==================== secded_mem_engine
secded_mem_engine/m3.png
(3 px per um)
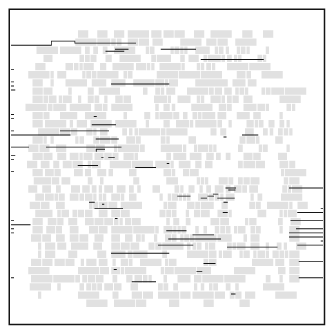

### src/rtl/hamming_pkg.sv
// rtl/hamming_pkg.sv - shared types and codeword layout for the SECDED memory engine
package hamming_pkg;

    typedef enum logic {
        ENC = 1'b0,
        DEC = 1'b1
    } mode_t;

    typedef enum logic [2:0] {
        IDLE,
        RD_LO,
        RD_HI,
        CAPT,
        WR_LO,
        WR_HI,
        DONE
    } state_t;

    localparam logic [1:0] F_OK  = 2'b00;
    localparam logic [1:0] F_SEC = 2'b01;
    localparam logic [1:0] F_DED = 2'b10;

    localparam int P0_POS = 0;
    localparam int P1_POS = 1;
    localparam int P2_POS = 2;
    localparam int P4_POS = 4;
    localparam int P8_POS = 8;

    // Codeword positions whose index has bit 0/1/2/3 set; each Hamming parity covers one set.
    localparam logic [15:0] P1_MASK = 16'hAAAA;
    localparam logic [15:0] P2_MASK = 16'hCCCC;
    localparam logic [15:0] P4_MASK = 16'hF0F0;
    localparam logic [15:0] P8_MASK = 16'hFF00;

endpackage

### src/rtl/secded_codec.sv
// rtl/secded_codec.sv - combinational Hamming(16,11) SECDED encoder and decoder
module secded_codec
    import hamming_pkg::*;
(
    input  logic [10:0] data_in,
    input  logic [15:0] cw_in,
    output logic [15:0] cw_out,
    output logic [10:0] data_out,
    output logic [1:0]  flags
);

    logic [15:0] body;
    logic [3:0]  syn;
    logic        par;
    logic [10:0] flip;

    always_comb begin
        body       = '0;
        body[15:9] = data_in[10:4];
        body[7:5]  = data_in[3:1];
        body[3]    = data_in[0];
        cw_out         = body;
        cw_out[P1_POS] = ^(body & P1_MASK);
        cw_out[P2_POS] = ^(body & P2_MASK);
        cw_out[P4_POS] = ^(body & P4_MASK);
        cw_out[P8_POS] = ^(body & P8_MASK);
        cw_out[P0_POS] = ^cw_out[15:1];
    end

    // A syndrome naming a parity position (or zero) corrects no data bit, so only data positions are matched.
    always_comb begin
        syn  = {^(cw_in & P8_MASK), ^(cw_in & P4_MASK), ^(cw_in & P2_MASK), ^(cw_in & P1_MASK)};
        par  = ^cw_in;
        flip = {syn == 4'd15, syn == 4'd14, syn == 4'd13, syn == 4'd12,
                syn == 4'd11, syn == 4'd10, syn == 4'd9,  syn == 4'd7,
                syn == 4'd6,  syn == 4'd5,  syn == 4'd3};
        data_out = {cw_in[15:9], cw_in[7:5], cw_in[3]};
        if (par) begin
            data_out = data_out ^ flip;
            flags    = F_SEC;
        end else if (syn != 4'd0) begin
            flags = F_DED;
        end else begin
            flags = F_OK;
        end
    end

endmodule

### src/rtl/secded_mem_engine.sv
// rtl/secded_mem_engine.sv - memory-mastering SECDED encode/decode engine with Start/Ack handshake
module secded_mem_engine
    import hamming_pkg::*;
#(
    parameter int NUM_MSG = 15,
    parameter int ADDR_W  = 8,
    parameter int CNT_W   = $clog2(NUM_MSG + 1)
) (
    input  logic              Clk,
    input  logic              Reset,
    input  logic              Start,
    input  logic              Mode,
    input  logic [ADDR_W-1:0] SrcBase,
    input  logic [ADDR_W-1:0] DstBase,
    output logic              Ack,
    output logic              Busy,
    output logic [ADDR_W-1:0] MemAddr,
    output logic              MemWe,
    output logic [7:0]        MemWrData,
    input  logic [7:0]        MemRdData,
    output logic [CNT_W-1:0]  SingleCnt,
    output logic [CNT_W-1:0]  DoubleCnt
);

    localparam int IDX_W = $clog2(NUM_MSG + 1);
    localparam logic [IDX_W-1:0] LAST_IDX = IDX_W'(NUM_MSG - 1);

    state_t            state;
    mode_t             mode;
    logic [ADDR_W-1:0] src;
    logic [ADDR_W-1:0] dst;
    logic [IDX_W-1:0]  idx;
    logic [7:0]        lo_q;
    logic [7:0]        res_hi;
    logic [ADDR_W-1:0] rec_off;

    logic [15:0] cw_enc;
    logic [10:0] dec_data;
    logic [1:0]  dec_flags;
    logic [7:0]  res_lo_c;
    logic [7:0]  res_hi_c;

    assign rec_off = ADDR_W'(idx) << 1;

    // During CAPT the high byte is on MemRdData, so the codec sees the whole record that cycle.
    secded_codec u_codec (
        .data_in  ({MemRdData[2:0], lo_q}),
        .cw_in    ({MemRdData, lo_q}),
        .cw_out   (cw_enc),
        .data_out (dec_data),
        .flags    (dec_flags)
    );

    always_comb begin
        if (mode == ENC) begin
            {res_hi_c, res_lo_c} = cw_enc;
        end else begin
            {res_hi_c, res_lo_c} = {dec_flags, 3'b000, dec_data};
        end
    end

    always_ff @(posedge Clk) begin
        if (Reset) begin
            state     <= IDLE;
            mode      <= ENC;
            src       <= '0;
            dst       <= '0;
            idx       <= '0;
            lo_q      <= '0;
            res_hi    <= '0;
            Ack       <= 1'b0;
            Busy      <= 1'b0;
            MemAddr   <= '0;
            MemWe     <= 1'b0;
            MemWrData <= '0;
            SingleCnt <= '0;
            DoubleCnt <= '0;
        end else begin
            case (state)
                IDLE, DONE: begin
                    if (Start) begin
                        mode      <= mode_t'(Mode);
                        src       <= SrcBase;
                        dst       <= DstBase;
                        idx       <= '0;
                        SingleCnt <= '0;
                        DoubleCnt <= '0;
                        Busy      <= 1'b1;
                        Ack       <= 1'b0;
                        MemWe     <= 1'b0;
                        MemAddr   <= SrcBase;
                        state     <= RD_LO;
                    end
                end
                RD_LO: begin
                    MemAddr <= src + rec_off + ADDR_W'(1);
                    state   <= RD_HI;
                end
                RD_HI: begin
                    lo_q  <= MemRdData;
                    state <= CAPT;
                end
                CAPT: begin
                    res_hi    <= res_hi_c;
                    MemWrData <= res_lo_c;
                    MemAddr   <= dst + rec_off;
                    MemWe     <= 1'b1;
                    if (mode == DEC) begin
                        if (dec_flags == F_SEC && SingleCnt != '1) begin
                            SingleCnt <= SingleCnt + 1'b1;
                        end
                        if (dec_flags == F_DED && DoubleCnt != '1) begin
                            DoubleCnt <= DoubleCnt + 1'b1;
                        end
                    end
                    state <= WR_LO;
                end
                WR_LO: begin
                    MemWrData <= res_hi;
                    MemAddr   <= dst + rec_off + ADDR_W'(1);
                    state     <= WR_HI;
                end
                WR_HI: begin
                    MemWe <= 1'b0;
                    if (idx == LAST_IDX) begin
                        Busy  <= 1'b0;
                        Ack   <= 1'b1;
                        state <= DONE;
                    end else begin
                        idx     <= idx + 1'b1;
                        MemAddr <= src + rec_off + ADDR_W'(2);
                        state   <= RD_LO;
                    end
                end
                default: state <= IDLE;
            endcase
        end
    end

endmodule

### config.mk
export PLATFORM = sky130hd
export DESIGN_NAME = secded_mem_engine
export DESIGN_NICKNAME = d
export VERILOG_FILES = /design/src/rtl/hamming_pkg.sv /design/src/rtl/secded_codec.sv /design/src/rtl/secded_mem_engine.sv
export SDC_FILE = /design/constraint.sdc
export NUM_CORES = 1
export LEC_CHECK = 0
export CORE_MARGIN = 5
export CORE_UTILIZATION = 50
export DETAILED_ROUTE_END_ITERATION = 16
export PLACE_DENSITY_LB_ADDON = 0.15
export RECOVER_POWER = 50
export SLEW_MARGIN = 5
export SYNTH_ARGS = -nofsm -noshare
export SYNTH_HDL_FRONTEND = slang
export SYNTH_SLANG_ARGS = --single-unit
export TNS_END_PERCENT = 30
### constraint.sdc
create_clock -name Clk -period 5.2 [get_ports Clk]
set_input_delay 1.04 -clock Clk [delete_from_list [all_inputs] [get_ports Clk]]
set_output_delay 1.04 -clock Clk [all_outputs]
set_load 0.02 [all_outputs]
==================== ebpc_enc_arbiter
### config.mk
export PLATFORM = sky130hd
export DESIGN_NAME = ebpc_enc_arbiter
export DESIGN_NICKNAME = d
export VERILOG_FILES = /design/src/rtl/ebpc_pkg.sv /design/src/rtl/ebpc_enc_arbiter.sv
export SDC_FILE = /design/constraint.sdc
export NUM_CORES = 1
export LEC_CHECK = 0
export CAP_MARGIN = 20
export CORE_AREA = 2 2 133 83
export CTS_CLUSTER_DIAMETER = 200
export DETAILED_ROUTE_END_ITERATION = 7
export DIE_AREA = 0 0 135 85
export PLACE_DENSITY = 0.79
export SLEW_MARGIN = 5
export SYNTH_ARGS = -nofsm -noshare
export SYNTH_HDL_FRONTEND = slang
export SYNTH_SLANG_ARGS = --single-unit
### constraint.sdc
create_clock -name clk_i -period 2.7 [get_ports clk_i]
set_input_delay 0.405 -clock clk_i [delete_from_list [all_inputs] [get_ports clk_i]]
set_output_delay 0.405 -clock clk_i [all_outputs]
set_load 0.02 [all_outputs]
### src/rtl/ebpc_pkg.sv
`default_nettype none
// ---------------------------------------------------------------------------
// ebpc_pkg: shared EBPC datapath constants
// Rev 1.0
// ---------------------------------------------------------------------------
package ebpc_pkg;
  localparam int unsigned DATA_W = 8;
endpackage
`default_nettype wire

### src/rtl/ebpc_enc_arbiter.sv
`default_nettype none
// ---------------------------------------------------------------------------
// ebpc_enc_arbiter: round-robin, tensor-granular sharing of one ebpc_encoder
// Rev 1.0
// ---------------------------------------------------------------------------
module ebpc_enc_arbiter
  import ebpc_pkg::*;
#(
  parameter  int unsigned NUM_CH = 4,
  parameter  int unsigned CNT_W  = 24,
  localparam int unsigned CH_W   = $clog2(NUM_CH)
) (
  input  logic                     clk_i,
  input  logic                     rst_ni,
  input  logic [NUM_CH*DATA_W-1:0] ch_data_i,
  input  logic [NUM_CH-1:0]        ch_last_i,
  input  logic [NUM_CH-1:0]        ch_vld_i,
  output logic [NUM_CH-1:0]        ch_rdy_o,
  output logic [DATA_W-1:0]        enc_data_o,
  output logic                     enc_last_o,
  output logic                     enc_vld_o,
  input  logic                     enc_rdy_i,
  input  logic                     enc_idle_i,
  input  logic                     znz_vld_i,
  input  logic                     znz_rdy_i,
  input  logic                     bpc_vld_i,
  input  logic                     bpc_rdy_i,
  output logic                     busy_o,
  output logic [CH_W-1:0]          grant_o,
  output logic                     done_vld_o,
  input  logic                     done_rdy_i,
  output logic [CH_W-1:0]          done_ch_o,
  output logic [CNT_W-1:0]         done_in_cnt_o,
  output logic [CNT_W-1:0]         done_znz_cnt_o,
  output logic [CNT_W-1:0]         done_bpc_cnt_o
);

  typedef enum logic [1:0] {
    ARB    = 2'd0,
    STREAM = 2'd1,
    DRAIN  = 2'd2,
    REPORT = 2'd3
  } state_e;

  state_e            state_q;
  logic [CH_W-1:0]   rr_ptr_q;
  logic [CH_W-1:0]   grant_q;
  logic              drain_first_q;
  logic [CNT_W-1:0]  in_cnt_q;
  logic [CNT_W-1:0]  znz_cnt_q;
  logic [CNT_W-1:0]  bpc_cnt_q;

  logic              any_req;
  logic [CH_W-1:0]   winner;
  logic [CH_W:0]     idx;
  logic              in_xfer;
  logic              znz_hs;
  logic              bpc_hs;

  function automatic logic [CNT_W-1:0] sat_inc(input logic [CNT_W-1:0] v, input logic en);
    return (en && (v != {CNT_W{1'b1}})) ? v + CNT_W'(1) : v;
  endfunction

  // Search starts at rr_ptr and wraps; the first requester found wins.
  always_comb begin
    any_req = 1'b0;
    winner  = '0;
    idx     = '0;
    for (int unsigned i = 0; i < NUM_CH; i++) begin
      idx = {1'b0, rr_ptr_q} + (CH_W+1)'(i);
      if (idx >= (CH_W+1)'(NUM_CH)) idx = idx - (CH_W+1)'(NUM_CH);
      if (!any_req && ch_vld_i[idx[CH_W-1:0]]) begin
        any_req = 1'b1;
        winner  = idx[CH_W-1:0];
      end
    end
  end

  always_comb begin
    ch_rdy_o   = '0;
    enc_vld_o  = 1'b0;
    enc_last_o = 1'b0;
    enc_data_o = '0;
    if (state_q == STREAM) begin
      ch_rdy_o[grant_q] = enc_rdy_i;
      enc_vld_o         = ch_vld_i[grant_q];
      enc_last_o        = ch_last_i[grant_q];
      enc_data_o        = ch_data_i[DATA_W*grant_q +: DATA_W];
    end
  end

  assign in_xfer = (state_q == STREAM) && ch_vld_i[grant_q] && enc_rdy_i;
  assign znz_hs  = znz_vld_i && znz_rdy_i;
  assign bpc_hs  = bpc_vld_i && bpc_rdy_i;

  assign busy_o         = (state_q != ARB);
  assign grant_o        = grant_q;
  assign done_vld_o     = (state_q == REPORT);
  assign done_ch_o      = grant_q;
  assign done_in_cnt_o  = in_cnt_q;
  assign done_znz_cnt_o = znz_cnt_q;
  assign done_bpc_cnt_o = bpc_cnt_q;

  always_ff @(posedge clk_i or negedge rst_ni) begin
    if (!rst_ni) begin
      state_q       <= ARB;
      rr_ptr_q      <= '0;
      grant_q       <= '0;
      drain_first_q <= 1'b0;
      in_cnt_q      <= '0;
      znz_cnt_q     <= '0;
      bpc_cnt_q     <= '0;
    end else begin
      case (state_q)
        ARB: begin
          if (any_req) begin
            grant_q   <= winner;
            rr_ptr_q  <= (winner == CH_W'(NUM_CH - 1)) ? '0 : winner + CH_W'(1);
            in_cnt_q  <= '0;
            znz_cnt_q <= '0;
            bpc_cnt_q <= '0;
            state_q   <= STREAM;
          end
        end
        STREAM: begin
          in_cnt_q  <= sat_inc(in_cnt_q, in_xfer);
          znz_cnt_q <= sat_inc(znz_cnt_q, znz_hs);
          bpc_cnt_q <= sat_inc(bpc_cnt_q, bpc_hs);
          if (in_xfer && ch_last_i[grant_q]) begin
            drain_first_q <= 1'b1;
            state_q       <= DRAIN;
          end
        end
        DRAIN: begin
          znz_cnt_q     <= sat_inc(znz_cnt_q, znz_hs);
          bpc_cnt_q     <= sat_inc(bpc_cnt_q, bpc_hs);
          drain_first_q <= 1'b0;
          // The encoder only drops idle a cycle after the last word, so skip the first look.
          if (!drain_first_q && enc_idle_i) state_q <= REPORT;
        end
        REPORT: begin
          if (done_rdy_i) state_q <= ARB;
        end
        default: state_q <= ARB;
      endcase
    end
  end

endmodule
`default_nettype wire
==================== uart_tx_top
**config.mk**
```make
export PLATFORM = sky130hd
export DESIGN_NAME = uart_tx_top
export DESIGN_NICKNAME = d
export VERILOG_FILES = /design/src/rtl/uart_tx_pkg.sv /design/src/rtl/uart_tx_fsm.sv /design/src/rtl/uart_tx_top.sv
export SDC_FILE = /design/constraint.sdc
export NUM_CORES = 1
export LEC_CHECK = 0
export CAP_MARGIN = 10
export CELL_PAD_IN_SITES_DETAIL_PLACEMENT = 0
export CELL_PAD_IN_SITES_GLOBAL_PLACEMENT = 1
export CORE_MARGIN = 2
export CORE_UTILIZATION = 37
export CTS_CLUSTER_SIZE = 28
export DETAILED_ROUTE_END_ITERATION = 10
export MAX_ROUTING_LAYER = met4
export PLACE_DENSITY = 0.81
export SETUP_SLACK_MARGIN = 0.15
export SLEW_MARGIN = 30
export SYNTH_ARGS = -nofsm -noshare
export SYNTH_HDL_FRONTEND = slang
export SYNTH_SLANG_ARGS = --single-unit
export TNS_END_PERCENT = 10
```
**constraint.sdc**
```tcl
create_clock -name clk -period 1.8 [get_ports clk]
set_clock_uncertainty 0.1 [all_clocks]
set_input_delay 0.27 -clock clk [delete_from_list [all_inputs] [get_ports clk]]
set_output_delay 0.27 -clock clk [all_outputs]
set_load 0.05 [all_outputs]
```
**src/rtl/uart_tx_pkg.sv**
```systemverilog
`default_nettype none
// ============================================================================
// Module      : uart_tx_pkg
// Description : Shared types and constants for the 8N1/8P1 UART transmitter.
// Revision    : 1.0 - initial release
// ============================================================================
package uart_tx_pkg;

    localparam int   DATA_W    = 8;
    localparam int   CNT_W     = $clog2(DATA_W);

    localparam logic START_BIT = 1'b0;
    localparam logic STOP_BIT  = 1'b1;
    localparam logic PAR_EVEN  = 1'b0;
    localparam logic PAR_ODD   = 1'b1;

    typedef enum logic [2:0] {
        IDLE   = 3'd0,
        START  = 3'd1,
        DATA   = 3'd2,
        PARITY = 3'd3,
        STOP   = 3'd4
    } state_t;

endpackage
`default_nettype wire

```
**src/rtl/uart_tx_fsm.sv**
```systemverilog
`default_nettype none
// ============================================================================
// Module      : uart_tx_fsm
// Description : Frame sequencer: state register, data bit counter and busy.
// Revision    : 1.0 - initial release
// ============================================================================
module uart_tx_fsm
    import uart_tx_pkg::*;
(
    input  logic             clk,
    input  logic             rst,
    input  logic             i_data_valid,
    input  logic             i_par_en,
    output state_t           o_state,
    output logic [CNT_W-1:0] o_bit_cnt,
    output logic             o_busy,
    output logic             o_accept
);

    state_t           r_state;
    state_t           w_state_next;
    logic [CNT_W-1:0] r_bit_cnt;
    logic             r_busy;
    logic             w_accept;

    // A word is taken when idle, or while the stop bit is being launched so
    // that the next start bit follows without a gap.
    assign w_accept = i_data_valid && ((r_state == IDLE) || (r_state == STOP));

    always_comb begin
        w_state_next = r_state;
        case (r_state)
            IDLE:    if (w_accept) w_state_next = START;
            START:   w_state_next = DATA;
            DATA:    if (r_bit_cnt == CNT_W'(DATA_W - 1))
                         w_state_next = i_par_en ? PARITY : STOP;
            PARITY:  w_state_next = STOP;
            STOP:    w_state_next = w_accept ? START : IDLE;
            default: w_state_next = IDLE;
        endcase
    end

    // The line driver in the top registers the bit for the current state, so
    // busy is delayed by one cycle to stay aligned with the line.
    always_ff @(posedge clk) begin
        if (rst) begin
            r_state   <= IDLE;
            r_bit_cnt <= '0;
            r_busy    <= 1'b0;
        end else begin
            r_state   <= w_state_next;
            r_busy    <= (r_state != IDLE);
            r_bit_cnt <= (r_state == DATA) ? r_bit_cnt + 1'b1 : '0;
        end
    end

    assign o_state   = r_state;
    assign o_bit_cnt = r_bit_cnt;
    assign o_busy    = r_busy;
    assign o_accept  = w_accept;

endmodule
`default_nettype wire

```
**src/rtl/uart_tx_top.sv**
```systemverilog
`default_nettype none
// ============================================================================
// Module      : uart_tx_top
// Description : UART transmitter, one bit per clk, optional even/odd parity.
// Revision    : 1.0 - initial release
// ============================================================================
module uart_tx_top
    import uart_tx_pkg::*;
(
    input  logic              clk,
    input  logic              rst,
    input  logic [DATA_W-1:0] P_DATA,
    input  logic              Data_Valid,
    input  logic              PAR_EN,
    input  logic              PAR_TYP,
    output logic              TX_OUT_top,
    output logic              busy_top
);

    state_t           w_state;
    logic [CNT_W-1:0] w_bit_cnt;
    logic             w_busy;
    logic             w_accept;

    logic [DATA_W-1:0] r_data;
    logic              r_par_en;
    logic              r_par_typ;
    logic              r_tx;
    logic              w_parity;

    uart_tx_fsm u_fsm (
        .clk          (clk),
        .rst          (rst),
        .i_data_valid (Data_Valid),
        .i_par_en     (r_par_en),
        .o_state      (w_state),
        .o_bit_cnt    (w_bit_cnt),
        .o_busy       (w_busy),
        .o_accept     (w_accept)
    );

    // The frame in flight only ever sees these copies.
    always_ff @(posedge clk) begin
        if (rst) begin
            r_data    <= '0;
            r_par_en  <= 1'b0;
            r_par_typ <= PAR_EVEN;
        end else if (w_accept) begin
            r_data    <= P_DATA;
            r_par_en  <= PAR_EN;
            r_par_typ <= PAR_TYP;
        end
    end

    assign w_parity = (^r_data) ^ (r_par_typ == PAR_ODD);

    always_ff @(posedge clk) begin
        if (rst) begin
            r_tx <= STOP_BIT;
        end else begin
            case (w_state)
                START:   r_tx <= START_BIT;
                DATA:    r_tx <= r_data[w_bit_cnt];
                PARITY:  r_tx <= w_parity;
                default: r_tx <= STOP_BIT;
            endcase
        end
    end

    assign TX_OUT_top = r_tx;
    assign busy_top   = w_busy;

endmodule
`default_nettype wire

```
ebpc_enc_arbiter/route_heat.png
(3 px per um) 27 x 17 tiles, from dark blue (low) to red (high), scaled to the fullest tile. Values are wire area over tile area, all layers added.
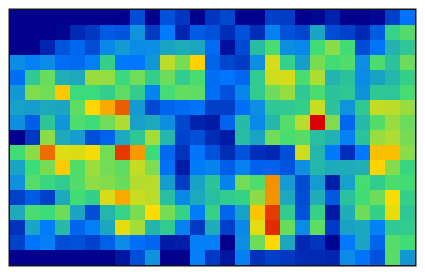
mean over tiles	0.19
nearly empty tiles	7.6%
tiles over half the peak	28%
fullest tile	0.53

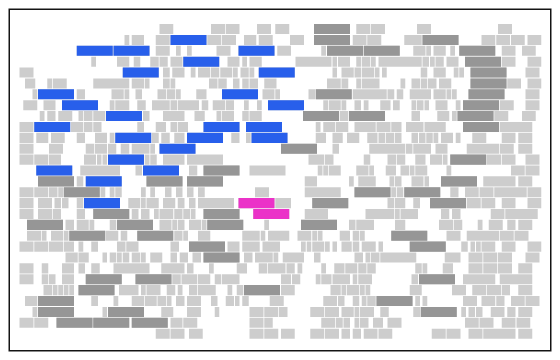
ebpc_enc_arbiter/ff_map.png
(4 px per um)
color	netlist name	placed flops
magenta	`state_q`	2
blue	`done_znz_cnt_o`	24

==> summary.txt, ebpc_enc_arbiter <==
Implementation results.

The run finished with clean final reports. Of the post-synthesis cell area, the dominant cell type holds 0.4118. The buffer depth of the longest clock path is 2. The data arrival at the endpoint of the critical path is 2.18 ns. The detailed-router iteration count before antenna repair is 5. The count of final hold-check violations is 0. Yosys reported a register bit count of around 79. The static leakage power is about 2.7 nW.

Summed over all routing layers, the global router reports a total usage of 0.2360. In the per-layer breakdown of the detailed-route log, met1 shows 5887 um. In the synthesis report, Yosys lists the chip area as 4801 um2.

For this run, the register share of the synthesized area comes to 0.4118. The core region is 10300 um2. The area growth from synthesis to layout is 41.05%.

The multi-input gate area in the final layout is around 2700 um2. The synthesized area per cell is 9.358 um2. The first global-routing pass estimated between 20000 and 25000 um of wire. The register-to-register path setup slack is 0.19 ns. The number of global-route vias before repair was 4292. The clock-pin transition on the worst setup and hold timing paths is roughly 0.060 ns. The I/O pin count is about 140. The most instantiated flip-flop cell in the synthesis netlist is dfrtp_1. The critical path is of the reg2out type. The number of unique standard cell types used by synthesis is 54. Yosys attributes the largest share of cell area to dfrtp_1 (41%), xnor2_1 (5.7%), nor2_1 (5.3%). The last timing report of the flow puts the setup violation total at 0. The worst pin sits at a relative slew slack of 0.5885. The finished cells cover 6771 um2. The worst reg2reg path startpoint is state_q[0]$_DFFE_PN0P_.

In this run the maximum-capacitance check reported violations numbering 0. The number of sinks handled by clock tree synthesis is 79. The layout summary lists the proportion of cells stronger than drive strength 1 as 0.1086.
==> ebpc_enc_arbiter: critical path: cells and delay by family, from the launching register on <==
kind	cells	cell delay (ns)
flip-flops	1	0.34
buffers and inverters	2	0.74
multiplexers	1	0.58
AND/OR/NAND/NOR	1	0.18
==> ebpc_enc_arbiter: area by class of cell <==
| type | count | share of cell area |
|---|---|---|
| timing repair buffer | 160 | 0.2345 |
| sequential | 79 | 0.2919 |
| clock inverter | 6 | 0.009978 |
| tap | 139 | 0.02568 |
| inverter | 19 | 0.01053 |
| multi-input combinational | 389 | 0.3921 |
| clock buffer | 10 | 0.03529 |
==> ebpc_enc_arbiter: cell families (layout without fill, tap and decap cells) <==
group	count (synthesis)	count (layout)	share of synthesized area
AND/OR/NAND/NOR	253	253	0.2885
XOR/XNOR	56	56	0.1022
multiplexers	16	16	0.05734
buffers and inverters	45	195	0.04170
AND-OR/OR-AND	56	56	0.07767
adder cells (fa/ha/maj)	8	8	0.02085
flip-flops	79	79	0.4118
==> ebpc_enc_arbiter: power by group <==
group | leakage, nW | switching, mW | internal, mW
logic | 1.51 | 1.21 | 0.905
clock network | 0.145 | 0.489 | 0.744
registers | 1.08 | 0.162 | 1.29
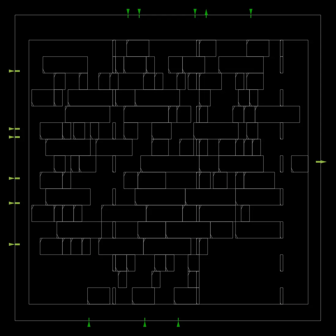
uart_tx_top/placed.png
count of standard-cell rows: 16
tap cell count: 27
fin cells: 132
sequential cells: 18

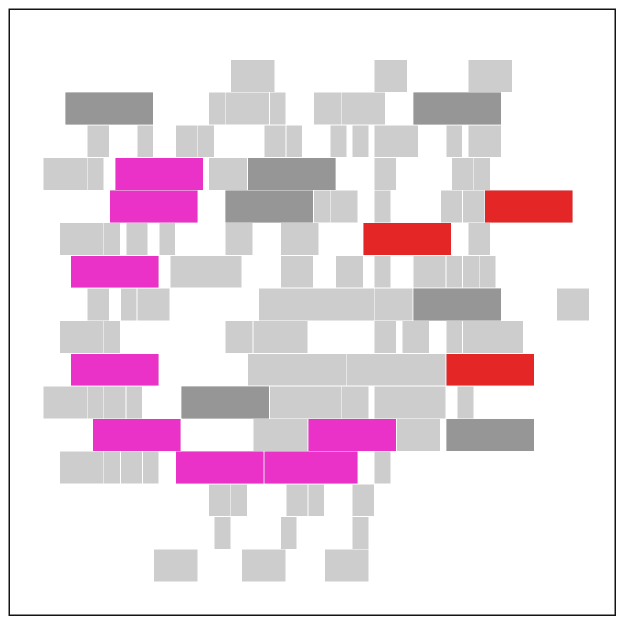
uart_tx_top/ff_map.png
(12 px per um)
color	netlist name	placed flops
magenta	`r_data`	8
red	`u_fsm.o_state`	3
share of the final layout cell area in sequential cells: 0.3581
Seq. pwr: 0.447 mW

==> summary.txt, uart_tx_top <==
Implementation results.

The commonest cells after synthesis are nand2_1 (25), dfxtp_1 (18), a21oi_1 (13). After synthesis, the largest family of logic cells by area is simple AND/OR/NAND/NOR gates. The number of cells after detailed placement is 128.

Port buffering added 14 buffers. The share of flip-flops with an asynchronous set or reset after synthesis is 0. For the worst flop-to-flop path, the logic depth is 4. The synthesized area per cell is 8.842 um2. The data arrival at the endpoint of the critical path is roughly 1.7 ns.

In the CTS report, the clock slew at the register clock pins of the worst setup and hold paths is listed as 0.10 ns. Looking at the gate-level netlist, the highest instance count belongs to nand2_1. The global placement routability congestion is 0.7583. Headroom to the max-slew limit came out at 0.7730.

The post-CTS setup buffer count is 0. In this run, synthesis inferred 0 flip-flops with an integrated enable. The initial antenna violation count is 0. Entering global routing, the biggest net connects 14 pins. The share of cells above drive strength 1 is 0.1143. The via count is 638. The non-clock inverter instance count of the final layout is 1. Yosys reported a register bit count of 18. The critical path endpoint category is a register.

Synthesis produced a netlist whose cell count is around 90. The startpoint type of the worst setup path is a register. The flow ran to the end, and the final reports show no timing, DRC or antenna violations. Per the post-run analysis, buffers plus inverters along the critical path come to 0. The clock tree buffer count of the final layout is 4.

The script computed the net switching share of total power as 0.2529. The cell-mix breakdown from Yosys lists the compound-gate area share as 0.08176. The worst-margin pin slew is roughly 0.34 ns.

Per the layout report, the design carries 15 non-clock buffers. The vias per cell is 4.833. The count of routing violations after the opening detailed-route iteration is 10.

The fraction of final cell area spent on non-clock buffers in this run is 0.1413. Timing analysis after detailed placement gives a worst setup slack of 0.2209 ns. In this design, the stage delay of the slowest critical-path cell is approximately 0.57 ns.

The final-layout clock-cell area share is 0.03594. The share of total power dissipated in the clock network is 0.293. The detailed-route wire length per cell is 11.00 um. As reported, the later end of the worst-skew pair has a clock insertion delay of 0.29 ns.

The total inserted antenna cells is 0. After the last flow step, the layout net total stands at 121. The cell type with the highest aggregate area in the netlist is dfxtp_1.
[uart_tx_top: layer usage]
metal	share of wire	vias up	GRT usage
met5	0	-	-
met3	0.045	2	0.05357
met1	0.47	294	0.1723
met2	0.48	10	0.2039
met4	0.0055	0	0.02703
li1	-	332	-
[uart_tx_top: cells in the final DEF, fill, tap and decap left out]
cell type / n
a21oi_1: 13
and3_1: 2
ha_1: 2
nor2_1: 6
mux4_1: 1
dfxtp_2: 1
inv_1: 1
nand4b_1: 1
and2_1: 1
xnor2_2: 3
clkdlybuf4s50_1: 12
buf_4: 3
nor3_1: 3
xnor3_1: 1
dfxtp_1: 17
xnor2_1: 1
nand4_1: 1
mux4_2: 1
nand2b_1: 1
mux2i_1: 2
or3_1: 1
nand2_1: 25
xor2_1: 1
clkbuf_4: 3
nor2b_1: 1
clkbuf_8: 1
[uart_tx_top: tightest hold or removal path: cells and delay by family, from the launching register on]
family / cells / cell delay [ns]
AND-OR/OR-AND: 1 / 0.05
flip-flops: 1 / 0.33
AND/OR/NAND/NOR: 1 / 0.05
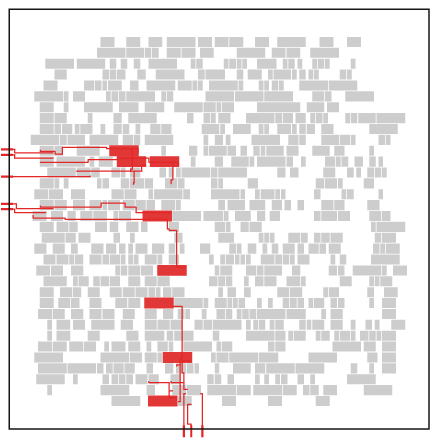
secded_mem_engine/port_trees.png
(4 px per um)
color	port	bits	direction	end cells	buffers	wire
red	`MemWrData`	8	output	8	8	330 um
Top Ports: 55
Port-buffer cells: 54

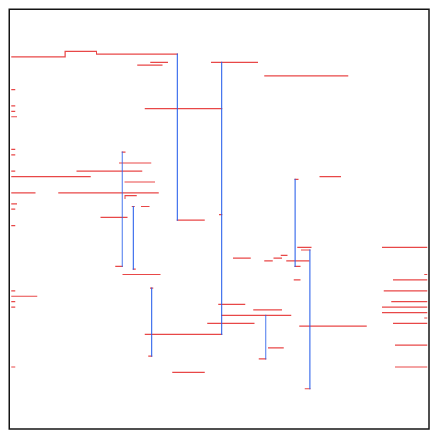
secded_mem_engine/layers.png
(4 px per um) Only two layers are drawn.
color	layer	wire length
blue	M4	238 um
red	M3	440 um

## Picture notes: secded_mem_engine/m3.png
nets with wire on the layer	57
share of all routed wire	3.7%

==> summary.txt, secded_mem_engine <==
Implementation results.

Max-slew check failures listed in the final report amount to 9. Setup repair after global routing left no endpoint under its margin. The group that draws the most power in this run is sequential cells. The total CTS buffers is 9. The flow ran to the end, but the final reports show violations. The analysis attributes to cell leakage a power of 1.873 nW. The portion of total power attributed to combinational logic is 0.315. The finished layout holds 724 standard cells, fillers aside. The share of the synthesized area in the top cell type is 0.3001. Summed over all layers, the global routing overflow is 0. The layout report gives the multi-input gate share of total cell area as 0.5623. The run reported a max-capacitance violation count of 1.

Once the clock tree was built, the setup fixing pass inserted 0 buffers. The total inserted antenna cells is 0. Summing over the stages, the warning tally comes to 27. The data required time at the worst endpoint is 5.48 ns.

The cell with the largest stage delay on the worst path is dfxtp_1. The inserted tap cell count is 108. The detailed-route wire length per cell is approximately 16 um. The checks that failed: max-capacitance violations, max-slew violations.

The vertical die dimension reported for this design is ~100 um. The launch point of the worst register-to-register path is recorded as state[2]$_SDFFE_PP0P_. The number of global-route vias before repair is 4137. Of the cells placed in the final design, the portion with a size suffix greater than 1 is 0.05519. The routed design shows a via density per instance of 5.700. The maximum number of pins on one net before global-route repair is 40. The share of total power in the clock network is 0.295.
[secded_mem_engine: worst max-delay path by stage]
stage	start	end	slack, ns	depth (start not counted)
4_1_cts	state[2]$_SDFFE_PP0P_	MemAddr[1]$_SDFFE_PP0P_	1.56	11
3_5_place_dp	MemRdData[1]	DoubleCnt[3]$_SDFFE_PP0P_	1.55	9
3_3_place_gp	state[2]$_SDFFE_PP0P_	MemAddr[1]$_SDFFE_PP0P_	1.63	11
6_report	state[2]$_SDFFE_PP0P_	MemAddr[1]$_SDFFE_PP0P_	1.59	11
2_1_floorplan	MemRdData[2]	DoubleCnt[3]$_SDFFE_PP0P_	2.33	9
5_1_grt	state[2]$_SDFFE_PP0P_	MemAddr[6]$_SDFFE_PP0P_	1.30	9
[secded_mem_engine: metrics by stage]
stage | setup slack, ns | area [um2] | hold WS, ns
detailed placement | 1.551 | 5045 | 0.4504
global route | 1.299 | 5231 | 0.4806
CTS | 1.561 | 5244 | 0.4620
global placement | 1.633 | 5045 | 0.4468
finish | 1.586 | 5231 | 0.4546
floorplan | 2.327 | 4469 | 0.4315

==================== insel_sync_ctrl
insel_sync_ctrl/route_heat.png
(6 px per um) 13 x 13 tiles, from dark blue (low) to red (high), scaled to the fullest tile. Values are wire area over tile area, all layers added.
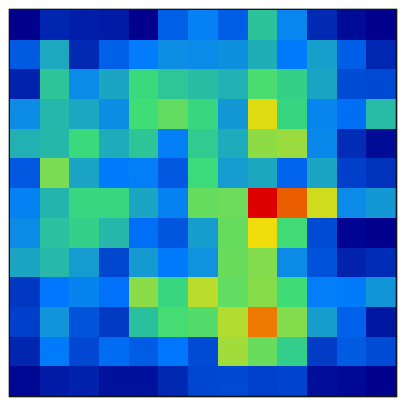

**config.mk**
```make
export PLATFORM = sky130hd
export DESIGN_NAME = insel_sync_ctrl
export DESIGN_NICKNAME = d
export VERILOG_FILES = /design/src/rtl/insel_sync_ctrl.sv
export SDC_FILE = /design/constraint.sdc
export NUM_CORES = 1
export LEC_CHECK = 0
export ABC_AREA = 0
export ABC_CLOCK_PERIOD_IN_PS = 5200
export CAP_MARGIN = 20
export CORE_UTILIZATION = 52
export CTS_BUF_LIST = sky130_fd_sc_hd__clkbuf_8
export DETAILED_ROUTE_END_ITERATION = 12
export PLACE_DENSITY_LB_ADDON = 0.12
export SLEW_MARGIN = 20
export SYNTH_ARGS = -nofsm -noshare
export SYNTH_HDL_FRONTEND = slang
export SYNTH_SLANG_ARGS = --single-unit
```
**constraint.sdc**
```tcl
create_clock -name user_clk -period 5.2 [get_ports user_clk]
set_input_delay 1.56 -clock user_clk [delete_from_list [all_inputs] [get_ports user_clk]]
set_output_delay 1.56 -clock user_clk [all_outputs]
set_load 0.005 [all_outputs]
```
**src/rtl/insel_sync_ctrl.sv**
```systemverilog
// Input-select sequencer: applies a new select map on frame sync (or at once), then blanks for a settle window.
// Latency: one cycle from sync_in/ctrl edge to insel_out and sync_out; no backpressure, every input is sampled each cycle.
module insel_sync_ctrl #(
   parameter int N_INPUTS   = 4,
   parameter int SEL_W      = 2,
   parameter int SETTLE_CYC = 16,
   parameter int CNT_W      = 16
) (
   input  logic                        user_clk,
   input  logic                        user_rst_n,
   input  logic [31:0]                 ctrl_word,
   input  logic                        sync_in,
   output logic [N_INPUTS*SEL_W-1:0]   insel_out,
   output logic                        sync_out,
   output logic                        blank,
   output logic                        armed,
   output logic                        busy,
   output logic [CNT_W-1:0]            apply_count
);

   localparam int MW = N_INPUTS * SEL_W;
   localparam int CW = (SETTLE_CYC > 1) ? $clog2(SETTLE_CYC) : 1;
   localparam logic [CW-1:0] CNT_LOAD = (SETTLE_CYC > 0) ? CW'(SETTLE_CYC - 1) : '0;

   typedef enum logic [1:0] {IDLE, ARMED, SETTLE} state_t;

   state_t          state;
   logic [MW-1:0]   pending;
   logic            pend_vld;
   logic [CW-1:0]   cnt;
   logic            arm_prev, now_prev;
   logic            arm_edge, now_edge;
   logic            do_apply;
   logic [MW-1:0]   map, apply_map;
   logic            unused_ctrl;

   assign map         = ctrl_word[MW-1:0];
   assign arm_edge    = ctrl_word[16] & ~arm_prev;
   assign now_edge    = ctrl_word[17] & ~now_prev;
   assign unused_ctrl = ^ctrl_word;

   // now_edge always outranks sync; sync only applies from ARMED
   always_comb begin
      do_apply  = 1'b0;
      apply_map = map;
      case (state)
         IDLE:    do_apply = now_edge;
         ARMED: begin
            do_apply  = now_edge | sync_in;
            apply_map = now_edge ? map : pending;
         end
         SETTLE:  do_apply = now_edge;
         default: do_apply = 1'b0;
      endcase
   end

   always_ff @(posedge user_clk or negedge user_rst_n) begin
      if (!user_rst_n) begin
         state       <= IDLE;
         pending     <= '0;
         pend_vld    <= 1'b0;
         cnt         <= '0;
         arm_prev    <= 1'b1;
         now_prev    <= 1'b1;
         insel_out   <= '0;
         sync_out    <= 1'b0;
         blank       <= 1'b0;
         armed       <= 1'b0;
         busy        <= 1'b0;
         apply_count <= '0;
      end else begin
         arm_prev <= ctrl_word[16];
         now_prev <= ctrl_word[17];
         sync_out <= sync_in;
         if (do_apply) begin
            insel_out   <= apply_map;
            apply_count <= apply_count + 1'b1;
            pend_vld    <= 1'b0;
            armed       <= 1'b0;
            if (SETTLE_CYC > 0) begin
               state <= SETTLE;
               cnt   <= CNT_LOAD;
               blank <= 1'b1;
               busy  <= 1'b1;
            end else begin
               state <= IDLE;
               blank <= 1'b0;
               busy  <= 1'b0;
            end
         end else begin
            case (state)
               IDLE: begin
                  if (arm_edge) begin
                     pending <= map;
                     state   <= ARMED;
                     armed   <= 1'b1;
                     busy    <= 1'b1;
                  end
               end
               ARMED: begin
                  if (arm_edge) pending <= map;
               end
               SETTLE: begin
                  if (arm_edge) begin
                     pending  <= map;
                     pend_vld <= 1'b1;
                  end
                  // an arm seen during settle is held until the window closes
                  if (cnt == '0) begin
                     blank    <= 1'b0;
                     pend_vld <= 1'b0;
                     if (arm_edge || pend_vld) begin
                        state <= ARMED;
                        armed <= 1'b1;
                        busy  <= 1'b1;
                     end else begin
                        state <= IDLE;
                        busy  <= 1'b0;
                     end
                  end else begin
                     cnt <= cnt - 1'b1;
                  end
               end
               default: begin
                  state <= IDLE;
                  armed <= 1'b0;
                  busy  <= 1'b0;
                  blank <= 1'b0;
               end
            endcase
         end
      end
   end

endmodule

```
==================== stopwatch_ctrl
### src/rtl/stopwatch_ctrl.sv
// Button front-end and run/stop/clear/lap sequencer for the 100 Hz stopwatch.
// Define STOPWATCH_LAP_EN to build the lap debouncer, lap register and LAP state.
module stopwatch_btn #(
    parameter int unsigned DEBOUNCE_CYCLES = 1_000_000
) (
    input  logic clk,
    input  logic reset,
    input  logic btn,
    output logic press
);
    localparam int unsigned CW = (DEBOUNCE_CYCLES > 1) ? $clog2(DEBOUNCE_CYCLES) : 1;
    localparam logic [CW-1:0] LAST = CW'(DEBOUNCE_CYCLES - 1);

    logic          sync1;
    logic          sync2;
    logic          deb;
    logic          deb_d1;
    logic [CW-1:0] cnt;

    always_ff @(posedge clk or posedge reset) begin
        if (reset) begin
            sync1  <= 1'b0;
            sync2  <= 1'b0;
            deb    <= 1'b0;
            deb_d1 <= 1'b0;
            press  <= 1'b0;
            cnt    <= '0;
        end else begin
            sync1  <= btn;
            sync2  <= sync1;
            deb_d1 <= deb;
            press  <= deb & ~deb_d1;
            // A level is accepted only after it differs for a full window
            if (sync2 == deb) begin
                cnt <= '0;
            end else if (cnt == LAST) begin
                deb <= sync2;
                cnt <= '0;
            end else begin
                cnt <= cnt + 1'b1;
            end
        end
    end
endmodule

module stopwatch_ctrl #(
    parameter int unsigned DEBOUNCE_CYCLES = 1_000_000,
    parameter int unsigned COUNT_W         = 14
) (
    input  logic               clk,
    input  logic               reset,
    input  logic               btn_run_stop,
    input  logic               btn_clear,
    input  logic               btn_lap,
    input  logic [COUNT_W-1:0] i_count,
    output logic               o_run_stop,
    output logic               o_clear,
    output logic [COUNT_W-1:0] o_disp_count,
    output logic [1:0]         o_state
);
    typedef enum logic [1:0] {
        ST_STOP  = 2'b00,
        ST_RUN   = 2'b01,
        ST_CLEAR = 2'b10,
        ST_LAP   = 2'b11
    } state_t;

    state_t state;
    state_t state_nx;

    logic run_p;
    logic clr_p;
    logic lap_p;
    logic ev_run;
    logic ev_clr;
    logic ev_lap;

    stopwatch_btn #(.DEBOUNCE_CYCLES(DEBOUNCE_CYCLES)) u_run (
        .clk   (clk),
        .reset (reset),
        .btn   (btn_run_stop),
        .press (run_p)
    );

    stopwatch_btn #(.DEBOUNCE_CYCLES(DEBOUNCE_CYCLES)) u_clr (
        .clk   (clk),
        .reset (reset),
        .btn   (btn_clear),
        .press (clr_p)
    );

`ifdef STOPWATCH_LAP_EN
    logic [COUNT_W-1:0] lap_reg;
    logic               lap_load;
    logic               lap_zero;

    stopwatch_btn #(.DEBOUNCE_CYCLES(DEBOUNCE_CYCLES)) u_lap (
        .clk   (clk),
        .reset (reset),
        .btn   (btn_lap),
        .press (lap_p)
    );

    assign lap_load = (state == ST_RUN) && ev_lap;
    assign lap_zero = (state == ST_CLEAR);

    always_ff @(posedge clk or posedge reset) begin
        if (reset) begin
            lap_reg <= '0;
        end else if (lap_load) begin
            lap_reg <= i_count;
        end else if (lap_zero) begin
            lap_reg <= '0;
        end
    end
`else
    logic unused_btn_lap;

    assign unused_btn_lap = btn_lap;
    assign lap_p          = 1'b0;
`endif

    // Same-cycle presses resolve run_stop > clear > lap
    assign ev_run = run_p;
    assign ev_clr = clr_p & ~run_p;
    assign ev_lap = lap_p & ~run_p & ~clr_p;

    always_ff @(posedge clk or posedge reset) begin
        if (reset) begin
            state <= ST_STOP;
        end else begin
            state <= state_nx;
        end
    end

    always_comb begin
        state_nx = state;
        unique case (state)
            ST_STOP: begin
                unique case (1'b1)
                    ev_run:  state_nx = ST_RUN;
                    ev_clr:  state_nx = ST_CLEAR;
                    default: state_nx = ST_STOP;
                endcase
            end
            ST_RUN: begin
                unique case (1'b1)
                    ev_run:  state_nx = ST_STOP;
                    ev_lap:  state_nx = ST_LAP;
                    default: state_nx = ST_RUN;
                endcase
            end
            ST_CLEAR: state_nx = ST_STOP;
`ifdef STOPWATCH_LAP_EN
            ST_LAP: begin
                unique case (1'b1)
                    ev_run:  state_nx = ST_STOP;
                    ev_lap:  state_nx = ST_RUN;
                    default: state_nx = ST_LAP;
                endcase
            end
`endif
            default: state_nx = ST_STOP;
        endcase
    end

    always_comb begin
        o_run_stop = (state == ST_RUN) || (state == ST_LAP);
        o_clear    = (state == ST_CLEAR);
        o_state    = state;
`ifdef STOPWATCH_LAP_EN
        o_disp_count = (state == ST_LAP) ? lap_reg : i_count;
`else
        o_disp_count = i_count;
`endif
    end
endmodule

### config.mk
export PLATFORM = sky130hd
export DESIGN_NAME = stopwatch_ctrl
export DESIGN_NICKNAME = d
export VERILOG_FILES = /design/src/rtl/stopwatch_ctrl.sv
export SDC_FILE = /design/constraint.sdc
export NUM_CORES = 1
export LEC_CHECK = 0
export CORE_MARGIN = 2
export CORE_UTILIZATION = 30
export DETAILED_ROUTE_END_ITERATION = 10
export SLEW_MARGIN = 20
export SYNTH_ARGS = -nofsm -noshare
export SYNTH_HDL_FRONTEND = slang
export SYNTH_SLANG_ARGS = --single-unit
### constraint.sdc
create_clock -name clk -period 2.4 [get_ports clk]
set_input_delay 0.48 -clock clk [delete_from_list [all_inputs] [get_ports clk]]
set_output_delay 0.48 -clock clk [all_outputs]
set_load 0.03 [all_outputs]
==================== decode_stage
## config.mk

```make
export PLATFORM = sky130hd
export DESIGN_NAME = decode_stage
export DESIGN_NICKNAME = d
export VERILOG_FILES = /design/src/rtl/decode_stage.sv
export SDC_FILE = /design/constraint.sdc
export NUM_CORES = 1
export LEC_CHECK = 0
export CAP_MARGIN = 20
export CORE_ASPECT_RATIO = 1.4
export CORE_MARGIN = 2
export CORE_UTILIZATION = 36
export CTS_BUF_LIST = sky130_fd_sc_hd__clkbuf_4 sky130_fd_sc_hd__clkbuf_8
export DETAILED_ROUTE_END_ITERATION = 10
export PLACE_DENSITY = 0.79
export SETUP_SLACK_MARGIN = 0.3
export SLEW_MARGIN = 5
export SYNTH_ARGS = -nofsm -noshare
export SYNTH_HDL_FRONTEND = slang
export SYNTH_SLANG_ARGS = --single-unit
export TNS_END_PERCENT = 100
```

## constraint.sdc

```tcl
create_clock -name clk -period 1 [get_ports clk]
set_input_delay 0.1 -clock clk [delete_from_list [all_inputs] [get_ports clk]]
set_output_delay 0.1 -clock clk [all_outputs]
set_load 0.02 [all_outputs]
```

## src/rtl/decode_stage.sv

```systemverilog
// Registered opcode decode with valid/ready output slot and load-use bubbles.
// DECODE_LOADUSE_INTERLOCK_EN builds the load-destination scoreboard.
module decode_stage #(
    parameter int OPC_W  = 5,
    parameter int REG_AW = 4,
    parameter int RA_IDX = 15,
    parameter int LD_LAT = 1
) (
    input  logic              clk,
    input  logic              rst,
    input  logic              flush,
    input  logic              in_valid,
    input  logic [31:0]       in_instr,
    output logic              in_ready,
    output logic              out_valid,
    input  logic              out_ready,
    output logic [11:0]       out_ctrl,
    output logic [OPC_W-1:0]  out_aluop,
    output logic [REG_AW-1:0] out_rd,
    output logic [REG_AW-1:0] out_rs1,
    output logic [REG_AW-1:0] out_rs2,
    output logic              out_illegal,
    output logic              hazard_stall
);
    localparam int IB = 31 - OPC_W;

    localparam int C_RET  = 11;
    localparam int C_ST   = 10;
    localparam int C_WB   = 9;
    localparam int C_IMM  = 8;
    localparam int C_BEQ  = 7;
    localparam int C_BGT  = 6;
    localparam int C_UBR  = 5;
    localparam int C_LD   = 4;
    localparam int C_CALL = 3;
    localparam int C_IRET = 2;
    localparam int C_SET  = 1;
    localparam int C_RST  = 0;

    localparam logic [OPC_W-1:0] OP_ALU_HI = OPC_W'(5'h04);
    localparam logic [OPC_W-1:0] OP_CMP    = OPC_W'(5'h05);
    localparam logic [OPC_W-1:0] OP_ALU2   = OPC_W'(5'h06);
    localparam logic [OPC_W-1:0] OP_NOT    = OPC_W'(5'h08);
    localparam logic [OPC_W-1:0] OP_MOV    = OPC_W'(5'h09);
    localparam logic [OPC_W-1:0] OP_ALU2HI = OPC_W'(5'h0C);
    localparam logic [OPC_W-1:0] OP_NOP    = OPC_W'(5'h0D);
    localparam logic [OPC_W-1:0] OP_LD     = OPC_W'(5'h0E);
    localparam logic [OPC_W-1:0] OP_ST     = OPC_W'(5'h0F);
    localparam logic [OPC_W-1:0] OP_BEQ    = OPC_W'(5'h10);
    localparam logic [OPC_W-1:0] OP_BGT    = OPC_W'(5'h11);
    localparam logic [OPC_W-1:0] OP_B      = OPC_W'(5'h12);
    localparam logic [OPC_W-1:0] OP_CALL   = OPC_W'(5'h13);
    localparam logic [OPC_W-1:0] OP_RET    = OPC_W'(5'h14);
    localparam logic [OPC_W-1:0] OP_IRET   = OPC_W'(5'h15);
    localparam logic [OPC_W-1:0] OP_SET    = OPC_W'(5'h18);
    localparam logic [OPC_W-1:0] OP_RESET  = OPC_W'(5'h19);

    logic [OPC_W-1:0]  opc;
    logic              imm;
    logic [REG_AW-1:0] rd, rs1, rs2, src1;
    logic              is_alu;
    logic [11:0]       dctrl;
    logic              dill, u1, u2, ud;
    logic              hazard, advance, accept;
    logic              unused_low;

    assign opc = in_instr[31 -: OPC_W];
    assign imm = in_instr[IB];
    assign rd  = in_instr[IB-1 -: REG_AW];
    assign rs1 = in_instr[IB-1-REG_AW -: REG_AW];
    assign rs2 = in_instr[IB-1-2*REG_AW -: REG_AW];
    assign unused_low = ^in_instr[IB-3*REG_AW-1:0];

    assign is_alu = (opc <= OP_ALU_HI) || (opc >= OP_ALU2 && opc <= OP_ALU2HI);
    // ret pulls its target from the return-address register
    assign src1 = (opc == OP_RET) ? REG_AW'(RA_IDX) : rs1;

    always_comb begin
        dctrl = '0;
        dill  = 1'b0;
        u1    = 1'b0;
        u2    = 1'b0;
        ud    = 1'b0;
        unique case (1'b1)
            is_alu: begin
                dctrl[C_WB] = 1'b1;
                u1 = (opc != OP_MOV) && (opc != OP_NOT);
                u2 = !imm;
            end
            opc == OP_CMP: begin
                u1 = 1'b1;
                u2 = !imm;
            end
            opc == OP_NOP: begin
            end
            opc == OP_LD: begin
                dctrl[C_WB] = 1'b1;
                dctrl[C_LD] = 1'b1;
                u1 = 1'b1;
            end
            opc == OP_ST: begin
                dctrl[C_ST] = 1'b1;
                u1 = 1'b1;
                ud = 1'b1;
            end
            opc == OP_BEQ: dctrl[C_BEQ] = 1'b1;
            opc == OP_BGT: dctrl[C_BGT] = 1'b1;
            opc == OP_B:   dctrl[C_UBR] = 1'b1;
            opc == OP_CALL: begin
                dctrl[C_WB]   = 1'b1;
                dctrl[C_UBR]  = 1'b1;
                dctrl[C_CALL] = 1'b1;
            end
            opc == OP_RET: begin
                dctrl[C_RET] = 1'b1;
                dctrl[C_UBR] = 1'b1;
                u1 = 1'b1;
            end
            opc == OP_IRET: begin
                dctrl[C_RET]  = 1'b1;
                dctrl[C_UBR]  = 1'b1;
                dctrl[C_IRET] = 1'b1;
            end
            opc == OP_SET: begin
                dctrl[C_WB]  = 1'b1;
                dctrl[C_SET] = 1'b1;
            end
            opc == OP_RESET: begin
                dctrl[C_WB]  = 1'b1;
                dctrl[C_RST] = 1'b1;
            end
            default: dill = 1'b1;
        endcase
        dctrl[C_IMM] = imm;
    end

    assign advance      = !out_valid || out_ready;
    assign in_ready     = advance && !hazard && !flush;
    assign accept       = in_valid && in_ready;
    assign hazard_stall = in_valid && hazard && advance && !flush;

`ifdef DECODE_LOADUSE_INTERLOCK_EN
    logic [LD_LAT-1:0] sb_v;
    logic [REG_AW-1:0] sb_rd [LD_LAT];

    always_comb begin
        hazard = 1'b0;
        for (int i = 0; i < LD_LAT; i++) begin
            if (sb_v[i] && ((u1 && src1 == sb_rd[i]) ||
                            (u2 && rs2 == sb_rd[i]) ||
                            (ud && rd == sb_rd[i])))
                hazard = 1'b1;
        end
    end

    always_ff @(posedge clk or posedge rst) begin
        if (rst) begin
            sb_v <= '0;
            for (int i = 0; i < LD_LAT; i++) sb_rd[i] <= '0;
        end else if (flush) begin
            sb_v <= '0;
        end else if (advance) begin
            sb_v[0]  <= accept && dctrl[C_LD];
            sb_rd[0] <= rd;
            for (int i = 1; i < LD_LAT; i++) begin
                sb_v[i]  <= sb_v[i-1];
                sb_rd[i] <= sb_rd[i-1];
            end
        end
    end
`else
    logic unused_src;
    assign unused_src = ^{u1, u2, ud};
    assign hazard = 1'b0;
`endif

    always_ff @(posedge clk or posedge rst) begin
        if (rst) begin
            out_valid   <= 1'b0;
            out_ctrl    <= '0;
            out_aluop   <= '0;
            out_rd      <= '0;
            out_rs1     <= '0;
            out_rs2     <= '0;
            out_illegal <= 1'b0;
        end else if (flush) begin
            out_valid   <= 1'b0;
            out_ctrl    <= '0;
            out_aluop   <= '0;
            out_rd      <= '0;
            out_rs1     <= '0;
            out_rs2     <= '0;
            out_illegal <= 1'b0;
        end else if (advance) begin
            out_valid   <= accept;
            out_ctrl    <= accept ? dctrl : '0;
            out_aluop   <= accept ? opc : '0;
            out_rd      <= accept ? rd : '0;
            out_rs1     <= accept ? src1 : '0;
            out_rs2     <= accept ? rs2 : '0;
            out_illegal <= accept && dill;
        end
    end
endmodule

```

insel_sync_ctrl/placed.png
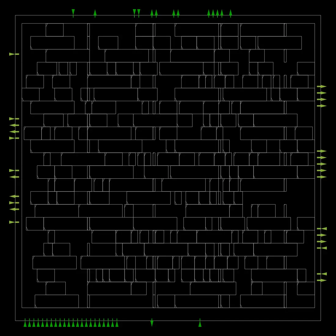
Final Core Density: 0.6923
area of the core region: 3689 um2

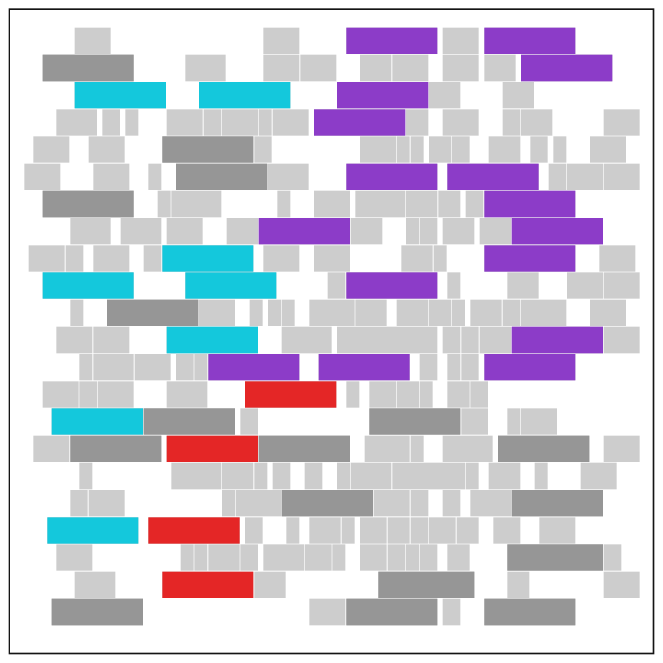
insel_sync_ctrl/ff_map.png
(10 px per um)
color	netlist name	placed flops
cyan	`insel_out`	8
red	`cnt`	4
purple	`apply_count`	16
area taken by flip-flops and latches: 1129 um2
Seq. pwr: 0.542 mW
share of the final layout cell area in sequential cells: 0.4419

About insel_sync_ctrl/route_heat.png:
nearly empty tiles	4.7%
mean over tiles	0.15
emptiest ninth of the die	south-west
tiles over half the peak	17%
fullest tile	0.49

==> summary.txt, insel_sync_ctrl <==
Implementation results.

The run finished with clean final reports. In the global route stage, overall resource usage came out at 0.2138. After layout, the minimum clock period comes to just over 3 ns. Counting distinct cell types in the post-synthesis netlist gives 37. The endpoint of the worst hold path is apply_count[15]$_DFFE_PN0P_. The worst min-delay path category is reg2reg.

The worst slew slack as a fraction of its limit is 0.5753. The H-tree generated during clock tree synthesis spans 2 levels. After synthesis, the most frequently instantiated cells are dfrtp_1 (43), nand2_1 (25), o21ai_0 (12). The remaining antenna violation count after routing is 0. The effective utilization at floorplan is 0.5468.

The buffer depth of the longest clock path is 2. The share of the synthesized area in the top cell type is 0.5335. The layout has between 200 and 300 filler cells.

According to the Yosys statistics, the synthesized design has a chip area of approximately 2000 um2. Counting pins that exceed their max-slew limit in the final report gives 0. For the worst reg-to-reg path, the startpoint reported by OpenROAD is now_prev$_DFF_PN1_. The first global-routing pass estimated 6686 um of wire. The net count reported at finish is ~260. Once the clock tree was built, the setup fixing pass inserted 0 buffers. The number of cells on the worst reg-to-reg path is 4. The clock-pin transition on the worst setup and hold timing paths is roughly 0.080 ns. The post-synthesis cell count from yosys is roughly 180. The total CTS buffers is 5. The peak supply drop is 0.2561 mV. At floorplan, the net count of the design was reported as 212. On met2, the global router reports a usage of 0.3513.

The number of warnings in the stage logs is 48.
[insel_sync_ctrl: layer usage]
layer  vias to the layer above  part of all wire
met1                       712              0.45
met2                        42              0.49
met4                         0             0.012
met5                         -                 0
met3                         6             0.051
li1                        695                 -
[insel_sync_ctrl: logic make-up after synthesis]
group                      after synthesis  synth area share
and+or+nand+nor                         61            0.1588
DFF                                     45            0.5596
AOI/OAI and AO/OA                       25           0.08499
xor gates and xnor gates                17           0.07382
muxes                                   17           0.08995
buffers and inverters                    8           0.02047
adders and majority gates                2           0.01240
[insel_sync_ctrl: cell type report]
class | instances | share of cell area
clock inverter | 3 | 0.004410
multi-input combinational | 122 | 0.3317
inverter | 4 | 0.005879
timing repair buffer | 42 | 0.1656
tap | 48 | 0.02352
sequential | 45 | 0.4419
clock buffer | 5 | 0.02695
[insel_sync_ctrl: cell usage in the layout, fill, tap and decap left out, drive strengths merged, types with 7 or more instances in the layout]
master and instances:
nor3 7, mux2i 8, nand3 7, dfrtp 43, inv 7, nand2 25, xnor2 8, clkdlybuf4s50 39
o21ai 13, mux2 9, xor2 9
[insel_sync_ctrl: where the power goes]
group	internal [mW]	switching [mW]
combinational	0.221	0.155
clock	0.0896	0.106
sequential	0.454	0.0876
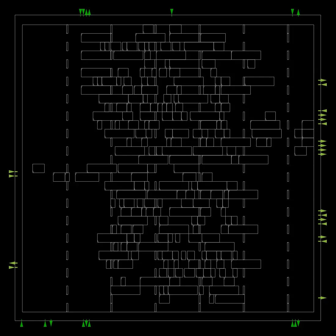
stopwatch_ctrl/placed.png
fin cells: 347
Final Core Density: 0.3344
area of the core region: 8175 um2
share of the final layout cell area in sequential cells: 0.4760
count of standard-cell rows: 33

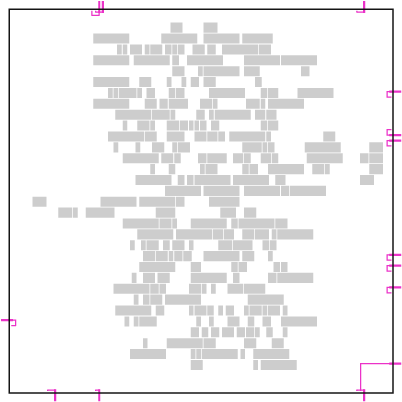
stopwatch_ctrl/port_trees.png
(4 px per um)
color	port	bits	direction	end cells	buffers	wire
magenta	`o_disp_count`	14	output	0	0	51.2 um
Top Ports: 37
Port-buffer cells: 7

==> summary.txt, stopwatch_ctrl <==
Implementation results.

The remaining global-route overflow is 0. The met2 usage in global routing is 0.1503. The non-clock inverters instantiated in the layout total 10. The total met2 wirelength after detailed routing is 1882 um. After layout, the clock buffer instance count stands at 5. Synthesis produced around 240 cells. The capture point of the critical path was reported as o_clear.

The first global-routing pass estimated 7058 um of wire. The critical path is of the reg2out type. The sequential cell power is 0.898 mW. At the later pin of the worst-skew pair, clock insertion delay measures ~0.31 ns. The final count of negative-setup-slack endpoints is 0. The number of instances on the worst hold path is 0. Yosys instantiated no cell more often than dfrtp_1. The run finished with clean final reports. The worst hold-check slack is 0.3564 ns. The cell type with the highest aggregate area in the netlist is dfrtp_1. The number of global-route vias before repair is 1547. The multi-input combinational cells in the finished layout cover a total of around 1000 um2. The chip footprint is 9127 um2.

Looking at the critical path, the highest net fanout was 5. The end of the worst register-to-register path is u_run.cnt[17]$_DFF_PP0_.
[stopwatch_ctrl: logic make-up (layout without fill, tap and decap cells)]
logic type	after synthesis	count (layout)	share of synthesized area
and+or+nand+nor	106	106	0.2349
adders and majority gates	2	2	0.009954
DFF	52	52	0.5177
buffers and inverters	28	30	0.06521
muxes	3	3	0.01294
AOI/OAI and AO/OA	19	19	0.05475
xor gates and xnor gates	30	30	0.1045
[stopwatch_ctrl: how the worst min path moves through the flow]
stage | start | endpoint | slack [ns]
after floorplan | u_clr.sync1$_DFF_PP0_ | u_clr.sync2$_DFF_PP0_ | 0.33
after global placement | u_run.sync1$_DFF_PP0_ | u_run.sync2$_DFF_PP0_ | 0.33
after detailed placement | u_clr.sync1$_DFF_PP0_ | u_clr.sync2$_DFF_PP0_ | 0.34
after CTS | u_clr.sync1$_DFF_PP0_ | u_clr.sync2$_DFF_PP0_ | 0.36
after global routing | u_clr.sync1$_DFF_PP0_ | u_clr.sync2$_DFF_PP0_ | 0.37
final | u_clr.sync1$_DFF_PP0_ | u_clr.sync2$_DFF_PP0_ | 0.36
[stopwatch_ctrl: critical path: stages (launching register included)]
cell and delay [ns]:
dfrtp_1 0.45, nor2b_1 0.12, clkdlybuf4s50_1 0.67
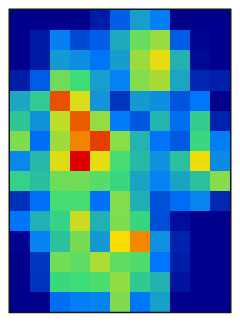
decode_stage/route_heat.png
(4 px per um) 11 x 15 tiles, from dark blue (low) to red (high), scaled to the fullest tile. Values are wire area over tile area, all layers added.
fullest tile	0.46
tiles over half the peak	26%
nearly empty tiles	18%
emptiest ninth of the die	south-east

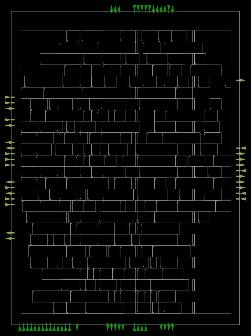
decode_stage/placed.png
fin cells: 249
count of standard-cell rows: 25

==> summary.txt, decode_stage <==
Implementation results.

The highest routed metal layer is met4. Counting the buffers created by CTS gives 5. The launch point of the critical path is out_valid$_DFFE_PP0P_. According to the Yosys statistics, the synthesized design has a chip area of 1311 um2.

The end of the worst register-to-register path is out_ctrl[7]$_DFFE_PP0P_. Dividing the detail-routed wire length by the instance count gives 15.59 um. The final timing report counts setup violations totalling 33. The setup slack after layout is -0.2642 ns. Derived from the worst setup path, the maximum achievable clock frequency is about 800 MHz.

The met3 usage in global routing is 0.04118. Sequential power for this build is 1.33 mW. The switching power of the nets is 0.7412 mW. The count of final hold-check violations is 0. Per the OpenROAD floorplan log, the width of the die is 55.01 um. The number of warnings in the stage logs is 43. The clock-pin transition on the worst setup and hold timing paths is about 0.06 ns. The net count after synthesis is 153.

The count of nets left with antenna violations once routing finished came out at 0. The global routing report lists met1 layer usage as 0.2212. The wire length reported by the detailed router is 3882 um. The data required time at the worst endpoint is 1.22 ns. The run finished, with violations left. The final reports fail on negative setup slack.
decode_stage: cell type report:
type / count / area (um2)
fillers: 241 / 1002
repair buffers: 94 / 964.7
flip-flops and latches: 31 / 777.0
multi-input cells: 73 / 528.0
clock buffers: 8 / 103.9
well taps: 40 / 50.05
inverters: 3 / 15.01
decode_stage: synthesized netlist by cell type (all sizes together):
| cell type | number |
|---|---|
| o31ai | 2 |
| nor2b | 1 |
| nor3b | 2 |
| a32o | 3 |
| o21ai | 13 |
| conb | 1 |
| nor3 | 1 |
| inv | 3 |
| maj3 | 1 |
| dfrtp | 31 |
| nand4b | 1 |
| nor2 | 4 |
| nand3b | 2 |
| o41ai | 1 |
| buf | 7 |
| clkbuf | 2 |
| a21oi | 3 |
| nand2b | 2 |
| nand2 | 23 |
| a22o | 13 |
decode_stage: state kept, by name (all words and copies together), names as in the netlist:
name / count
out_aluop: 5
out_ctrl: 12
out_illegal: 1
out_rd: 4
out_rs1: 4
out_rs2: 4
out_valid: 1
decode_stage: worst max-delay path: stages (launching register included):
cell and delay (ns):
dfrtp_2 0.40, nor2b_4 0.14, nor3b_4 0.22, buf_6 0.17, buf_12 0.12, a32o_1 0.15

==================== jpeg_bit_feeder
jpeg_bit_feeder/route_heat.png
(4 px per um) 12 x 15 tiles, from dark blue (low) to red (high), scaled to the fullest tile. Values are wire area over tile area, all layers added.
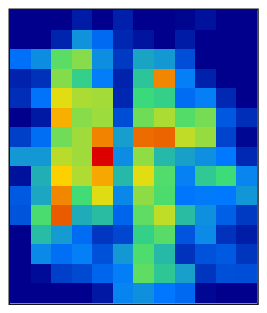

**config.mk**
```make
export PLATFORM = sky130hd
export DESIGN_NAME = jpeg_bit_feeder
export DESIGN_NICKNAME = d
export VERILOG_FILES = /design/src/rtl/jpeg_bit_feeder.sv
export SDC_FILE = /design/constraint.sdc
export NUM_CORES = 1
export LEC_CHECK = 0
export CORE_ASPECT_RATIO = 1.2
export CORE_MARGIN = 2
export CORE_UTILIZATION = 36
export DETAILED_ROUTE_END_ITERATION = 10
export PLACE_DENSITY = 0.6
export SLEW_MARGIN = 20
export SYNTH_ARGS = -nofsm -noshare
export SYNTH_HDL_FRONTEND = slang
export SYNTH_SLANG_ARGS = --single-unit
```
**constraint.sdc**
```tcl
create_clock -name clk -period 1.9 [get_ports clk]
set_input_delay 0.285 -clock clk [delete_from_list [all_inputs] [get_ports clk]]
set_output_delay 0.285 -clock clk [all_outputs]
set_load 0.005 [all_outputs]
```
**src/rtl/jpeg_bit_feeder.sv**
```systemverilog
// jpeg_bit_feeder: serialises entropy-coded JPEG bytes MSB-first, removing 0xFF00 stuffing and fill bytes.
// Markers halt the bit stream until the parser acknowledges them.
module jpeg_bit_feeder #(
  parameter bit STUFF_EN  = 1'b1,
  parameter bit FILL_SKIP = 1'b1
) (
  input  logic       clk,
  input  logic       rst_n,
  input  logic [7:0] i_byte_in,
  input  logic       i_byte_valid,
  output logic       o_byte_ready,
  output logic       o_bit_out,
  output logic       o_bit_valid,
  input  logic       i_bit_ready,
  input  logic       i_flush,
  output logic       o_marker_valid,
  output logic [7:0] o_marker_code,
  output logic       o_marker_is_rst,
  input  logic       i_marker_ack,
  output logic [3:0] o_bits_left
);
  typedef enum logic [1:0] {LOAD, SHIFT, FF_WAIT, MARKER} state_t;
  state_t     r_state, w_state_n;
  logic [7:0] r_shreg, w_shreg_n, r_marker_code, w_marker_code_n;
  logic [3:0] r_bits_left, w_bits_left_n;
  logic       r_marker_is_rst, w_marker_is_rst_n;
  logic       w_shift, w_last, w_accept, w_is_ff;
  assign o_bit_valid     = r_state == SHIFT;
  assign o_marker_valid  = r_state == MARKER;
  assign o_bit_out       = r_shreg[7];
  assign o_bits_left     = r_bits_left;
  assign o_marker_code   = r_marker_code;
  assign o_marker_is_rst = r_marker_is_rst;
  assign w_shift         = o_bit_valid && i_bit_ready;
  // last bit leaving this cycle: a new byte may load on the same edge
  assign w_last          = w_shift && r_bits_left == 4'd1;
  assign o_byte_ready    = !i_flush && (r_state == LOAD || r_state == FF_WAIT || w_last);
  assign w_accept        = i_byte_valid && o_byte_ready;
  assign w_is_ff         = STUFF_EN && i_byte_in == 8'hFF;
  always_comb begin
    w_state_n         = r_state;
    w_shreg_n         = r_shreg;
    w_bits_left_n     = r_bits_left;
    w_marker_code_n   = r_marker_code;
    w_marker_is_rst_n = r_marker_is_rst;
    if (i_flush) begin
      w_state_n     = LOAD;
      w_bits_left_n = 4'd0;
    end else begin
      case (r_state)
        LOAD, SHIFT: begin
          if (w_shift) begin
            w_shreg_n     = {r_shreg[6:0], 1'b0};
            w_bits_left_n = r_bits_left - 4'd1;
            w_state_n     = w_last ? LOAD : SHIFT;
          end
          if (w_accept && w_is_ff) w_state_n = FF_WAIT;
          else if (w_accept) begin
            w_shreg_n     = i_byte_in;
            w_bits_left_n = 4'd8;
            w_state_n     = SHIFT;
          end
        end
        FF_WAIT: begin
          if (w_accept && i_byte_in == 8'h00) begin
            w_shreg_n     = 8'hFF;
            w_bits_left_n = 4'd8;
            w_state_n     = SHIFT;
          end else if (w_accept && !(FILL_SKIP && i_byte_in == 8'hFF)) begin
            w_marker_code_n   = i_byte_in;
            w_marker_is_rst_n = i_byte_in[7:3] == 5'b11010;
            w_state_n         = MARKER;
          end
        end
        MARKER: w_state_n = i_marker_ack ? LOAD : MARKER;
        default: w_state_n = LOAD;
      endcase
    end
  end
  always_ff @(posedge clk or negedge rst_n) begin
    if (!rst_n) begin
      r_state         <= LOAD;
      r_shreg         <= 8'h00;
      r_bits_left     <= 4'd0;
      r_marker_code   <= 8'h00;
      r_marker_is_rst <= 1'b0;
    end else begin
      r_state         <= w_state_n;
      r_shreg         <= w_shreg_n;
      r_bits_left     <= w_bits_left_n;
      r_marker_code   <= w_marker_code_n;
      r_marker_is_rst <= w_marker_is_rst_n;
    end
  end
endmodule
```
==================== iob_split_reg
===== src/rtl/iob_split_reg.sv =====
// iob_split_reg: registered native-bus splitter, one master routed to N_SLAVES slaves by an address bit field
//
// Ports:
//   clk      in   system clock
//   rst      in   asynchronous active-low reset
//   m_req    in   master request  {valid, addr, wdata, wstrb}
//   m_resp   out  master response {rdata, ready}
//   s_req    out  slave requests,  slave k at [k*REQ_W +: REQ_W]
//   s_resp   in   slave responses, slave k at [k*RESP_W +: RESP_W]
//   err      out  one-cycle pulse alongside the master ready of an error response
//   err_sel  out  select value of the most recent error
//
// Optional feature macro: SPLIT_TIMEOUT_EN (abandon a slave that stays not-ready for TIMEOUT cycles).
module iob_split_reg #(
    parameter int N_SLAVES = 2,
    parameter int P_SLAVES = 31,
    parameter int ADDR_W = 32,
    parameter int DATA_W = 32,
    parameter int TIMEOUT = 255,
    parameter logic [DATA_W-1:0] ERR_DATA = 32'hDEAD_BEEF,
    localparam int SEL_W = $clog2(N_SLAVES),
    localparam int STRB_W = DATA_W / 8,
    localparam int REQ_W = 1 + ADDR_W + DATA_W + STRB_W,
    localparam int RESP_W = DATA_W + 1
) (
    input  logic                       clk,
    input  logic                       rst,
    input  logic [REQ_W-1:0]           m_req,
    output logic [RESP_W-1:0]          m_resp,
    output logic [N_SLAVES*REQ_W-1:0]  s_req,
    input  logic [N_SLAVES*RESP_W-1:0] s_resp,
    output logic                       err,
    output logic [SEL_W-1:0]           err_sel
);
    typedef enum logic [1:0] {IDLE, REQ, RESP} state_t;
    state_t state;
    logic m_valid;
    logic [ADDR_W-1:0] m_addr;
    logic [DATA_W-1:0] m_wdata;
    logic [STRB_W-1:0] m_wstrb;
    logic [SEL_W-1:0] m_sel;
    logic [SEL_W-1:0] sel_q;
    logic m_ready;
    logic [DATA_W-1:0] m_rdata;
    logic s_rdy;
    logic [DATA_W-1:0] s_rdata;
`ifdef SPLIT_TIMEOUT_EN
    logic [15:0] cnt;
`endif
    assign m_valid = m_req[REQ_W-1];
    assign m_addr = m_req[REQ_W-2 -: ADDR_W];
    assign m_wdata = m_req[STRB_W +: DATA_W];
    assign m_wstrb = m_req[STRB_W-1:0];
    assign m_sel = m_addr[P_SLAVES -: SEL_W];
    assign m_resp = {m_rdata, m_ready};
    // Response of the latched slave only; other slaves are never looked at.
    always_comb begin
        s_rdy = 1'b0;
        s_rdata = '0;
        for (int k = 0; k < N_SLAVES; k++)
            if (SEL_W'(k) == sel_q) {s_rdata, s_rdy} = s_resp[k*RESP_W +: RESP_W];
    end
    // s_req doubles as the request latch: only the selected slice is loaded,
    // every other slice stays all-zero, and the whole vector clears on leaving REQ.
    always_ff @(posedge clk or negedge rst) begin
        if (!rst) begin
            state <= IDLE;
            s_req <= '0;
            sel_q <= '0;
            m_ready <= 1'b0;
            m_rdata <= '0;
            err <= 1'b0;
            err_sel <= '0;
`ifdef SPLIT_TIMEOUT_EN
            cnt <= '0;
`endif
        end else begin
            m_ready <= 1'b0;
            err <= 1'b0;
            case (state)
                IDLE: if (m_valid) begin
                    sel_q <= m_sel;
                    if (int'(m_sel) < N_SLAVES) begin
                        for (int k = 0; k < N_SLAVES; k++)
                            if (SEL_W'(k) == m_sel) s_req[k*REQ_W +: REQ_W] <= {1'b1, m_addr, m_wdata, m_wstrb};
`ifdef SPLIT_TIMEOUT_EN
                        cnt <= '0;
`endif
                        state <= REQ;
                    end else begin
                        m_ready <= 1'b1;
                        m_rdata <= ERR_DATA;
                        err <= 1'b1;
                        err_sel <= m_sel;
                        state <= RESP;
                    end
                end
                REQ: if (s_rdy) begin
                    s_req <= '0;
                    m_ready <= 1'b1;
                    m_rdata <= s_rdata;
                    state <= RESP;
                end
`ifdef SPLIT_TIMEOUT_EN
                // The TIMEOUT-th REQ cycle without ready expires; a ready in that cycle wins above.
                else if (cnt == 16'(TIMEOUT - 1)) begin
                    s_req <= '0;
                    m_ready <= 1'b1;
                    m_rdata <= ERR_DATA;
                    err <= 1'b1;
                    err_sel <= sel_q;
                    state <= RESP;
                end else cnt <= cnt + 16'd1;
`endif
                RESP: state <= IDLE;
                default: state <= IDLE;
            endcase
        end
    end
endmodule


===== config.mk =====
export PLATFORM = sky130hd
export DESIGN_NAME = iob_split_reg
export DESIGN_NICKNAME = d
export VERILOG_FILES = /design/src/rtl/iob_split_reg.sv
export SDC_FILE = /design/constraint.sdc
export NUM_CORES = 1
export LEC_CHECK = 0
export CAP_MARGIN = 10
export CORE_MARGIN = 2
export CORE_UTILIZATION = 40
export CTS_CLUSTER_SIZE = 12
export DETAILED_ROUTE_END_ITERATION = 6
export HOLD_SLACK_MARGIN = 0.12
export PLACE_DENSITY = 0.76
export SETUP_SLACK_MARGIN = 0.02
export SLEW_MARGIN = 20
export SYNTH_ARGS = -nofsm -noshare
export SYNTH_HDL_FRONTEND = slang
export SYNTH_SLANG_ARGS = --single-unit

===== constraint.sdc =====
create_clock -name clk -period 5.05 [get_ports clk]
set_input_delay 0.505 -clock clk [delete_from_list [all_inputs] [get_ports clk]]
set_output_delay 0.505 -clock clk [all_outputs]
set_load 0.01 [all_outputs]

==================== traffic_light_fsm
File: src/rtl/traffic_pkg.sv
// Shared encodings and default timing for the two-road traffic-light controller.
package traffic_pkg;

  localparam int unsigned LIGHT_W = 2;
  typedef logic [LIGHT_W-1:0] light_t;

  localparam light_t LIGHT_G = 2'b00;
  localparam light_t LIGHT_Y = 2'b01;
  localparam light_t LIGHT_R = 2'b10;

  localparam int unsigned STATE_W = 3;
  typedef enum logic [STATE_W-1:0] {
    A_GRN  = 3'd0,
    A_YEL  = 3'd1,
    RED_AB = 3'd2,
    B_GRN  = 3'd3,
    B_YEL  = 3'd4,
    RED_BA = 3'd5
  } state_t;

  localparam int unsigned DEF_MIN_GREEN    = 4;
  localparam int unsigned DEF_MAX_GREEN    = 12;
  localparam int unsigned DEF_YELLOW_TICKS = 2;
  localparam int unsigned DEF_ALLRED_TICKS = 1;
  localparam int unsigned DEF_CNT_W        = 4;

endpackage

File: src/rtl/dwell_timer.sv
// Tick-gated dwell counter with synchronous clear; saturates at all-ones.
module dwell_timer
  import traffic_pkg::*;
#(
  parameter int unsigned CNT_W = DEF_CNT_W
) (
  input  logic             clk,
  input  logic             reset_n,
  input  logic             tick,
  input  logic             clr,
  output logic [CNT_W-1:0] cnt
);

  localparam logic [CNT_W-1:0] CNT_MAX = '1;

  // Clear wins over counting so a phase change always starts from zero.
  always_ff @(posedge clk) begin
    if (!reset_n) begin
      cnt <= '0;
    end else if (clr) begin
      cnt <= '0;
    end else if (tick && (cnt != CNT_MAX)) begin
      cnt <= cnt + CNT_W'(1);
    end
  end

endmodule

File: src/rtl/traffic_light_fsm.sv
// Two-road Moore traffic-light controller timed in ticks from the divide-by-3 stage.
module traffic_light_fsm
  import traffic_pkg::*;
#(
  parameter int unsigned MIN_GREEN    = DEF_MIN_GREEN,
  parameter int unsigned MAX_GREEN    = DEF_MAX_GREEN,
  parameter int unsigned YELLOW_TICKS = DEF_YELLOW_TICKS,
  parameter int unsigned ALLRED_TICKS = DEF_ALLRED_TICKS,
  parameter int unsigned CNT_W        = DEF_CNT_W
) (
  input  logic         clk,
  input  logic         reset_n,
  input  logic         tick,
  input  logic         ta,
  input  logic         tb,
  output logic [1:0]   la,
  output logic [1:0]   lb,
  output logic         phase_start
);

  localparam logic [CNT_W-1:0] MIN_LAST = CNT_W'(MIN_GREEN - 1);
  localparam logic [CNT_W-1:0] MAX_LAST = CNT_W'(MAX_GREEN - 1);
  localparam logic [CNT_W-1:0] YEL_LAST = CNT_W'(YELLOW_TICKS - 1);
  localparam logic [CNT_W-1:0] RED_LAST = CNT_W'(ALLRED_TICKS - 1);

  state_t           state;
  state_t           state_d;
  state_t           succ;
  logic             exit_met;
  logic             illegal;
  logic             clr;
  logic [CNT_W-1:0] cnt;
  light_t           la_d;
  light_t           lb_d;

  dwell_timer #(
    .CNT_W (CNT_W)
  ) u_timer (
    .clk     (clk),
    .reset_n (reset_n),
    .tick    (tick),
    .clr     (clr),
    .cnt     (cnt)
  );

  // Lights are registered from the next-state decode so they change with the state.
  always_ff @(posedge clk) begin
    if (!reset_n) begin
      state       <= A_GRN;
      la          <= LIGHT_G;
      lb          <= LIGHT_R;
      phase_start <= 1'b0;
    end else begin
      state       <= state_d;
      la          <= la_d;
      lb          <= lb_d;
      phase_start <= (state_d != state);
    end
  end

  // Exit condition and successor of the current phase.
  always_comb begin
    exit_met = 1'b0;
    succ     = A_GRN;
    illegal  = 1'b0;
    case (state)
      A_GRN: begin
        exit_met = ((cnt >= MIN_LAST) && !ta) || ((cnt >= MAX_LAST) && tb);
        succ     = A_YEL;
      end
      A_YEL: begin
        exit_met = (cnt == YEL_LAST);
        succ     = RED_AB;
      end
      RED_AB: begin
        exit_met = (cnt == RED_LAST);
        succ     = B_GRN;
      end
      B_GRN: begin
        exit_met = ((cnt >= MIN_LAST) && !tb) || ((cnt >= MAX_LAST) && ta);
        succ     = B_YEL;
      end
      B_YEL: begin
        exit_met = (cnt == YEL_LAST);
        succ     = RED_BA;
      end
      RED_BA: begin
        exit_met = (cnt == RED_LAST);
        succ     = A_GRN;
      end
      default: illegal = 1'b1;
    endcase

    state_d = state;
    if (illegal) begin
      state_d = A_GRN;
    end else if (tick && exit_met) begin
      state_d = succ;
    end
    clr = illegal || (tick && exit_met);
  end

  // Light decode of the state being entered.
  always_comb begin
    la_d = LIGHT_R;
    lb_d = LIGHT_R;
    case (state_d)
      A_GRN:   la_d = LIGHT_G;
      A_YEL:   la_d = LIGHT_Y;
      B_GRN:   lb_d = LIGHT_G;
      B_YEL:   lb_d = LIGHT_Y;
      default: ;
    endcase
  end

endmodule

File: config.mk
export PLATFORM = sky130hd
export DESIGN_NAME = traffic_light_fsm
export DESIGN_NICKNAME = d
export VERILOG_FILES = /design/src/rtl/traffic_pkg.sv /design/src/rtl/dwell_timer.sv /design/src/rtl/traffic_light_fsm.sv
export SDC_FILE = /design/constraint.sdc
export NUM_CORES = 1
export LEC_CHECK = 0
export CORE_UTILIZATION = 45
export CTS_CLUSTER_SIZE = 8
export DETAILED_ROUTE_END_ITERATION = 8
export PLACE_DENSITY_LB_ADDON = 0.2
export SETUP_SLACK_MARGIN = 0.3
export SYNTH_ARGS = -nofsm -noshare
export SYNTH_HDL_FRONTEND = slang
export SYNTH_SLANG_ARGS = --single-unit
export TNS_END_PERCENT = 5
File: constraint.sdc
create_clock -name clk -period 2.2 [get_ports clk]
set_input_delay 0.44 -clock clk [delete_from_list [all_inputs] [get_ports clk]]
set_output_delay 0.44 -clock clk [all_outputs]
set_load 0.02 [all_outputs]
iob_split_reg/placed.png
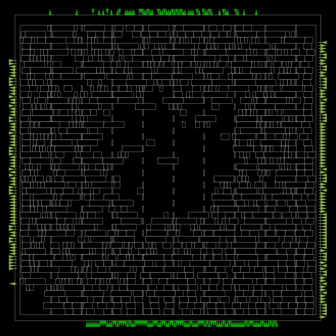
area of the core region: 17420 um2
fill cell total of the finished layout: 1475
share of the final layout cell area in sequential cells: 0.3959
sequential cells: 172

==> summary.txt, iob_split_reg <==
Implementation results.

The global placement routability congestion is 0.7662. The maximum fanout encountered on the critical timing path is 42. Cell internal power was estimated by the tool at 4.326 mW.

The horizontal die size is 137.9 um. The worst hold-check slack is about 0.17 ns. The root cell of the clock tree is clkbuf_16.

The post-synthesis chip area from yosys is just over 7000 um2. Detailed routing placed a total of 1841 um of wire on met3. The remaining global-route overflow is 0. The first routing iteration left 250 violations. The detailed-route wire length per cell is 17.12 um. The share of the cycle needed by the critical path after routing is 0.4775. The number of warnings reported in the stage logs is 28. The number of buffers and inverters on the critical path is 2.

The flow ran to the end, and the final reports show no timing, DRC or antenna violations. The cell with the largest stage delay on the worst path is or4b_2. STA classifies the critical path startpoint as an input port.
[iob_split_reg: cell families (layout without fill, tap and decap cells)]
logic type	Yosys count	after routing	synth area share
buffers and inverters	61	349	0.04695
AOI/OAI and AO/OA	136	136	0.09531
and+or+nand+nor	278	278	0.1529
DFF	172	172	0.6005
other	1	3	0.0005231
muxes	66	66	0.1039
[iob_split_reg: power by group through the flow]
stage | Sequential (mW) | Clock (mW) | Combinational (mW)
after detailed placement | 2.38 | 0 | 2.93
after CTS | 2.37 | 1.31 | 2.94
after global routing | 2.44 | 1.36 | 3.14
after global placement | 2.36 | 0 | 2.86
final | 2.37 | 1.28 | 2.90
after floorplan | 2.64 | 0 | 0.973
[iob_split_reg: state kept, by name, summed over array words and instances (netlist names)]
| register | count |
|---|---|
| m_rdata | 32 |
| m_ready | 1 |
| s_req | 136 |
| state | 2 |
| sel_q | 1 |
[iob_split_reg: cell type report]
cell class                      instances  area (um2)
Inverter                                2       7.507
Sequential cell                       172        4304
Fill cell                            1475        6546
Clock inverter                          9       115.1
Multi-Input combinational cell        483        2560
Tap cell                              225       281.5
Timing Repair Buffer                  315        3144
Clock buffer                           23       457.9
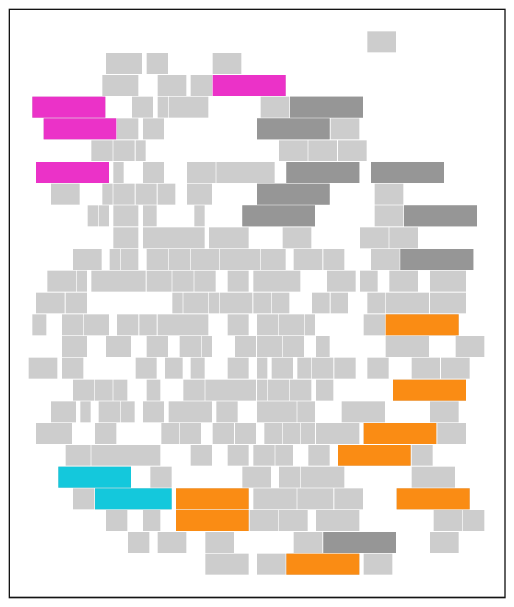
jpeg_bit_feeder/ff_map.png
(8 px per um)
color	netlist name	placed flops
cyan	`r_state`	2
magenta	`o_bits_left`	4
orange	`o_marker_code`	8
Final Core Density: 0.5713
share of the final layout cell area in sequential cells: 0.2603
area taken by flip-flops and latches: 576.8 um2
Seq. pwr: 0.625 mW

## Picture notes: jpeg_bit_feeder/route_heat.png
densest ninth of the die	center
nearly empty tiles	18%
mean over tiles	0.14
tiles over half the peak	24%

==> summary.txt, jpeg_bit_feeder <==
Implementation results.

The total CTS buffers is 3. Looking at the area split, the leading class of cells is logic gates. The area recorded from the Yosys report for this design is about 1400 um2.

The timing report gives the worst reg2reg path a setup slack of roughly 0.058 ns. The die boundary height is about 73 um. For the worst setup path, the data required time is 2.05 ns. The number of maximum-capacitance constraint violations is 0. The kind of cell with the highest combined delay along the critical path is simple AND/OR/NAND/NOR gates. The peak supply drop is 0.4630 mV. The critical path goes through nor4b_4, a31oi_4, or3_2, a32o_1. The wire length on met1 is 1691 um. Of the cells placed in the final design, the portion with a size suffix greater than 1 is 0.3762. The flow ran to the end, and the final reports show no timing, DRC or antenna violations. The power consumed by the clock network is 0.304 mW. The script logs the mean routed wire length per placed instance as 15.43 um.

Looking at the worst setup and hold paths, the clock pins of their registers show a slew of 0.08 ns. Among all stages on the critical path, the maximum delay recorded is 0.47 ns. In this run, the synthesized area fraction spent on xor and xnor cells is recorded as 0. The share of the cycle needed by the critical path after routing is 0.9694. The initial antenna violation count is 0. According to the I/O placement log, the pin count is 31. The highest routed metal layer is met4. According to the cell report, the number of logic gates is roughly 90. The number of buffers inserted by port buffering is 30. Yosys mapped a number of flops with a built-in enable equal to 0. The data arrival at the endpoint of the critical path is 1.99 ns. Per the detail_route report, vias per standard cell equal 5.367. The global routing report lists met3 layer usage as 0.02465.

Detailed routing placed a total of 114 um of wire on met3. The most common cell in the synthesized netlist is dfrtp_1. The synthesis report names the predominant flop master as dfrtp_1. The standard cell core area is 3879 um2.

Total global-route track usage over all layers is 0.1871.
[jpeg_bit_feeder: layout by cell type, fill, tap and decap left out, types with 2 or more instances in the layout]
cell | netlist | final
inv_1 | 4 | 3
nand3_1 | 5 | 5
nor4_1 | 2 | 2
a21oi_1 | 3 | 2
a32o_1 | 9 | 9
dfrtp_1 | 23 | 22
nor2_1 | 4 | 4
or3_1 | 6 | 6
ha_1 | 2 | 2
o221ai_1 | 2 | 2
a221o_1 | 7 | 7
o211ai_1 | 3 | 3
buf_4 | 2 | 47
nand2_1 | 6 | 6
nand4_1 | 4 | 4
a31o_1 | 3 | 2
dlymetal6s2s_1 | 0 | 4
clkdlybuf4s50_1 | 0 | 24
a311oi_1 | 2 | 2
clkbuf_8 | 0 | 3
mux2_4 | 9 | 9
inv_2 | 1 | 2
[jpeg_bit_feeder: registers in the layout, summed over array words and instances (netlist names)]
name,count
o_marker_code,8
r_shreg,8
r_state,2
o_marker_is_rst,1
o_bits_left,4
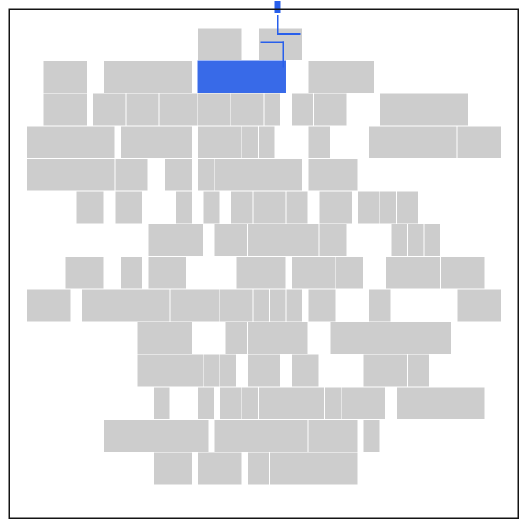
traffic_light_fsm/port_trees.png
(12 px per um)
color	port	bits	direction	end cells	buffers	wire
blue	`phase_start`	1	output	1	1	7.20 um
Port-buffer cells: 9
Top Ports: 10

==> summary.txt, traffic_light_fsm <==
Implementation results.

The run finished with clean final reports. The number of logic stages on the critical path including buffering is 7. The count of nets left with antenna violations once routing finished came out at 0.

Of the post-synthesis cell area, the dominant cell type holds 0.3288. In this run the deepest clock path goes through 2 buffers. IR analysis of the VDD net gives a maximum drop of 0.2920 mV. The endpoint of the worst hold path is reported as u_timer.cnt[1]$_SDFFE_PP0P_. In the final report, the number of hold violations comes to 0. The hold path startpoint is u_timer.cnt[1]$_SDFFE_PP0P_. The portion of total power attributed to combinational logic is 0.116. The detailed router reports a met3 wire length of 107 um.

The detailed-route wire length per cell is 13.86 um. Synthesis produced a netlist whose cell count is a little over 80. met2 is the most crowded layer. The non-clock inverter instance count of the final layout is 4. The report lists the number of cells resized after CTS as 1. The power density over the cells is 515.8 nW/um2. The effective utilization at floorplan is 0.4850. The synthesized area per cell is approximately 9.0 um2. The share of the cycle needed by the critical path after routing is 0.8369. For this run, the total global-route usage over all layers was measured as 0.1752. The synthesis report names the predominant flop master as dfxtp_1. The number of buffers added to fix hold violations after cts is 0. The maximum level of the CTS H-tree is 1. The part of the total power dissipated in sequential elements is 0.497. Post-synthesis, Yosys gives the total cell area as 730.7 um2.

CTS saw 12 sinks. Tap insertion was completed with 16 tapcells. Setup violations remaining at the end of the flow were counted as 0. The maximum number of pins on one net before global-route repair is 11. The worst reg2reg path startpoint is u_timer.cnt[0]$_SDFFE_PP0P_. The worst-margin pin slew is ~0.36 ns.

The number of warnings in the stage logs is 29. The register-to-register path setup slack is 0.36 ns. The worst slew slack as a fraction of its limit is 0.7565.

The share of total power in the clock network is 0.388. Internal power comes to 0.3486 mW. The final layout report lists a filler cell count of 137.
-- traffic_light_fsm: logic make-up after synthesis --
| group | count (synthesis) | share of synthesized area |
|---|---|---|
| xor+xnor | 1 | 0.01199 |
| simple gates | 35 | 0.2842 |
| buf+inv | 8 | 0.06506 |
| flops | 12 | 0.3288 |
| compound gates | 20 | 0.2278 |
| mux | 2 | 0.03082 |
| fa+ha+maj | 3 | 0.05138 |
-- traffic_light_fsm: metrics by stage --
step | area (um2) | setup slack [ns] | hold WS, ns
2_1_floorplan | 730.7 | 0.4844 | 0.4626
5_1_grt | 893.4 | 0.2920 | 0.4967
6_report | 893.4 | 0.3589 | 0.4800
3_5_place_dp | 830.8 | 0.1135 | 0.4872
3_3_place_gp | 830.8 | 0.2036 | 0.4838
4_1_cts | 868.3 | 0.3244 | 0.5006
-- traffic_light_fsm: registers in the layout, indices dropped and copies added, names as in the netlist --
register     cells
la               2
lb               2
phase_start      1
state            3
u_timer.cnt      4
-- traffic_light_fsm: worst register-to-register path: stages (launching register included) --
cell and delay [ns]:
dfxtp_4 0.38, inv_2 0.05, ha_2 0.17, and4bb_1 0.22, a41oi_2 0.26, a21oi_4 0.12, or3_4 0.43, nor3_2 0.15

==================== pc_gen
pc_gen/m3.png
(3 px per um)
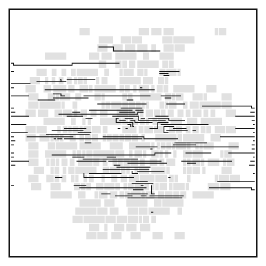

`src/rtl/pc_gen.sv`:
```
// ---------------------------------------------------------------------------
// pc_gen : fetch-address generator for the IF stage.
//
// Holds the architectural fetch PC and picks the next one from, in priority
// order: reset, global hold (cpu_en low), EX redirect, stall hold, and the
// predicted next PC (BTB target when predicted taken, else pc + 4).
//
// Optional feature macro: BRANCH_PREDICT_EN
//   defined   : flop-based, direct-mapped BTB with 2-bit counters, trained by
//               EX branch-resolution updates.
//   undefined : no BTB storage, predt_br_taken = 0, next PC = pc + 4,
//               btb_upd_* ignored.
//
// Ports
//   clk             in   clock, rising edge
//   rst             in   synchronous active-high reset
//   cpu_en          in   global enable, low holds all state
//   pc_stall        in   hold current PC
//   ex_redirect     in   EX redirect strobe (wins over pc_stall)
//   ex_redirect_pc  in   redirect target, [1:0] forced to 0
//   btb_upd_en      in   BTB update strobe
//   btb_upd_pc      in   PC of resolved branch
//   btb_upd_taken   in   resolved direction
//   btb_upd_target  in   resolved taken target
//   pc              out  current fetch PC (registered)
//   predt_br_taken  out  prediction for pc (combinational from pc + BTB)
// ---------------------------------------------------------------------------
module pc_gen #(
   parameter int unsigned            PC_WIDTH  = 32,
   parameter int unsigned            BTB_DEPTH = 64,
   parameter logic [PC_WIDTH-1:0]    RESET_PC  = '0
) (
   input  logic                clk,
   input  logic                rst,
   input  logic                cpu_en,
   input  logic                pc_stall,
   input  logic                ex_redirect,
   input  logic [PC_WIDTH-1:0] ex_redirect_pc,
   input  logic                btb_upd_en,
   input  logic [PC_WIDTH-1:0] btb_upd_pc,
   input  logic                btb_upd_taken,
   input  logic [PC_WIDTH-1:0] btb_upd_target,
   output logic [PC_WIDTH-1:0] pc,
   output logic                predt_br_taken
);

   localparam int unsigned IDX   = (BTB_DEPTH > 1) ? $clog2(BTB_DEPTH) : 1;
   localparam int unsigned TAG_W = PC_WIDTH - IDX - 2;
   localparam int unsigned TGT_W = PC_WIDTH - 2;

   logic [PC_WIDTH-1:0] r_pc;
   logic [PC_WIDTH-1:0] w_pc_next;
   logic [PC_WIDTH-1:0] w_pc_inc;
   logic [PC_WIDTH-1:0] w_pred_next;
   logic                w_pred_taken;
   logic                w_unused;

   // Sequential successor, wraps modulo 2^PC_WIDTH
   assign w_pc_inc = r_pc + PC_WIDTH'(4);

`ifdef BRANCH_PREDICT_EN
   // BTB storage in flops so reset clears every entry in one edge
   logic             r_valid [BTB_DEPTH];
   logic [TAG_W-1:0] r_tag   [BTB_DEPTH];
   logic [TGT_W-1:0] r_tgt   [BTB_DEPTH];
   logic [1:0]       r_ctr   [BTB_DEPTH];

   logic [IDX-1:0]   w_rd_idx;
   logic [TAG_W-1:0] w_rd_tag;
   logic             w_rd_hit;
   logic [IDX-1:0]   w_upd_idx;
   logic [TAG_W-1:0] w_upd_tag;
   logic             w_upd_hit;

   assign w_rd_idx  = r_pc[IDX+1:2];
   assign w_rd_tag  = r_pc[PC_WIDTH-1:IDX+2];
   assign w_upd_idx = btb_upd_pc[IDX+1:2];
   assign w_upd_tag = btb_upd_pc[PC_WIDTH-1:IDX+2];

   // Lookup reads pre-update contents; writes become visible next cycle
   assign w_rd_hit     = r_valid[w_rd_idx] && (r_tag[w_rd_idx] == w_rd_tag);
   assign w_pred_taken = w_rd_hit && r_ctr[w_rd_idx][1];
   assign w_pred_next  = w_pred_taken ? {r_tgt[w_rd_idx], 2'b00} : w_pc_inc;

   assign w_upd_hit = r_valid[w_upd_idx] && (r_tag[w_upd_idx] == w_upd_tag);

   // BTB training: saturating 2-bit counter, allocate only on taken miss
   always_ff @(posedge clk) begin
      if (rst) begin
         for (int unsigned i = 0; i < BTB_DEPTH; i++) begin
            r_valid[i] <= 1'b0;
            r_tag[i]   <= '0;
            r_tgt[i]   <= '0;
            r_ctr[i]   <= 2'b01;
         end
      end else if (cpu_en && btb_upd_en) begin
         if (btb_upd_taken) begin
            if (w_upd_hit) begin
               if (r_ctr[w_upd_idx] != 2'b11) begin
                  r_ctr[w_upd_idx] <= r_ctr[w_upd_idx] + 2'd1;
               end
               r_tgt[w_upd_idx] <= btb_upd_target[PC_WIDTH-1:2];
            end else begin
               r_valid[w_upd_idx] <= 1'b1;
               r_tag[w_upd_idx]   <= w_upd_tag;
               r_tgt[w_upd_idx]   <= btb_upd_target[PC_WIDTH-1:2];
               r_ctr[w_upd_idx]   <= 2'b10;
            end
         end else if (w_upd_hit) begin
            if (r_ctr[w_upd_idx] != 2'b00) begin
               r_ctr[w_upd_idx] <= r_ctr[w_upd_idx] - 2'd1;
            end
         end
      end
   end

   // Word-offset bits carry no information for the BTB
   assign w_unused = ^{btb_upd_pc[1:0], btb_upd_target[1:0], ex_redirect_pc[1:0]};
`else
   assign w_pred_taken = 1'b0;
   assign w_pred_next  = w_pc_inc;

   // Update port is inert when prediction is compiled out
   assign w_unused = ^{btb_upd_en, btb_upd_pc, btb_upd_taken, btb_upd_target,
                       ex_redirect_pc[1:0]};
`endif

   // Next-PC select: hold > redirect > stall > predicted next
   always_comb begin
      w_pc_next = r_pc;
      if (cpu_en) begin
         if (ex_redirect) begin
            w_pc_next = {ex_redirect_pc[PC_WIDTH-1:2], 2'b00};
         end else if (!pc_stall) begin
            w_pc_next = w_pred_next;
         end
      end
   end

   // Fetch PC register; reset ignores cpu_en
   always_ff @(posedge clk) begin
      if (rst) begin
         r_pc <= RESET_PC;
      end else begin
         r_pc <= w_pc_next;
      end
   end

   assign pc             = r_pc;
   assign predt_br_taken = w_pred_taken;

endmodule

```
`config.mk`:
```
export PLATFORM = sky130hd
export DESIGN_NAME = pc_gen
export DESIGN_NICKNAME = d
export VERILOG_FILES = /design/src/rtl/pc_gen.sv
export SDC_FILE = /design/constraint.sdc
export NUM_CORES = 1
export LEC_CHECK = 0
export CAP_MARGIN = 0
export CORE_MARGIN = 5
export CORE_UTILIZATION = 40
export CTS_BUF_LIST = sky130_fd_sc_hd__clkbuf_8
export CTS_CLUSTER_SIZE = 14
export DETAILED_ROUTE_END_ITERATION = 7
export GPL_ROUTABILITY_DRIVEN = 0
export GPL_TIMING_DRIVEN = 0
export MAX_ROUTING_LAYER = met4
export PLACE_DENSITY = 0.92
export RECOVER_POWER = 25
export SETUP_SLACK_MARGIN = 0.1
export SYNTH_ARGS = -nofsm -noshare
export SYNTH_HDL_FRONTEND = slang
export SYNTH_SLANG_ARGS = --single-unit
```
`constraint.sdc`:
```
create_clock -name clk -period 4.7 [get_ports clk]
set_clock_uncertainty 0.15 [all_clocks]
set_input_delay 0.705 -clock clk [delete_from_list [all_inputs] [get_ports clk]]
set_output_delay 0.705 -clock clk [all_outputs]
set_load 0.02 [all_outputs]
```
==================== sap_controller_flat
[src/rtl/sap_controller_if.sv]
`default_nettype none
// ============================================================================
// Module      : sap_controller_if
// Description : Bus and control-strobe bundle between the SAP-U controller
//               (master) and the datapath / test environment (slave).
// Revision    : 1.0 - initial release
// ============================================================================
interface sap_controller_if #(
  parameter int DATA_WIDTH = 8,
  parameter int ADDR_WIDTH = 4
);

  logic                  step_en;
  logic [DATA_WIDTH-1:0] bus_in;
  logic [DATA_WIDTH-1:0] bus_out;
  logic                  reg_a_load_n;
  logic                  reg_a_bus_enable_n;
  logic                  reg_b_load_n;
  logic                  alu_enable;
  logic                  alu_subtract;
  logic                  ram_output_enable;
  logic                  ram_control_signal;
  logic                  ram_load_mar_reg;
  logic                  out_load;
  logic                  halted;
  logic [ADDR_WIDTH-1:0] pc;
  logic [DATA_WIDTH-1:0] ir;
  logic [2:0]            step;

  // Controller side: consumes the enable and the bus, drives everything else.
  modport master (
    input  step_en, bus_in,
    output bus_out, reg_a_load_n, reg_a_bus_enable_n, reg_b_load_n,
           alu_enable, alu_subtract, ram_output_enable, ram_control_signal,
           ram_load_mar_reg, out_load, halted, pc, ir, step
  );

  // Datapath side: mirror image of the controller view.
  modport slave (
    output step_en, bus_in,
    input  bus_out, reg_a_load_n, reg_a_bus_enable_n, reg_b_load_n,
           alu_enable, alu_subtract, ram_output_enable, ram_control_signal,
           ram_load_mar_reg, out_load, halted, pc, ir, step
  );

endinterface
`default_nettype wire

[src/rtl/sap_controller.sv]
`default_nettype none
// ============================================================================
// Module      : sap_controller
// Description : SAP-U control sequencer. Holds PC, IR and the T-state
//               counter and decodes (step, opcode, halted) into the control
//               strobes and the controller's share of the OR-combined bus.
// Revision    : 1.0 - initial release
// ============================================================================
module sap_controller #(
  parameter int DATA_WIDTH = 8,
  parameter int ADDR_WIDTH = 4
) (
  input  logic             clk,
  input  logic             reset_n,
  sap_controller_if.master ctrl
);

  localparam logic [3:0] OP_NOP = 4'h0;
  localparam logic [3:0] OP_LDA = 4'h1;
  localparam logic [3:0] OP_ADD = 4'h2;
  localparam logic [3:0] OP_SUB = 4'h3;
  localparam logic [3:0] OP_STA = 4'h4;
  localparam logic [3:0] OP_LDI = 4'h5;
  localparam logic [3:0] OP_JMP = 4'h6;
  localparam logic [3:0] OP_OUT = 4'hE;
  localparam logic [3:0] OP_HLT = 4'hF;

  typedef enum logic [2:0] {
    T0 = 3'd0,
    T1 = 3'd1,
    T2 = 3'd2,
    T3 = 3'd3,
    T4 = 3'd4
  } step_t;

  step_t                 step_q, step_d;
  logic [ADDR_WIDTH-1:0] pc_q, pc_d;
  logic [DATA_WIDTH-1:0] ir_q, ir_d;
  logic                  halted_q, halted_d;

  // Internal strobes are active-high; polarity and reset gating are applied
  // once at the outputs.
  logic                  a_load, a_bus, b_load, alu_en, alu_sub;
  logic                  ram_oe, ram_we, mar_load, out_ld;
  logic [DATA_WIDTH-1:0] bus_val;

  logic                  advance;
  logic [3:0]            opcode;
  logic [3:0]            fetched_op;
  logic [DATA_WIDTH-1:0] pc_ext;
  logic [DATA_WIDTH-1:0] operand_ext;

  assign advance     = ctrl.step_en & ~halted_q;
  assign opcode      = ir_q[DATA_WIDTH-1 -: 4];
  assign fetched_op  = ctrl.bus_in[DATA_WIDTH-1 -: 4];
  assign pc_ext      = {{(DATA_WIDTH-ADDR_WIDTH){1'b0}}, pc_q};
  assign operand_ext = {{(DATA_WIDTH-ADDR_WIDTH){1'b0}}, ir_q[ADDR_WIDTH-1:0]};

  // Opcodes that continue past the fetch steps into T2.
  function automatic logic has_execute(input logic [3:0] op);
    case (op)
      OP_LDA, OP_ADD, OP_SUB, OP_STA,
      OP_LDI, OP_JMP, OP_OUT, OP_HLT: has_execute = 1'b1;
      default:                        has_execute = 1'b0;
    endcase
  endfunction

  // State register: everything freezes unless enabled and not halted.
  always_ff @(posedge clk or negedge reset_n) begin
    if (!reset_n) begin
      step_q   <= T0;
      pc_q     <= '0;
      ir_q     <= '0;
      halted_q <= 1'b0;
    end else if (advance) begin
      step_q   <= step_d;
      pc_q     <= pc_d;
      ir_q     <= ir_d;
      halted_q <= halted_d;
    end
  end

  // Next-state and strobe decode from the registered step/opcode/halted.
  always_comb begin
    step_d   = step_q;
    pc_d     = pc_q;
    ir_d     = ir_q;
    halted_d = halted_q;
    a_load   = 1'b0;
    a_bus    = 1'b0;
    b_load   = 1'b0;
    alu_en   = 1'b0;
    alu_sub  = 1'b0;
    ram_oe   = 1'b0;
    ram_we   = 1'b0;
    mar_load = 1'b0;
    out_ld   = 1'b0;
    bus_val  = '0;

    if (!halted_q) begin
      case (step_q)
        T0: begin
          bus_val  = pc_ext;
          mar_load = 1'b1;
          step_d   = T1;
        end
        T1: begin
          // The step after fetch depends on the opcode being loaded now,
          // not on the stale IR contents.
          ram_oe = 1'b1;
          ir_d   = ctrl.bus_in;
          pc_d   = pc_q + ADDR_WIDTH'(1);
          step_d = has_execute(fetched_op) ? T2 : T0;
        end
        T2: begin
          step_d = T0;
          case (opcode)
            OP_LDA, OP_ADD, OP_SUB, OP_STA: begin
              bus_val  = operand_ext;
              mar_load = 1'b1;
              step_d   = T3;
            end
            OP_LDI: begin
              bus_val = operand_ext;
              a_load  = 1'b1;
            end
            OP_JMP: begin
              bus_val = operand_ext;
              pc_d    = ir_q[ADDR_WIDTH-1:0];
            end
            OP_OUT: begin
              a_bus  = 1'b1;
              out_ld = 1'b1;
            end
            OP_HLT: begin
              halted_d = 1'b1;
            end
            default: ;
          endcase
        end
        T3: begin
          step_d = T0;
          case (opcode)
            OP_LDA: begin
              ram_oe = 1'b1;
              a_load = 1'b1;
            end
            OP_ADD, OP_SUB: begin
              ram_oe = 1'b1;
              b_load = 1'b1;
              step_d = T4;
            end
            OP_STA: begin
              a_bus  = 1'b1;
              ram_we = 1'b1;
            end
            default: ;
          endcase
        end
        T4: begin
          step_d = T0;
          if (opcode == OP_ADD || opcode == OP_SUB) begin
            alu_en  = 1'b1;
            a_load  = 1'b1;
            alu_sub = (opcode == OP_SUB);
          end
        end
        default: step_d = T0;
      endcase
    end
  end

  // Outputs are forced inactive for as long as reset is asserted.
  assign ctrl.bus_out            = reset_n ? bus_val : '0;
  assign ctrl.reg_a_load_n       = ~(reset_n & a_load);
  assign ctrl.reg_a_bus_enable_n = ~(reset_n & a_bus);
  assign ctrl.reg_b_load_n       = ~(reset_n & b_load);
  assign ctrl.alu_enable         = reset_n & alu_en;
  assign ctrl.alu_subtract       = reset_n & alu_sub;
  assign ctrl.ram_output_enable  = reset_n & ram_oe;
  assign ctrl.ram_control_signal = reset_n & ram_we;
  assign ctrl.ram_load_mar_reg   = reset_n & mar_load;
  assign ctrl.out_load           = reset_n & out_ld;
  assign ctrl.halted             = halted_q;
  assign ctrl.pc                 = pc_q;
  assign ctrl.ir                 = ir_q;
  assign ctrl.step               = step_q;

endmodule
`default_nettype wire

[src/flat_wrapper.sv]
// flat-port wrapper written by rule: the top's interface ports become plain ports
module sap_controller_flat 
#(
  parameter int DATA_WIDTH = 8,
  parameter int ADDR_WIDTH = 4
)
  (clk, reset_n, ctrl_step_en, ctrl_bus_in, ctrl_bus_out, ctrl_reg_a_load_n, ctrl_reg_a_bus_enable_n, ctrl_reg_b_load_n, ctrl_alu_enable, ctrl_alu_subtract, ctrl_ram_output_enable, ctrl_ram_control_signal, ctrl_ram_load_mar_reg, ctrl_out_load, ctrl_halted, ctrl_pc, ctrl_ir, ctrl_step);
  sap_controller_if #(.DATA_WIDTH(DATA_WIDTH), .ADDR_WIDTH(ADDR_WIDTH)) ctrl_i ();
  input  logic clk;
  input  logic reset_n;
  input wire logic [$bits(ctrl_i.step_en)-1:0] ctrl_step_en;
  input wire logic [$bits(ctrl_i.bus_in)-1:0] ctrl_bus_in;
  output wire logic [$bits(ctrl_i.bus_out)-1:0] ctrl_bus_out;
  output wire logic [$bits(ctrl_i.reg_a_load_n)-1:0] ctrl_reg_a_load_n;
  output wire logic [$bits(ctrl_i.reg_a_bus_enable_n)-1:0] ctrl_reg_a_bus_enable_n;
  output wire logic [$bits(ctrl_i.reg_b_load_n)-1:0] ctrl_reg_b_load_n;
  output wire logic [$bits(ctrl_i.alu_enable)-1:0] ctrl_alu_enable;
  output wire logic [$bits(ctrl_i.alu_subtract)-1:0] ctrl_alu_subtract;
  output wire logic [$bits(ctrl_i.ram_output_enable)-1:0] ctrl_ram_output_enable;
  output wire logic [$bits(ctrl_i.ram_control_signal)-1:0] ctrl_ram_control_signal;
  output wire logic [$bits(ctrl_i.ram_load_mar_reg)-1:0] ctrl_ram_load_mar_reg;
  output wire logic [$bits(ctrl_i.out_load)-1:0] ctrl_out_load;
  output wire logic [$bits(ctrl_i.halted)-1:0] ctrl_halted;
  output wire logic [$bits(ctrl_i.pc)-1:0] ctrl_pc;
  output wire logic [$bits(ctrl_i.ir)-1:0] ctrl_ir;
  output wire logic [$bits(ctrl_i.step)-1:0] ctrl_step;
  assign ctrl_i.step_en = ctrl_step_en;
  assign ctrl_i.bus_in = ctrl_bus_in;
  assign ctrl_bus_out = ctrl_i.bus_out;
  assign ctrl_reg_a_load_n = ctrl_i.reg_a_load_n;
  assign ctrl_reg_a_bus_enable_n = ctrl_i.reg_a_bus_enable_n;
  assign ctrl_reg_b_load_n = ctrl_i.reg_b_load_n;
  assign ctrl_alu_enable = ctrl_i.alu_enable;
  assign ctrl_alu_subtract = ctrl_i.alu_subtract;
  assign ctrl_ram_output_enable = ctrl_i.ram_output_enable;
  assign ctrl_ram_control_signal = ctrl_i.ram_control_signal;
  assign ctrl_ram_load_mar_reg = ctrl_i.ram_load_mar_reg;
  assign ctrl_out_load = ctrl_i.out_load;
  assign ctrl_halted = ctrl_i.halted;
  assign ctrl_pc = ctrl_i.pc;
  assign ctrl_ir = ctrl_i.ir;
  assign ctrl_step = ctrl_i.step;
  sap_controller #(.DATA_WIDTH(DATA_WIDTH), .ADDR_WIDTH(ADDR_WIDTH)) u_core (.clk(clk), .reset_n(reset_n), .ctrl(ctrl_i));
endmodule
[config.mk]
export PLATFORM = sky130hd
export DESIGN_NAME = sap_controller_flat
export DESIGN_NICKNAME = d
export VERILOG_FILES = /design/src/rtl/sap_controller_if.sv /design/src/rtl/sap_controller.sv /design/src/flat_wrapper.sv
export SDC_FILE = /design/constraint.sdc
export NUM_CORES = 1
export LEC_CHECK = 0
export ABC_AREA = 0
export CAP_MARGIN = 20
export CORE_MARGIN = 5
export CORE_UTILIZATION = 38
export DETAILED_ROUTE_END_ITERATION = 16
export HOLD_SLACK_MARGIN = 0.06
export PLACE_DENSITY = 0.72
export SYNTH_ARGS = -nofsm -noshare
export SYNTH_HDL_FRONTEND = slang
export SYNTH_SLANG_ARGS = --single-unit
[constraint.sdc]
create_clock -name clk -period 2.35 [get_ports clk]
set_input_delay 0.235 -clock clk [delete_from_list [all_inputs] [get_ports clk]]
set_output_delay 0.235 -clock clk [all_outputs]
set_load 0.01 [all_outputs]
==================== multiword_adder_sequencer
### src/rtl/multiword_adder_sequencer.sv
// Wide add/subtract built from one WORD_WIDTH-bit adder slice reused over NUM_WORDS cycles,
// with the inter-word carry held in a register and valid/ready handshakes on both sides.
module multiword_adder_sequencer #(
  parameter int WORD_WIDTH = 8,
  parameter int NUM_WORDS  = 4
) (
  input  logic                             clk,
  input  logic                             rst,
  input  logic                             in_valid,
  output logic                             in_ready,
  input  logic [WORD_WIDTH*NUM_WORDS-1:0]  in_a,
  input  logic [WORD_WIDTH*NUM_WORDS-1:0]  in_b,
  input  logic                             in_carry,
  input  logic                             in_sub,
  output logic                             out_valid,
  input  logic                             out_ready,
  output logic [WORD_WIDTH*NUM_WORDS-1:0]  out_sum,
  output logic                             out_carry,
  output logic                             busy
);

  localparam int TW   = WORD_WIDTH * NUM_WORDS;
  localparam int IDXW = (NUM_WORDS > 1) ? $clog2(NUM_WORDS) : 1;
  localparam logic [IDXW-1:0] LAST_IDX = IDXW'(NUM_WORDS - 1);

  typedef enum logic [1:0] {IDLE, RUN, DONE} state_t;

  state_t                state;
  logic [TW-1:0]         a_reg;
  logic [TW-1:0]         b_reg;
  logic                  carry_reg;
  logic [IDXW-1:0]       idx;
  logic [WORD_WIDTH-1:0] a_word;
  logic [WORD_WIDTH-1:0] b_word;
  logic [WORD_WIDTH:0]   slice;

  // The single shared adder slice; the carry-in comes from the previous word.
  always_comb begin
    a_word = a_reg[int'(idx)*WORD_WIDTH +: WORD_WIDTH];
    b_word = b_reg[int'(idx)*WORD_WIDTH +: WORD_WIDTH];
    slice  = {1'b0, a_word} + {1'b0, b_word} + {{WORD_WIDTH{1'b0}}, carry_reg};
  end

  always_ff @(posedge clk) begin
    if (rst) begin
      state     <= IDLE;
      a_reg     <= '0;
      b_reg     <= '0;
      carry_reg <= 1'b0;
      idx       <= '0;
      in_ready  <= 1'b1;
      out_valid <= 1'b0;
      busy      <= 1'b0;
      out_sum   <= '0;
      out_carry <= 1'b0;
    end else begin
      case (state)
        IDLE: begin
          if (in_valid) begin
            a_reg     <= in_a;
            b_reg     <= in_sub ? ~in_b : in_b;
            carry_reg <= in_carry;
            idx       <= '0;
            in_ready  <= 1'b0;
            busy      <= 1'b1;
            state     <= RUN;
          end
        end
        RUN: begin
          out_sum[int'(idx)*WORD_WIDTH +: WORD_WIDTH] <= slice[WORD_WIDTH-1:0];
          carry_reg <= slice[WORD_WIDTH];
          if (idx == LAST_IDX) begin
            out_carry <= slice[WORD_WIDTH];
            out_valid <= 1'b1;
            idx       <= '0;
            state     <= DONE;
          end else begin
            idx <= idx + IDXW'(1);
          end
        end
        DONE: begin
          // Result stays put until the consumer takes it.
          if (out_ready) begin
            out_valid <= 1'b0;
            in_ready  <= 1'b1;
            busy      <= 1'b0;
            state     <= IDLE;
          end
        end
        default: state <= IDLE;
      endcase
    end
  end

endmodule
### config.mk
export PLATFORM = sky130hd
export DESIGN_NAME = multiword_adder_sequencer
export DESIGN_NICKNAME = d
export VERILOG_FILES = /design/src/rtl/multiword_adder_sequencer.sv
export SDC_FILE = /design/constraint.sdc
export NUM_CORES = 1
export LEC_CHECK = 0
export ABC_AREA = 1
export CORE_UTILIZATION = 55
export DETAILED_ROUTE_END_ITERATION = 8
export MAX_ROUTING_LAYER = met4
export PLACE_DENSITY_LB_ADDON = 0.1
export SETUP_SLACK_MARGIN = 0.05
export SYNTH_ARGS = -nofsm -noshare
export SYNTH_HDL_FRONTEND = slang
export SYNTH_SLANG_ARGS = --single-unit
### constraint.sdc
create_clock -name clk -period 8.4 [get_ports clk]
set_clock_uncertainty 0.2 [all_clocks]
set_input_delay 1.68 -clock clk [delete_from_list [all_inputs] [get_ports clk]]
set_output_delay 1.68 -clock clk [all_outputs]
set_load 0.02 [all_outputs]
pc_gen/layers.png
(4 px per um) Only two layers are drawn.
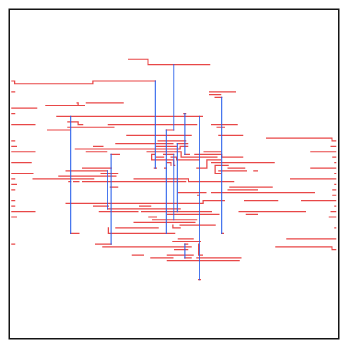
color	layer	wire length
blue	M4	247 um
red	M3	948 um

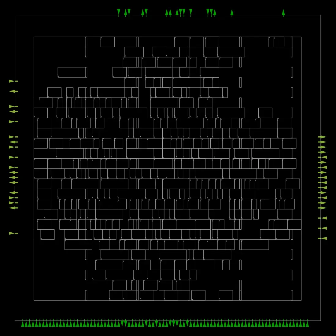
pc_gen/placed.png
fin cells: 422
count of standard-cell rows: 26

About pc_gen/m3.png:
nets with wire on the layer	96
main direction	horizontal
share of all routed wire	12%
longest straight run	36.3 um
wire length on this layer	948 um

==> summary.txt, pc_gen <==
Implementation results.

The critical path endpoint category is a register. In the final layout, excluding clock inverters the inverter count is 4. The most instantiated flip-flop cell in the synthesis netlist is dfxtp_1. The number of clock buffers added by TritonCTS is 5. The I/O pin count is 136.

Setup repair after global routing left no endpoint under its margin. The fraction of cell area in multi-input combinational cells is reported as 0.4705. In this run the worst setup path begins at ex_redirect.

In this run the static leakage power is 1.031 nW. The number of logic stages on the critical path including buffering is 7. In the final layout, excluding clock buffers the buffer count is 83. The number of global-route vias before repair is 2338. The floorplan step set the die height to between 80 and 90 um.

Per the hold report, the tightest min-delay path originates at pc[9]$_SDFFE_PP0N_. Summed over all nets, the half-perimeter wirelength after detailed placement is 5288 um. The maximum level of the CTS H-tree is 2.

For this configuration, the core starts out at a cell density of 0.4088. The classification of the worst setup path is in2reg. The initial antenna violation count was 0. In the global route stage, overall resource usage came out at 0.2263.

The layout has 6 clock buffers. In this run the horizontal extent of the chip is roughly 80 um. The final standard cell area without fillers is 2885 um2. The final count of negative-setup-slack endpoints is 0. The tree is rooted in a clkbuf_8. The endpoint of the worst hold path is pc[9]$_SDFFE_PP0N_. The register-to-register path setup slack is 2.08 ns. According to the floorplan report, the placeable core area is a little over 5000 um2. The die covers 6726 um2. The count of flip-flops with a built-in enable after synthesis is 0.

The worst-margin pin slew is slightly below 1 ns. Subtracting the final worst setup slack from the clock period gives 2.832 ns. The number of flip-flops in the largest register is 30. The max-slew violation total from the final report is 0. The family with the most delay on the worst path is buffers and inverters. The clock net in this run drives a total of 30 sinks. The run finished with clean final reports. Synthesis handed over a netlist of 280 instances. The synthesis stats list as the most numerous cell nand2_1.
[pc_gen: where the power goes]
| group | switching (mW) | internal (mW) | total [mW] | leakage [nW] |
|---|---|---|---|---|
| sequential | 0.0249 | 0.270 | 0.294 | 0.246 |
| combinational | 0.0893 | 0.0790 | 0.168 | 0.738 |
| clock | 0.112 | 0.118 | 0.230 | 0.0472 |
[pc_gen: logic make-up (layout without fill, tap and decap cells)]
kind of cell / count (synthesis) / count (layout) / share of synthesized area
buf+inv: 25 / 95 / 0.05971
fa+ha+maj: 1 / 1 / 0.006030
flops: 30 / 30 / 0.2895
simple gates: 127 / 127 / 0.3227
compound gates: 86 / 86 / 0.2708
mux: 10 / 10 / 0.04946
other cells: 1 / 3 / 0.001808
[pc_gen: layer usage]
layer,part of all wire,up-vias,GRT usage
li1,-,1201,-
met1,0.39,1246,0.2850
met2,0.45,216,0.3506
met3,0.12,29,0.04276
met4,0.032,0,0.1013
met5,0,-,-
[pc_gen: through the flow]
step	hold slack (ns)	setup WS (ns)	util
detailed placement	0.3870	1.655	0.5498
finish	0.4073	1.868	0.5685
floorplan	0.4322	2.126	-
global placement	0.3776	1.662	0.5498
global route	0.4346	1.687	0.5685
CTS	0.3997	1.957	0.5685
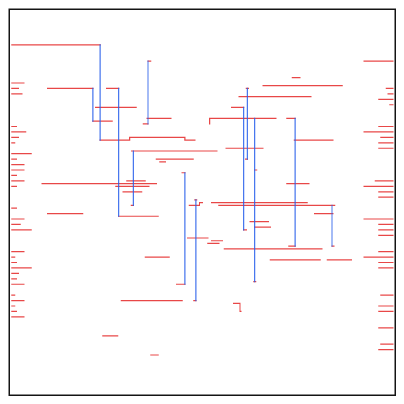
multiword_adder_sequencer/layers.png
(4 px per um) Only two layers are drawn.
color	layer	wire length
blue	M4	277 um
red	M3	603 um
Routed wire per std cell: 13.87 um
number of vias in the routed layout: 4493
Total Routed Length: 11440 um

==> summary.txt, multiword_adder_sequencer <==
Implementation results.

The non-clock buffer contribution to total cell area is 0.1754. The layout report gives the multi-input gate share of total cell area as 0.4061. The timing report gives the worst reg2reg path a setup slack of 4.54 ns. The share of the core filled with cells is 0.7285.

In the per-layer breakdown of the detailed-route log, met1 shows 5017 um. 106 I/O pins were placed. The post-layout minimum cycle time is 4.194 ns.

The aggregate global-route resource usage is 0.2650. The non-filler instance count after layout is about 830. Leaving out fill and tap cells, the most frequent cells in the layout are nor2_1 (145), dfxtp_1 (105), clkdlybuf4s50_1 (103). After legalization and detailed placement, the total HPWL measured 8335 um. Looking at the max-slew report, the worst-margin pin has a slew of 0.8768 ns.

Per STA, the worst path accumulates the most delay in the family buffers and inverters. The share of synthesized area in the top cell type comes to 0.4315. The synthesized area per cell is between 7 and 8 um2. Including well taps, the total number of placed cells is 809. The clock buffers instantiated in the layout total 9. Per the CTS log, the buffer count on the longest clock path is 2. The layout contains a multi-input combinational cell count of 464. The net count after synthesis is 720. Global route summary, busiest routing layer listed as met2. The fraction of final cell area spent on clock buffers and inverters in this run is 0.03668. STA classifies the critical path startpoint as an input port. From left edge to right edge, the die measures 96.11 um. According to the floorplan report, the total die area is 9236 um2. The cell class ranked first by area is logic gates.

The inserted tap cell count is 105. The worst min-delay path category is reg2reg. Counting the warning lines in the Yosys log gives 0. Endpoints with negative setup slack in the final report add up to 0. The power density over the cells is 192.7 nW/um2. In this run, distinct cell masters in the synthesized netlist total 29.

The final layout report lists a non-clock buffer count of 109. The clock latency on the worst-skew pair is 0.36 ns. Per the detail_route report, DRC violations left total 0. Across the run, the number of max-cap violations was 0.

The met3 usage in global routing is 0.04028. The run finished with clean final reports.
==> multiword_adder_sequencer: worst paths after layout <==
kind                       startpoint                  endpoint  depth (start not counted)
max                          in_valid    b_reg[19]$_SDFFE_PP0P_                          6
min reg2reg  out_sum[13]$_SDFFE_PP0P_  out_sum[13]$_SDFFE_PP0P_                          2
min          out_sum[13]$_SDFFE_PP0P_  out_sum[13]$_SDFFE_PP0P_                          2
max reg2reg       idx[1]$_SDFFE_PP0P_  out_sum[14]$_SDFFE_PP0P_                         14
==> multiword_adder_sequencer: Yosys cell counts, drive strengths merged <==
master  instances
xor2            2
xnor2          33
buf            22
nand2          84
a22o            1
ha             13
fa              2
o21a            1
nor2          149
o22ai          16
a22oi           4
o21ai          68
nand4           7
a211oi         32
nor4            1
nand3          15
clkbuf         18
inv            26
a21oi          36
dfxtp         105
==> multiword_adder_sequencer: power breakdown <==
group | switching [mW] | internal, mW | leakage (nW)
clock network | 0.181 | 0.172 | 0.115
registers | 0.0183 | 0.531 | 0.863
logic | 0.164 | 0.111 | 1.35
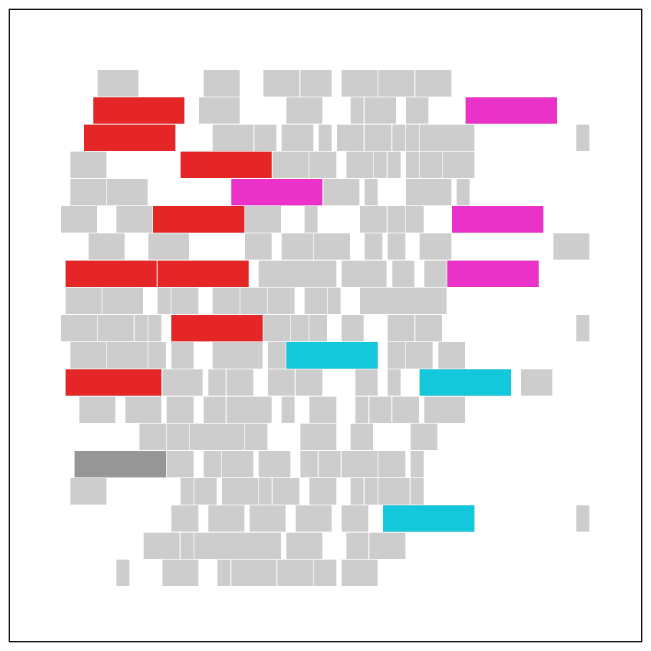
sap_controller_flat/ff_map.png
(10 px per um)
color	netlist name	placed flops
cyan	`u_core.ctrl.step`	3
magenta	`u_core.ctrl.pc`	4
red	`u_core.ctrl.ir`	8
not colored	1
area taken by flip-flops and latches: 401.6 um2
Final Core Density: 0.6005
share of the final layout cell area in sequential cells: 0.2447
Seq. pwr: 0.575 mW

==> summary.txt, sap_controller_flat <==
Implementation results.

The number of warnings in the stage logs is 26. The highest routed metal layer is met4. The worst reg2reg path startpoint is u_core.ctrl.step[2]$_DFFE_PN0P_. The final standard cell area without fillers is 1642 um2. Between the synthesized netlist and the finished layout, the area growth was recorded as 53.27%.

In the global route stage, met1 resource usage came out at 0.1829. The count of routing violations after the opening detailed-route iteration is 33. met2 is the most crowded layer. The die is 63.09 um wide. In the setup report, the worst path falls into the class reg2out. The worst setup path is captured at a primary output. The power density over the cells is 1233 nW/um2.

The wire length on met1 is 1307 um. The net count reported at finish is 181. The fraction of power spent switching nets is 0.4214.

The post-placement cell area is 1546 um2. The detailed router reported a total wirelength of 3202 um. The register-to-register path setup slack is 0.51 ns. Counting every instance in the synthesized netlist gives 118.

Recorded from the global router log, the overflow total was 0. Dividing the detail-routed wire length by the instance count gives roughly 16 um. The family with the most delay on the worst path is buffers and inverters. The largest stage delay on the critical path is 0.53 ns.

The initial antenna violation count is 0. The number of unique standard cell types used by synthesis is approximately 43. The area share of and-or/or-and cells after synthesis is 0.1449.

The synthesis report gives the async set-or-reset register share as 1.000. The run finished with clean final reports. The registers of the reported paths see a clock transition of 0.10 ns.
==> sap_controller_flat: timing repair <==
item,in CTS,in global routing
buffers inserted,1,1
hold buffers,0,0
pin swaps,0,1
hold endpoints to repair,0,0
resized,9,7
setup endpoints to repair,7,4
==> sap_controller_flat: registers in the layout, summed over array words and instances, names as in the netlist <==
register / flops
u_core.ctrl.pc: 4
u_core.ctrl.halted: 1
u_core.ctrl.ir: 8
u_core.ctrl.step: 3
==> sap_controller_flat: logic make-up (layout without fill, tap and decap cells) <==
| family | count (synthesis) | in the layout |
|---|---|---|
| mux | 9 | 9 |
| xor+xnor | 1 | 1 |
| fa+ha+maj | 1 | 1 |
| buf+inv | 16 | 63 |
| simple gates | 52 | 52 |
| flops | 16 | 16 |
| compound gates | 22 | 22 |
| other cells | 1 | 4 |
==> sap_controller_flat: layout make-up <==
class                           instances  area, um2  area share
Clock buffer                            4      36.28     0.02210
Timing Repair Buffer                   55      510.5      0.3110
Sequential cell                        16      401.6      0.2447
Inverter                                4      15.01    0.009146
Tap cell                               31      38.79     0.02363
Multi-Input combinational cell         89      639.4      0.3895


==> layout pictures side by side <==
Cell outlines without signal wires.
picture 1
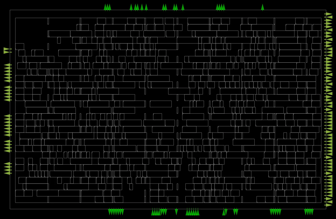
picture 2
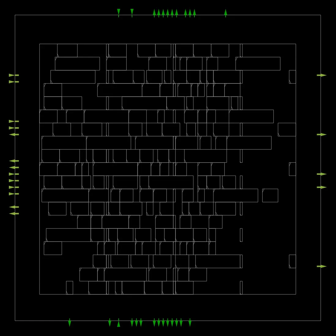
picture 3
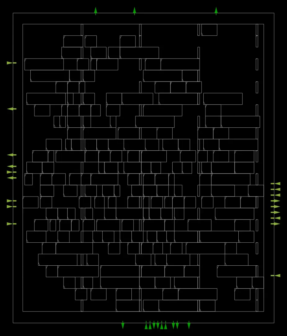
picture 4
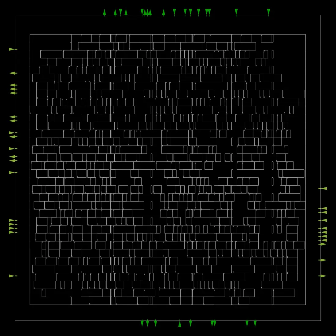
picture 5
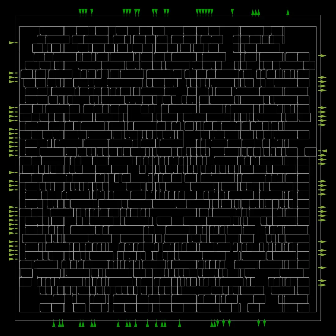
picture 6
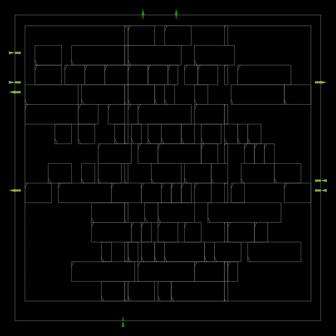
Of these, fewest cells: picture 6
Of these, most sequential cells: picture 5
picture 4: secded_mem_engine
picture 5: multiword_adder_sequencer
picture 6: traffic_light_fsm
picture 1: ebpc_enc_arbiter
picture 2: sap_controller_flat
picture 3: jpeg_bit_feeder


==> layout pictures side by side <==
Where the registers sit.
panel A
(8 px per um)
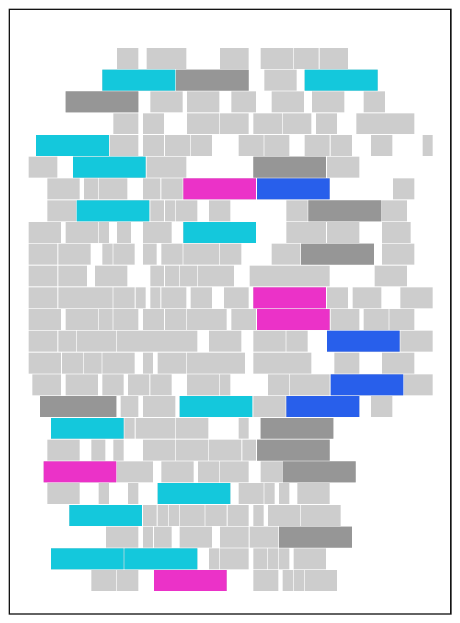
panel B
(6 px per um)
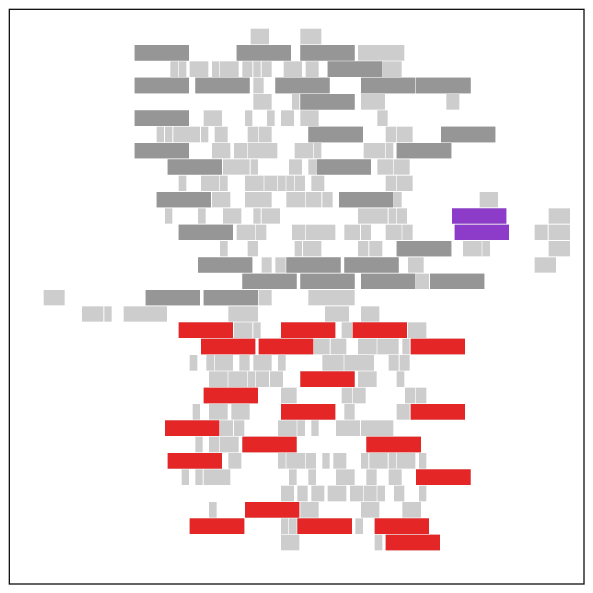
panel C
(6 px per um)
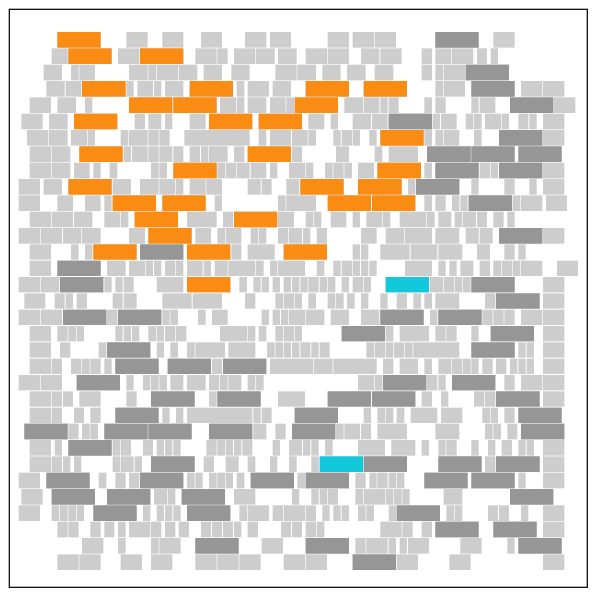
panel D
(12 px per um)
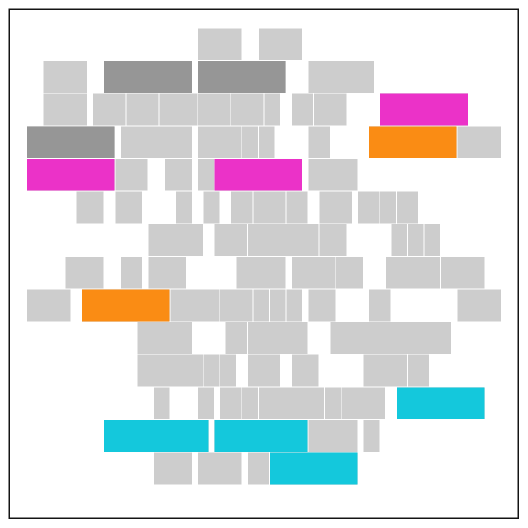
panel E
(4 px per um)
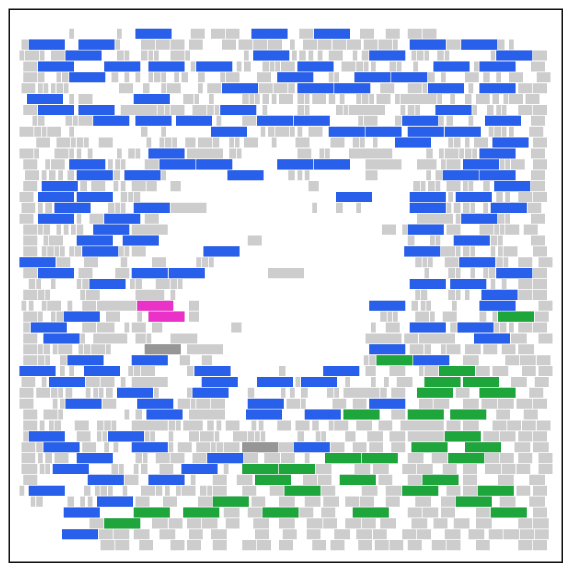
panel B: stopwatch_ctrl
panel C: multiword_adder_sequencer
panel A: decode_stage
panel D: traffic_light_fsm
panel E: iob_split_reg
Of these, most cells: panel E
Of these, smallest die: panel D

Key to panel A:
color	netlist name	placed flops
cyan	`out_ctrl`	12
blue	`out_rd`	4
magenta	`out_aluop`	5

Power is estimated from default activity; no workload was simulated.
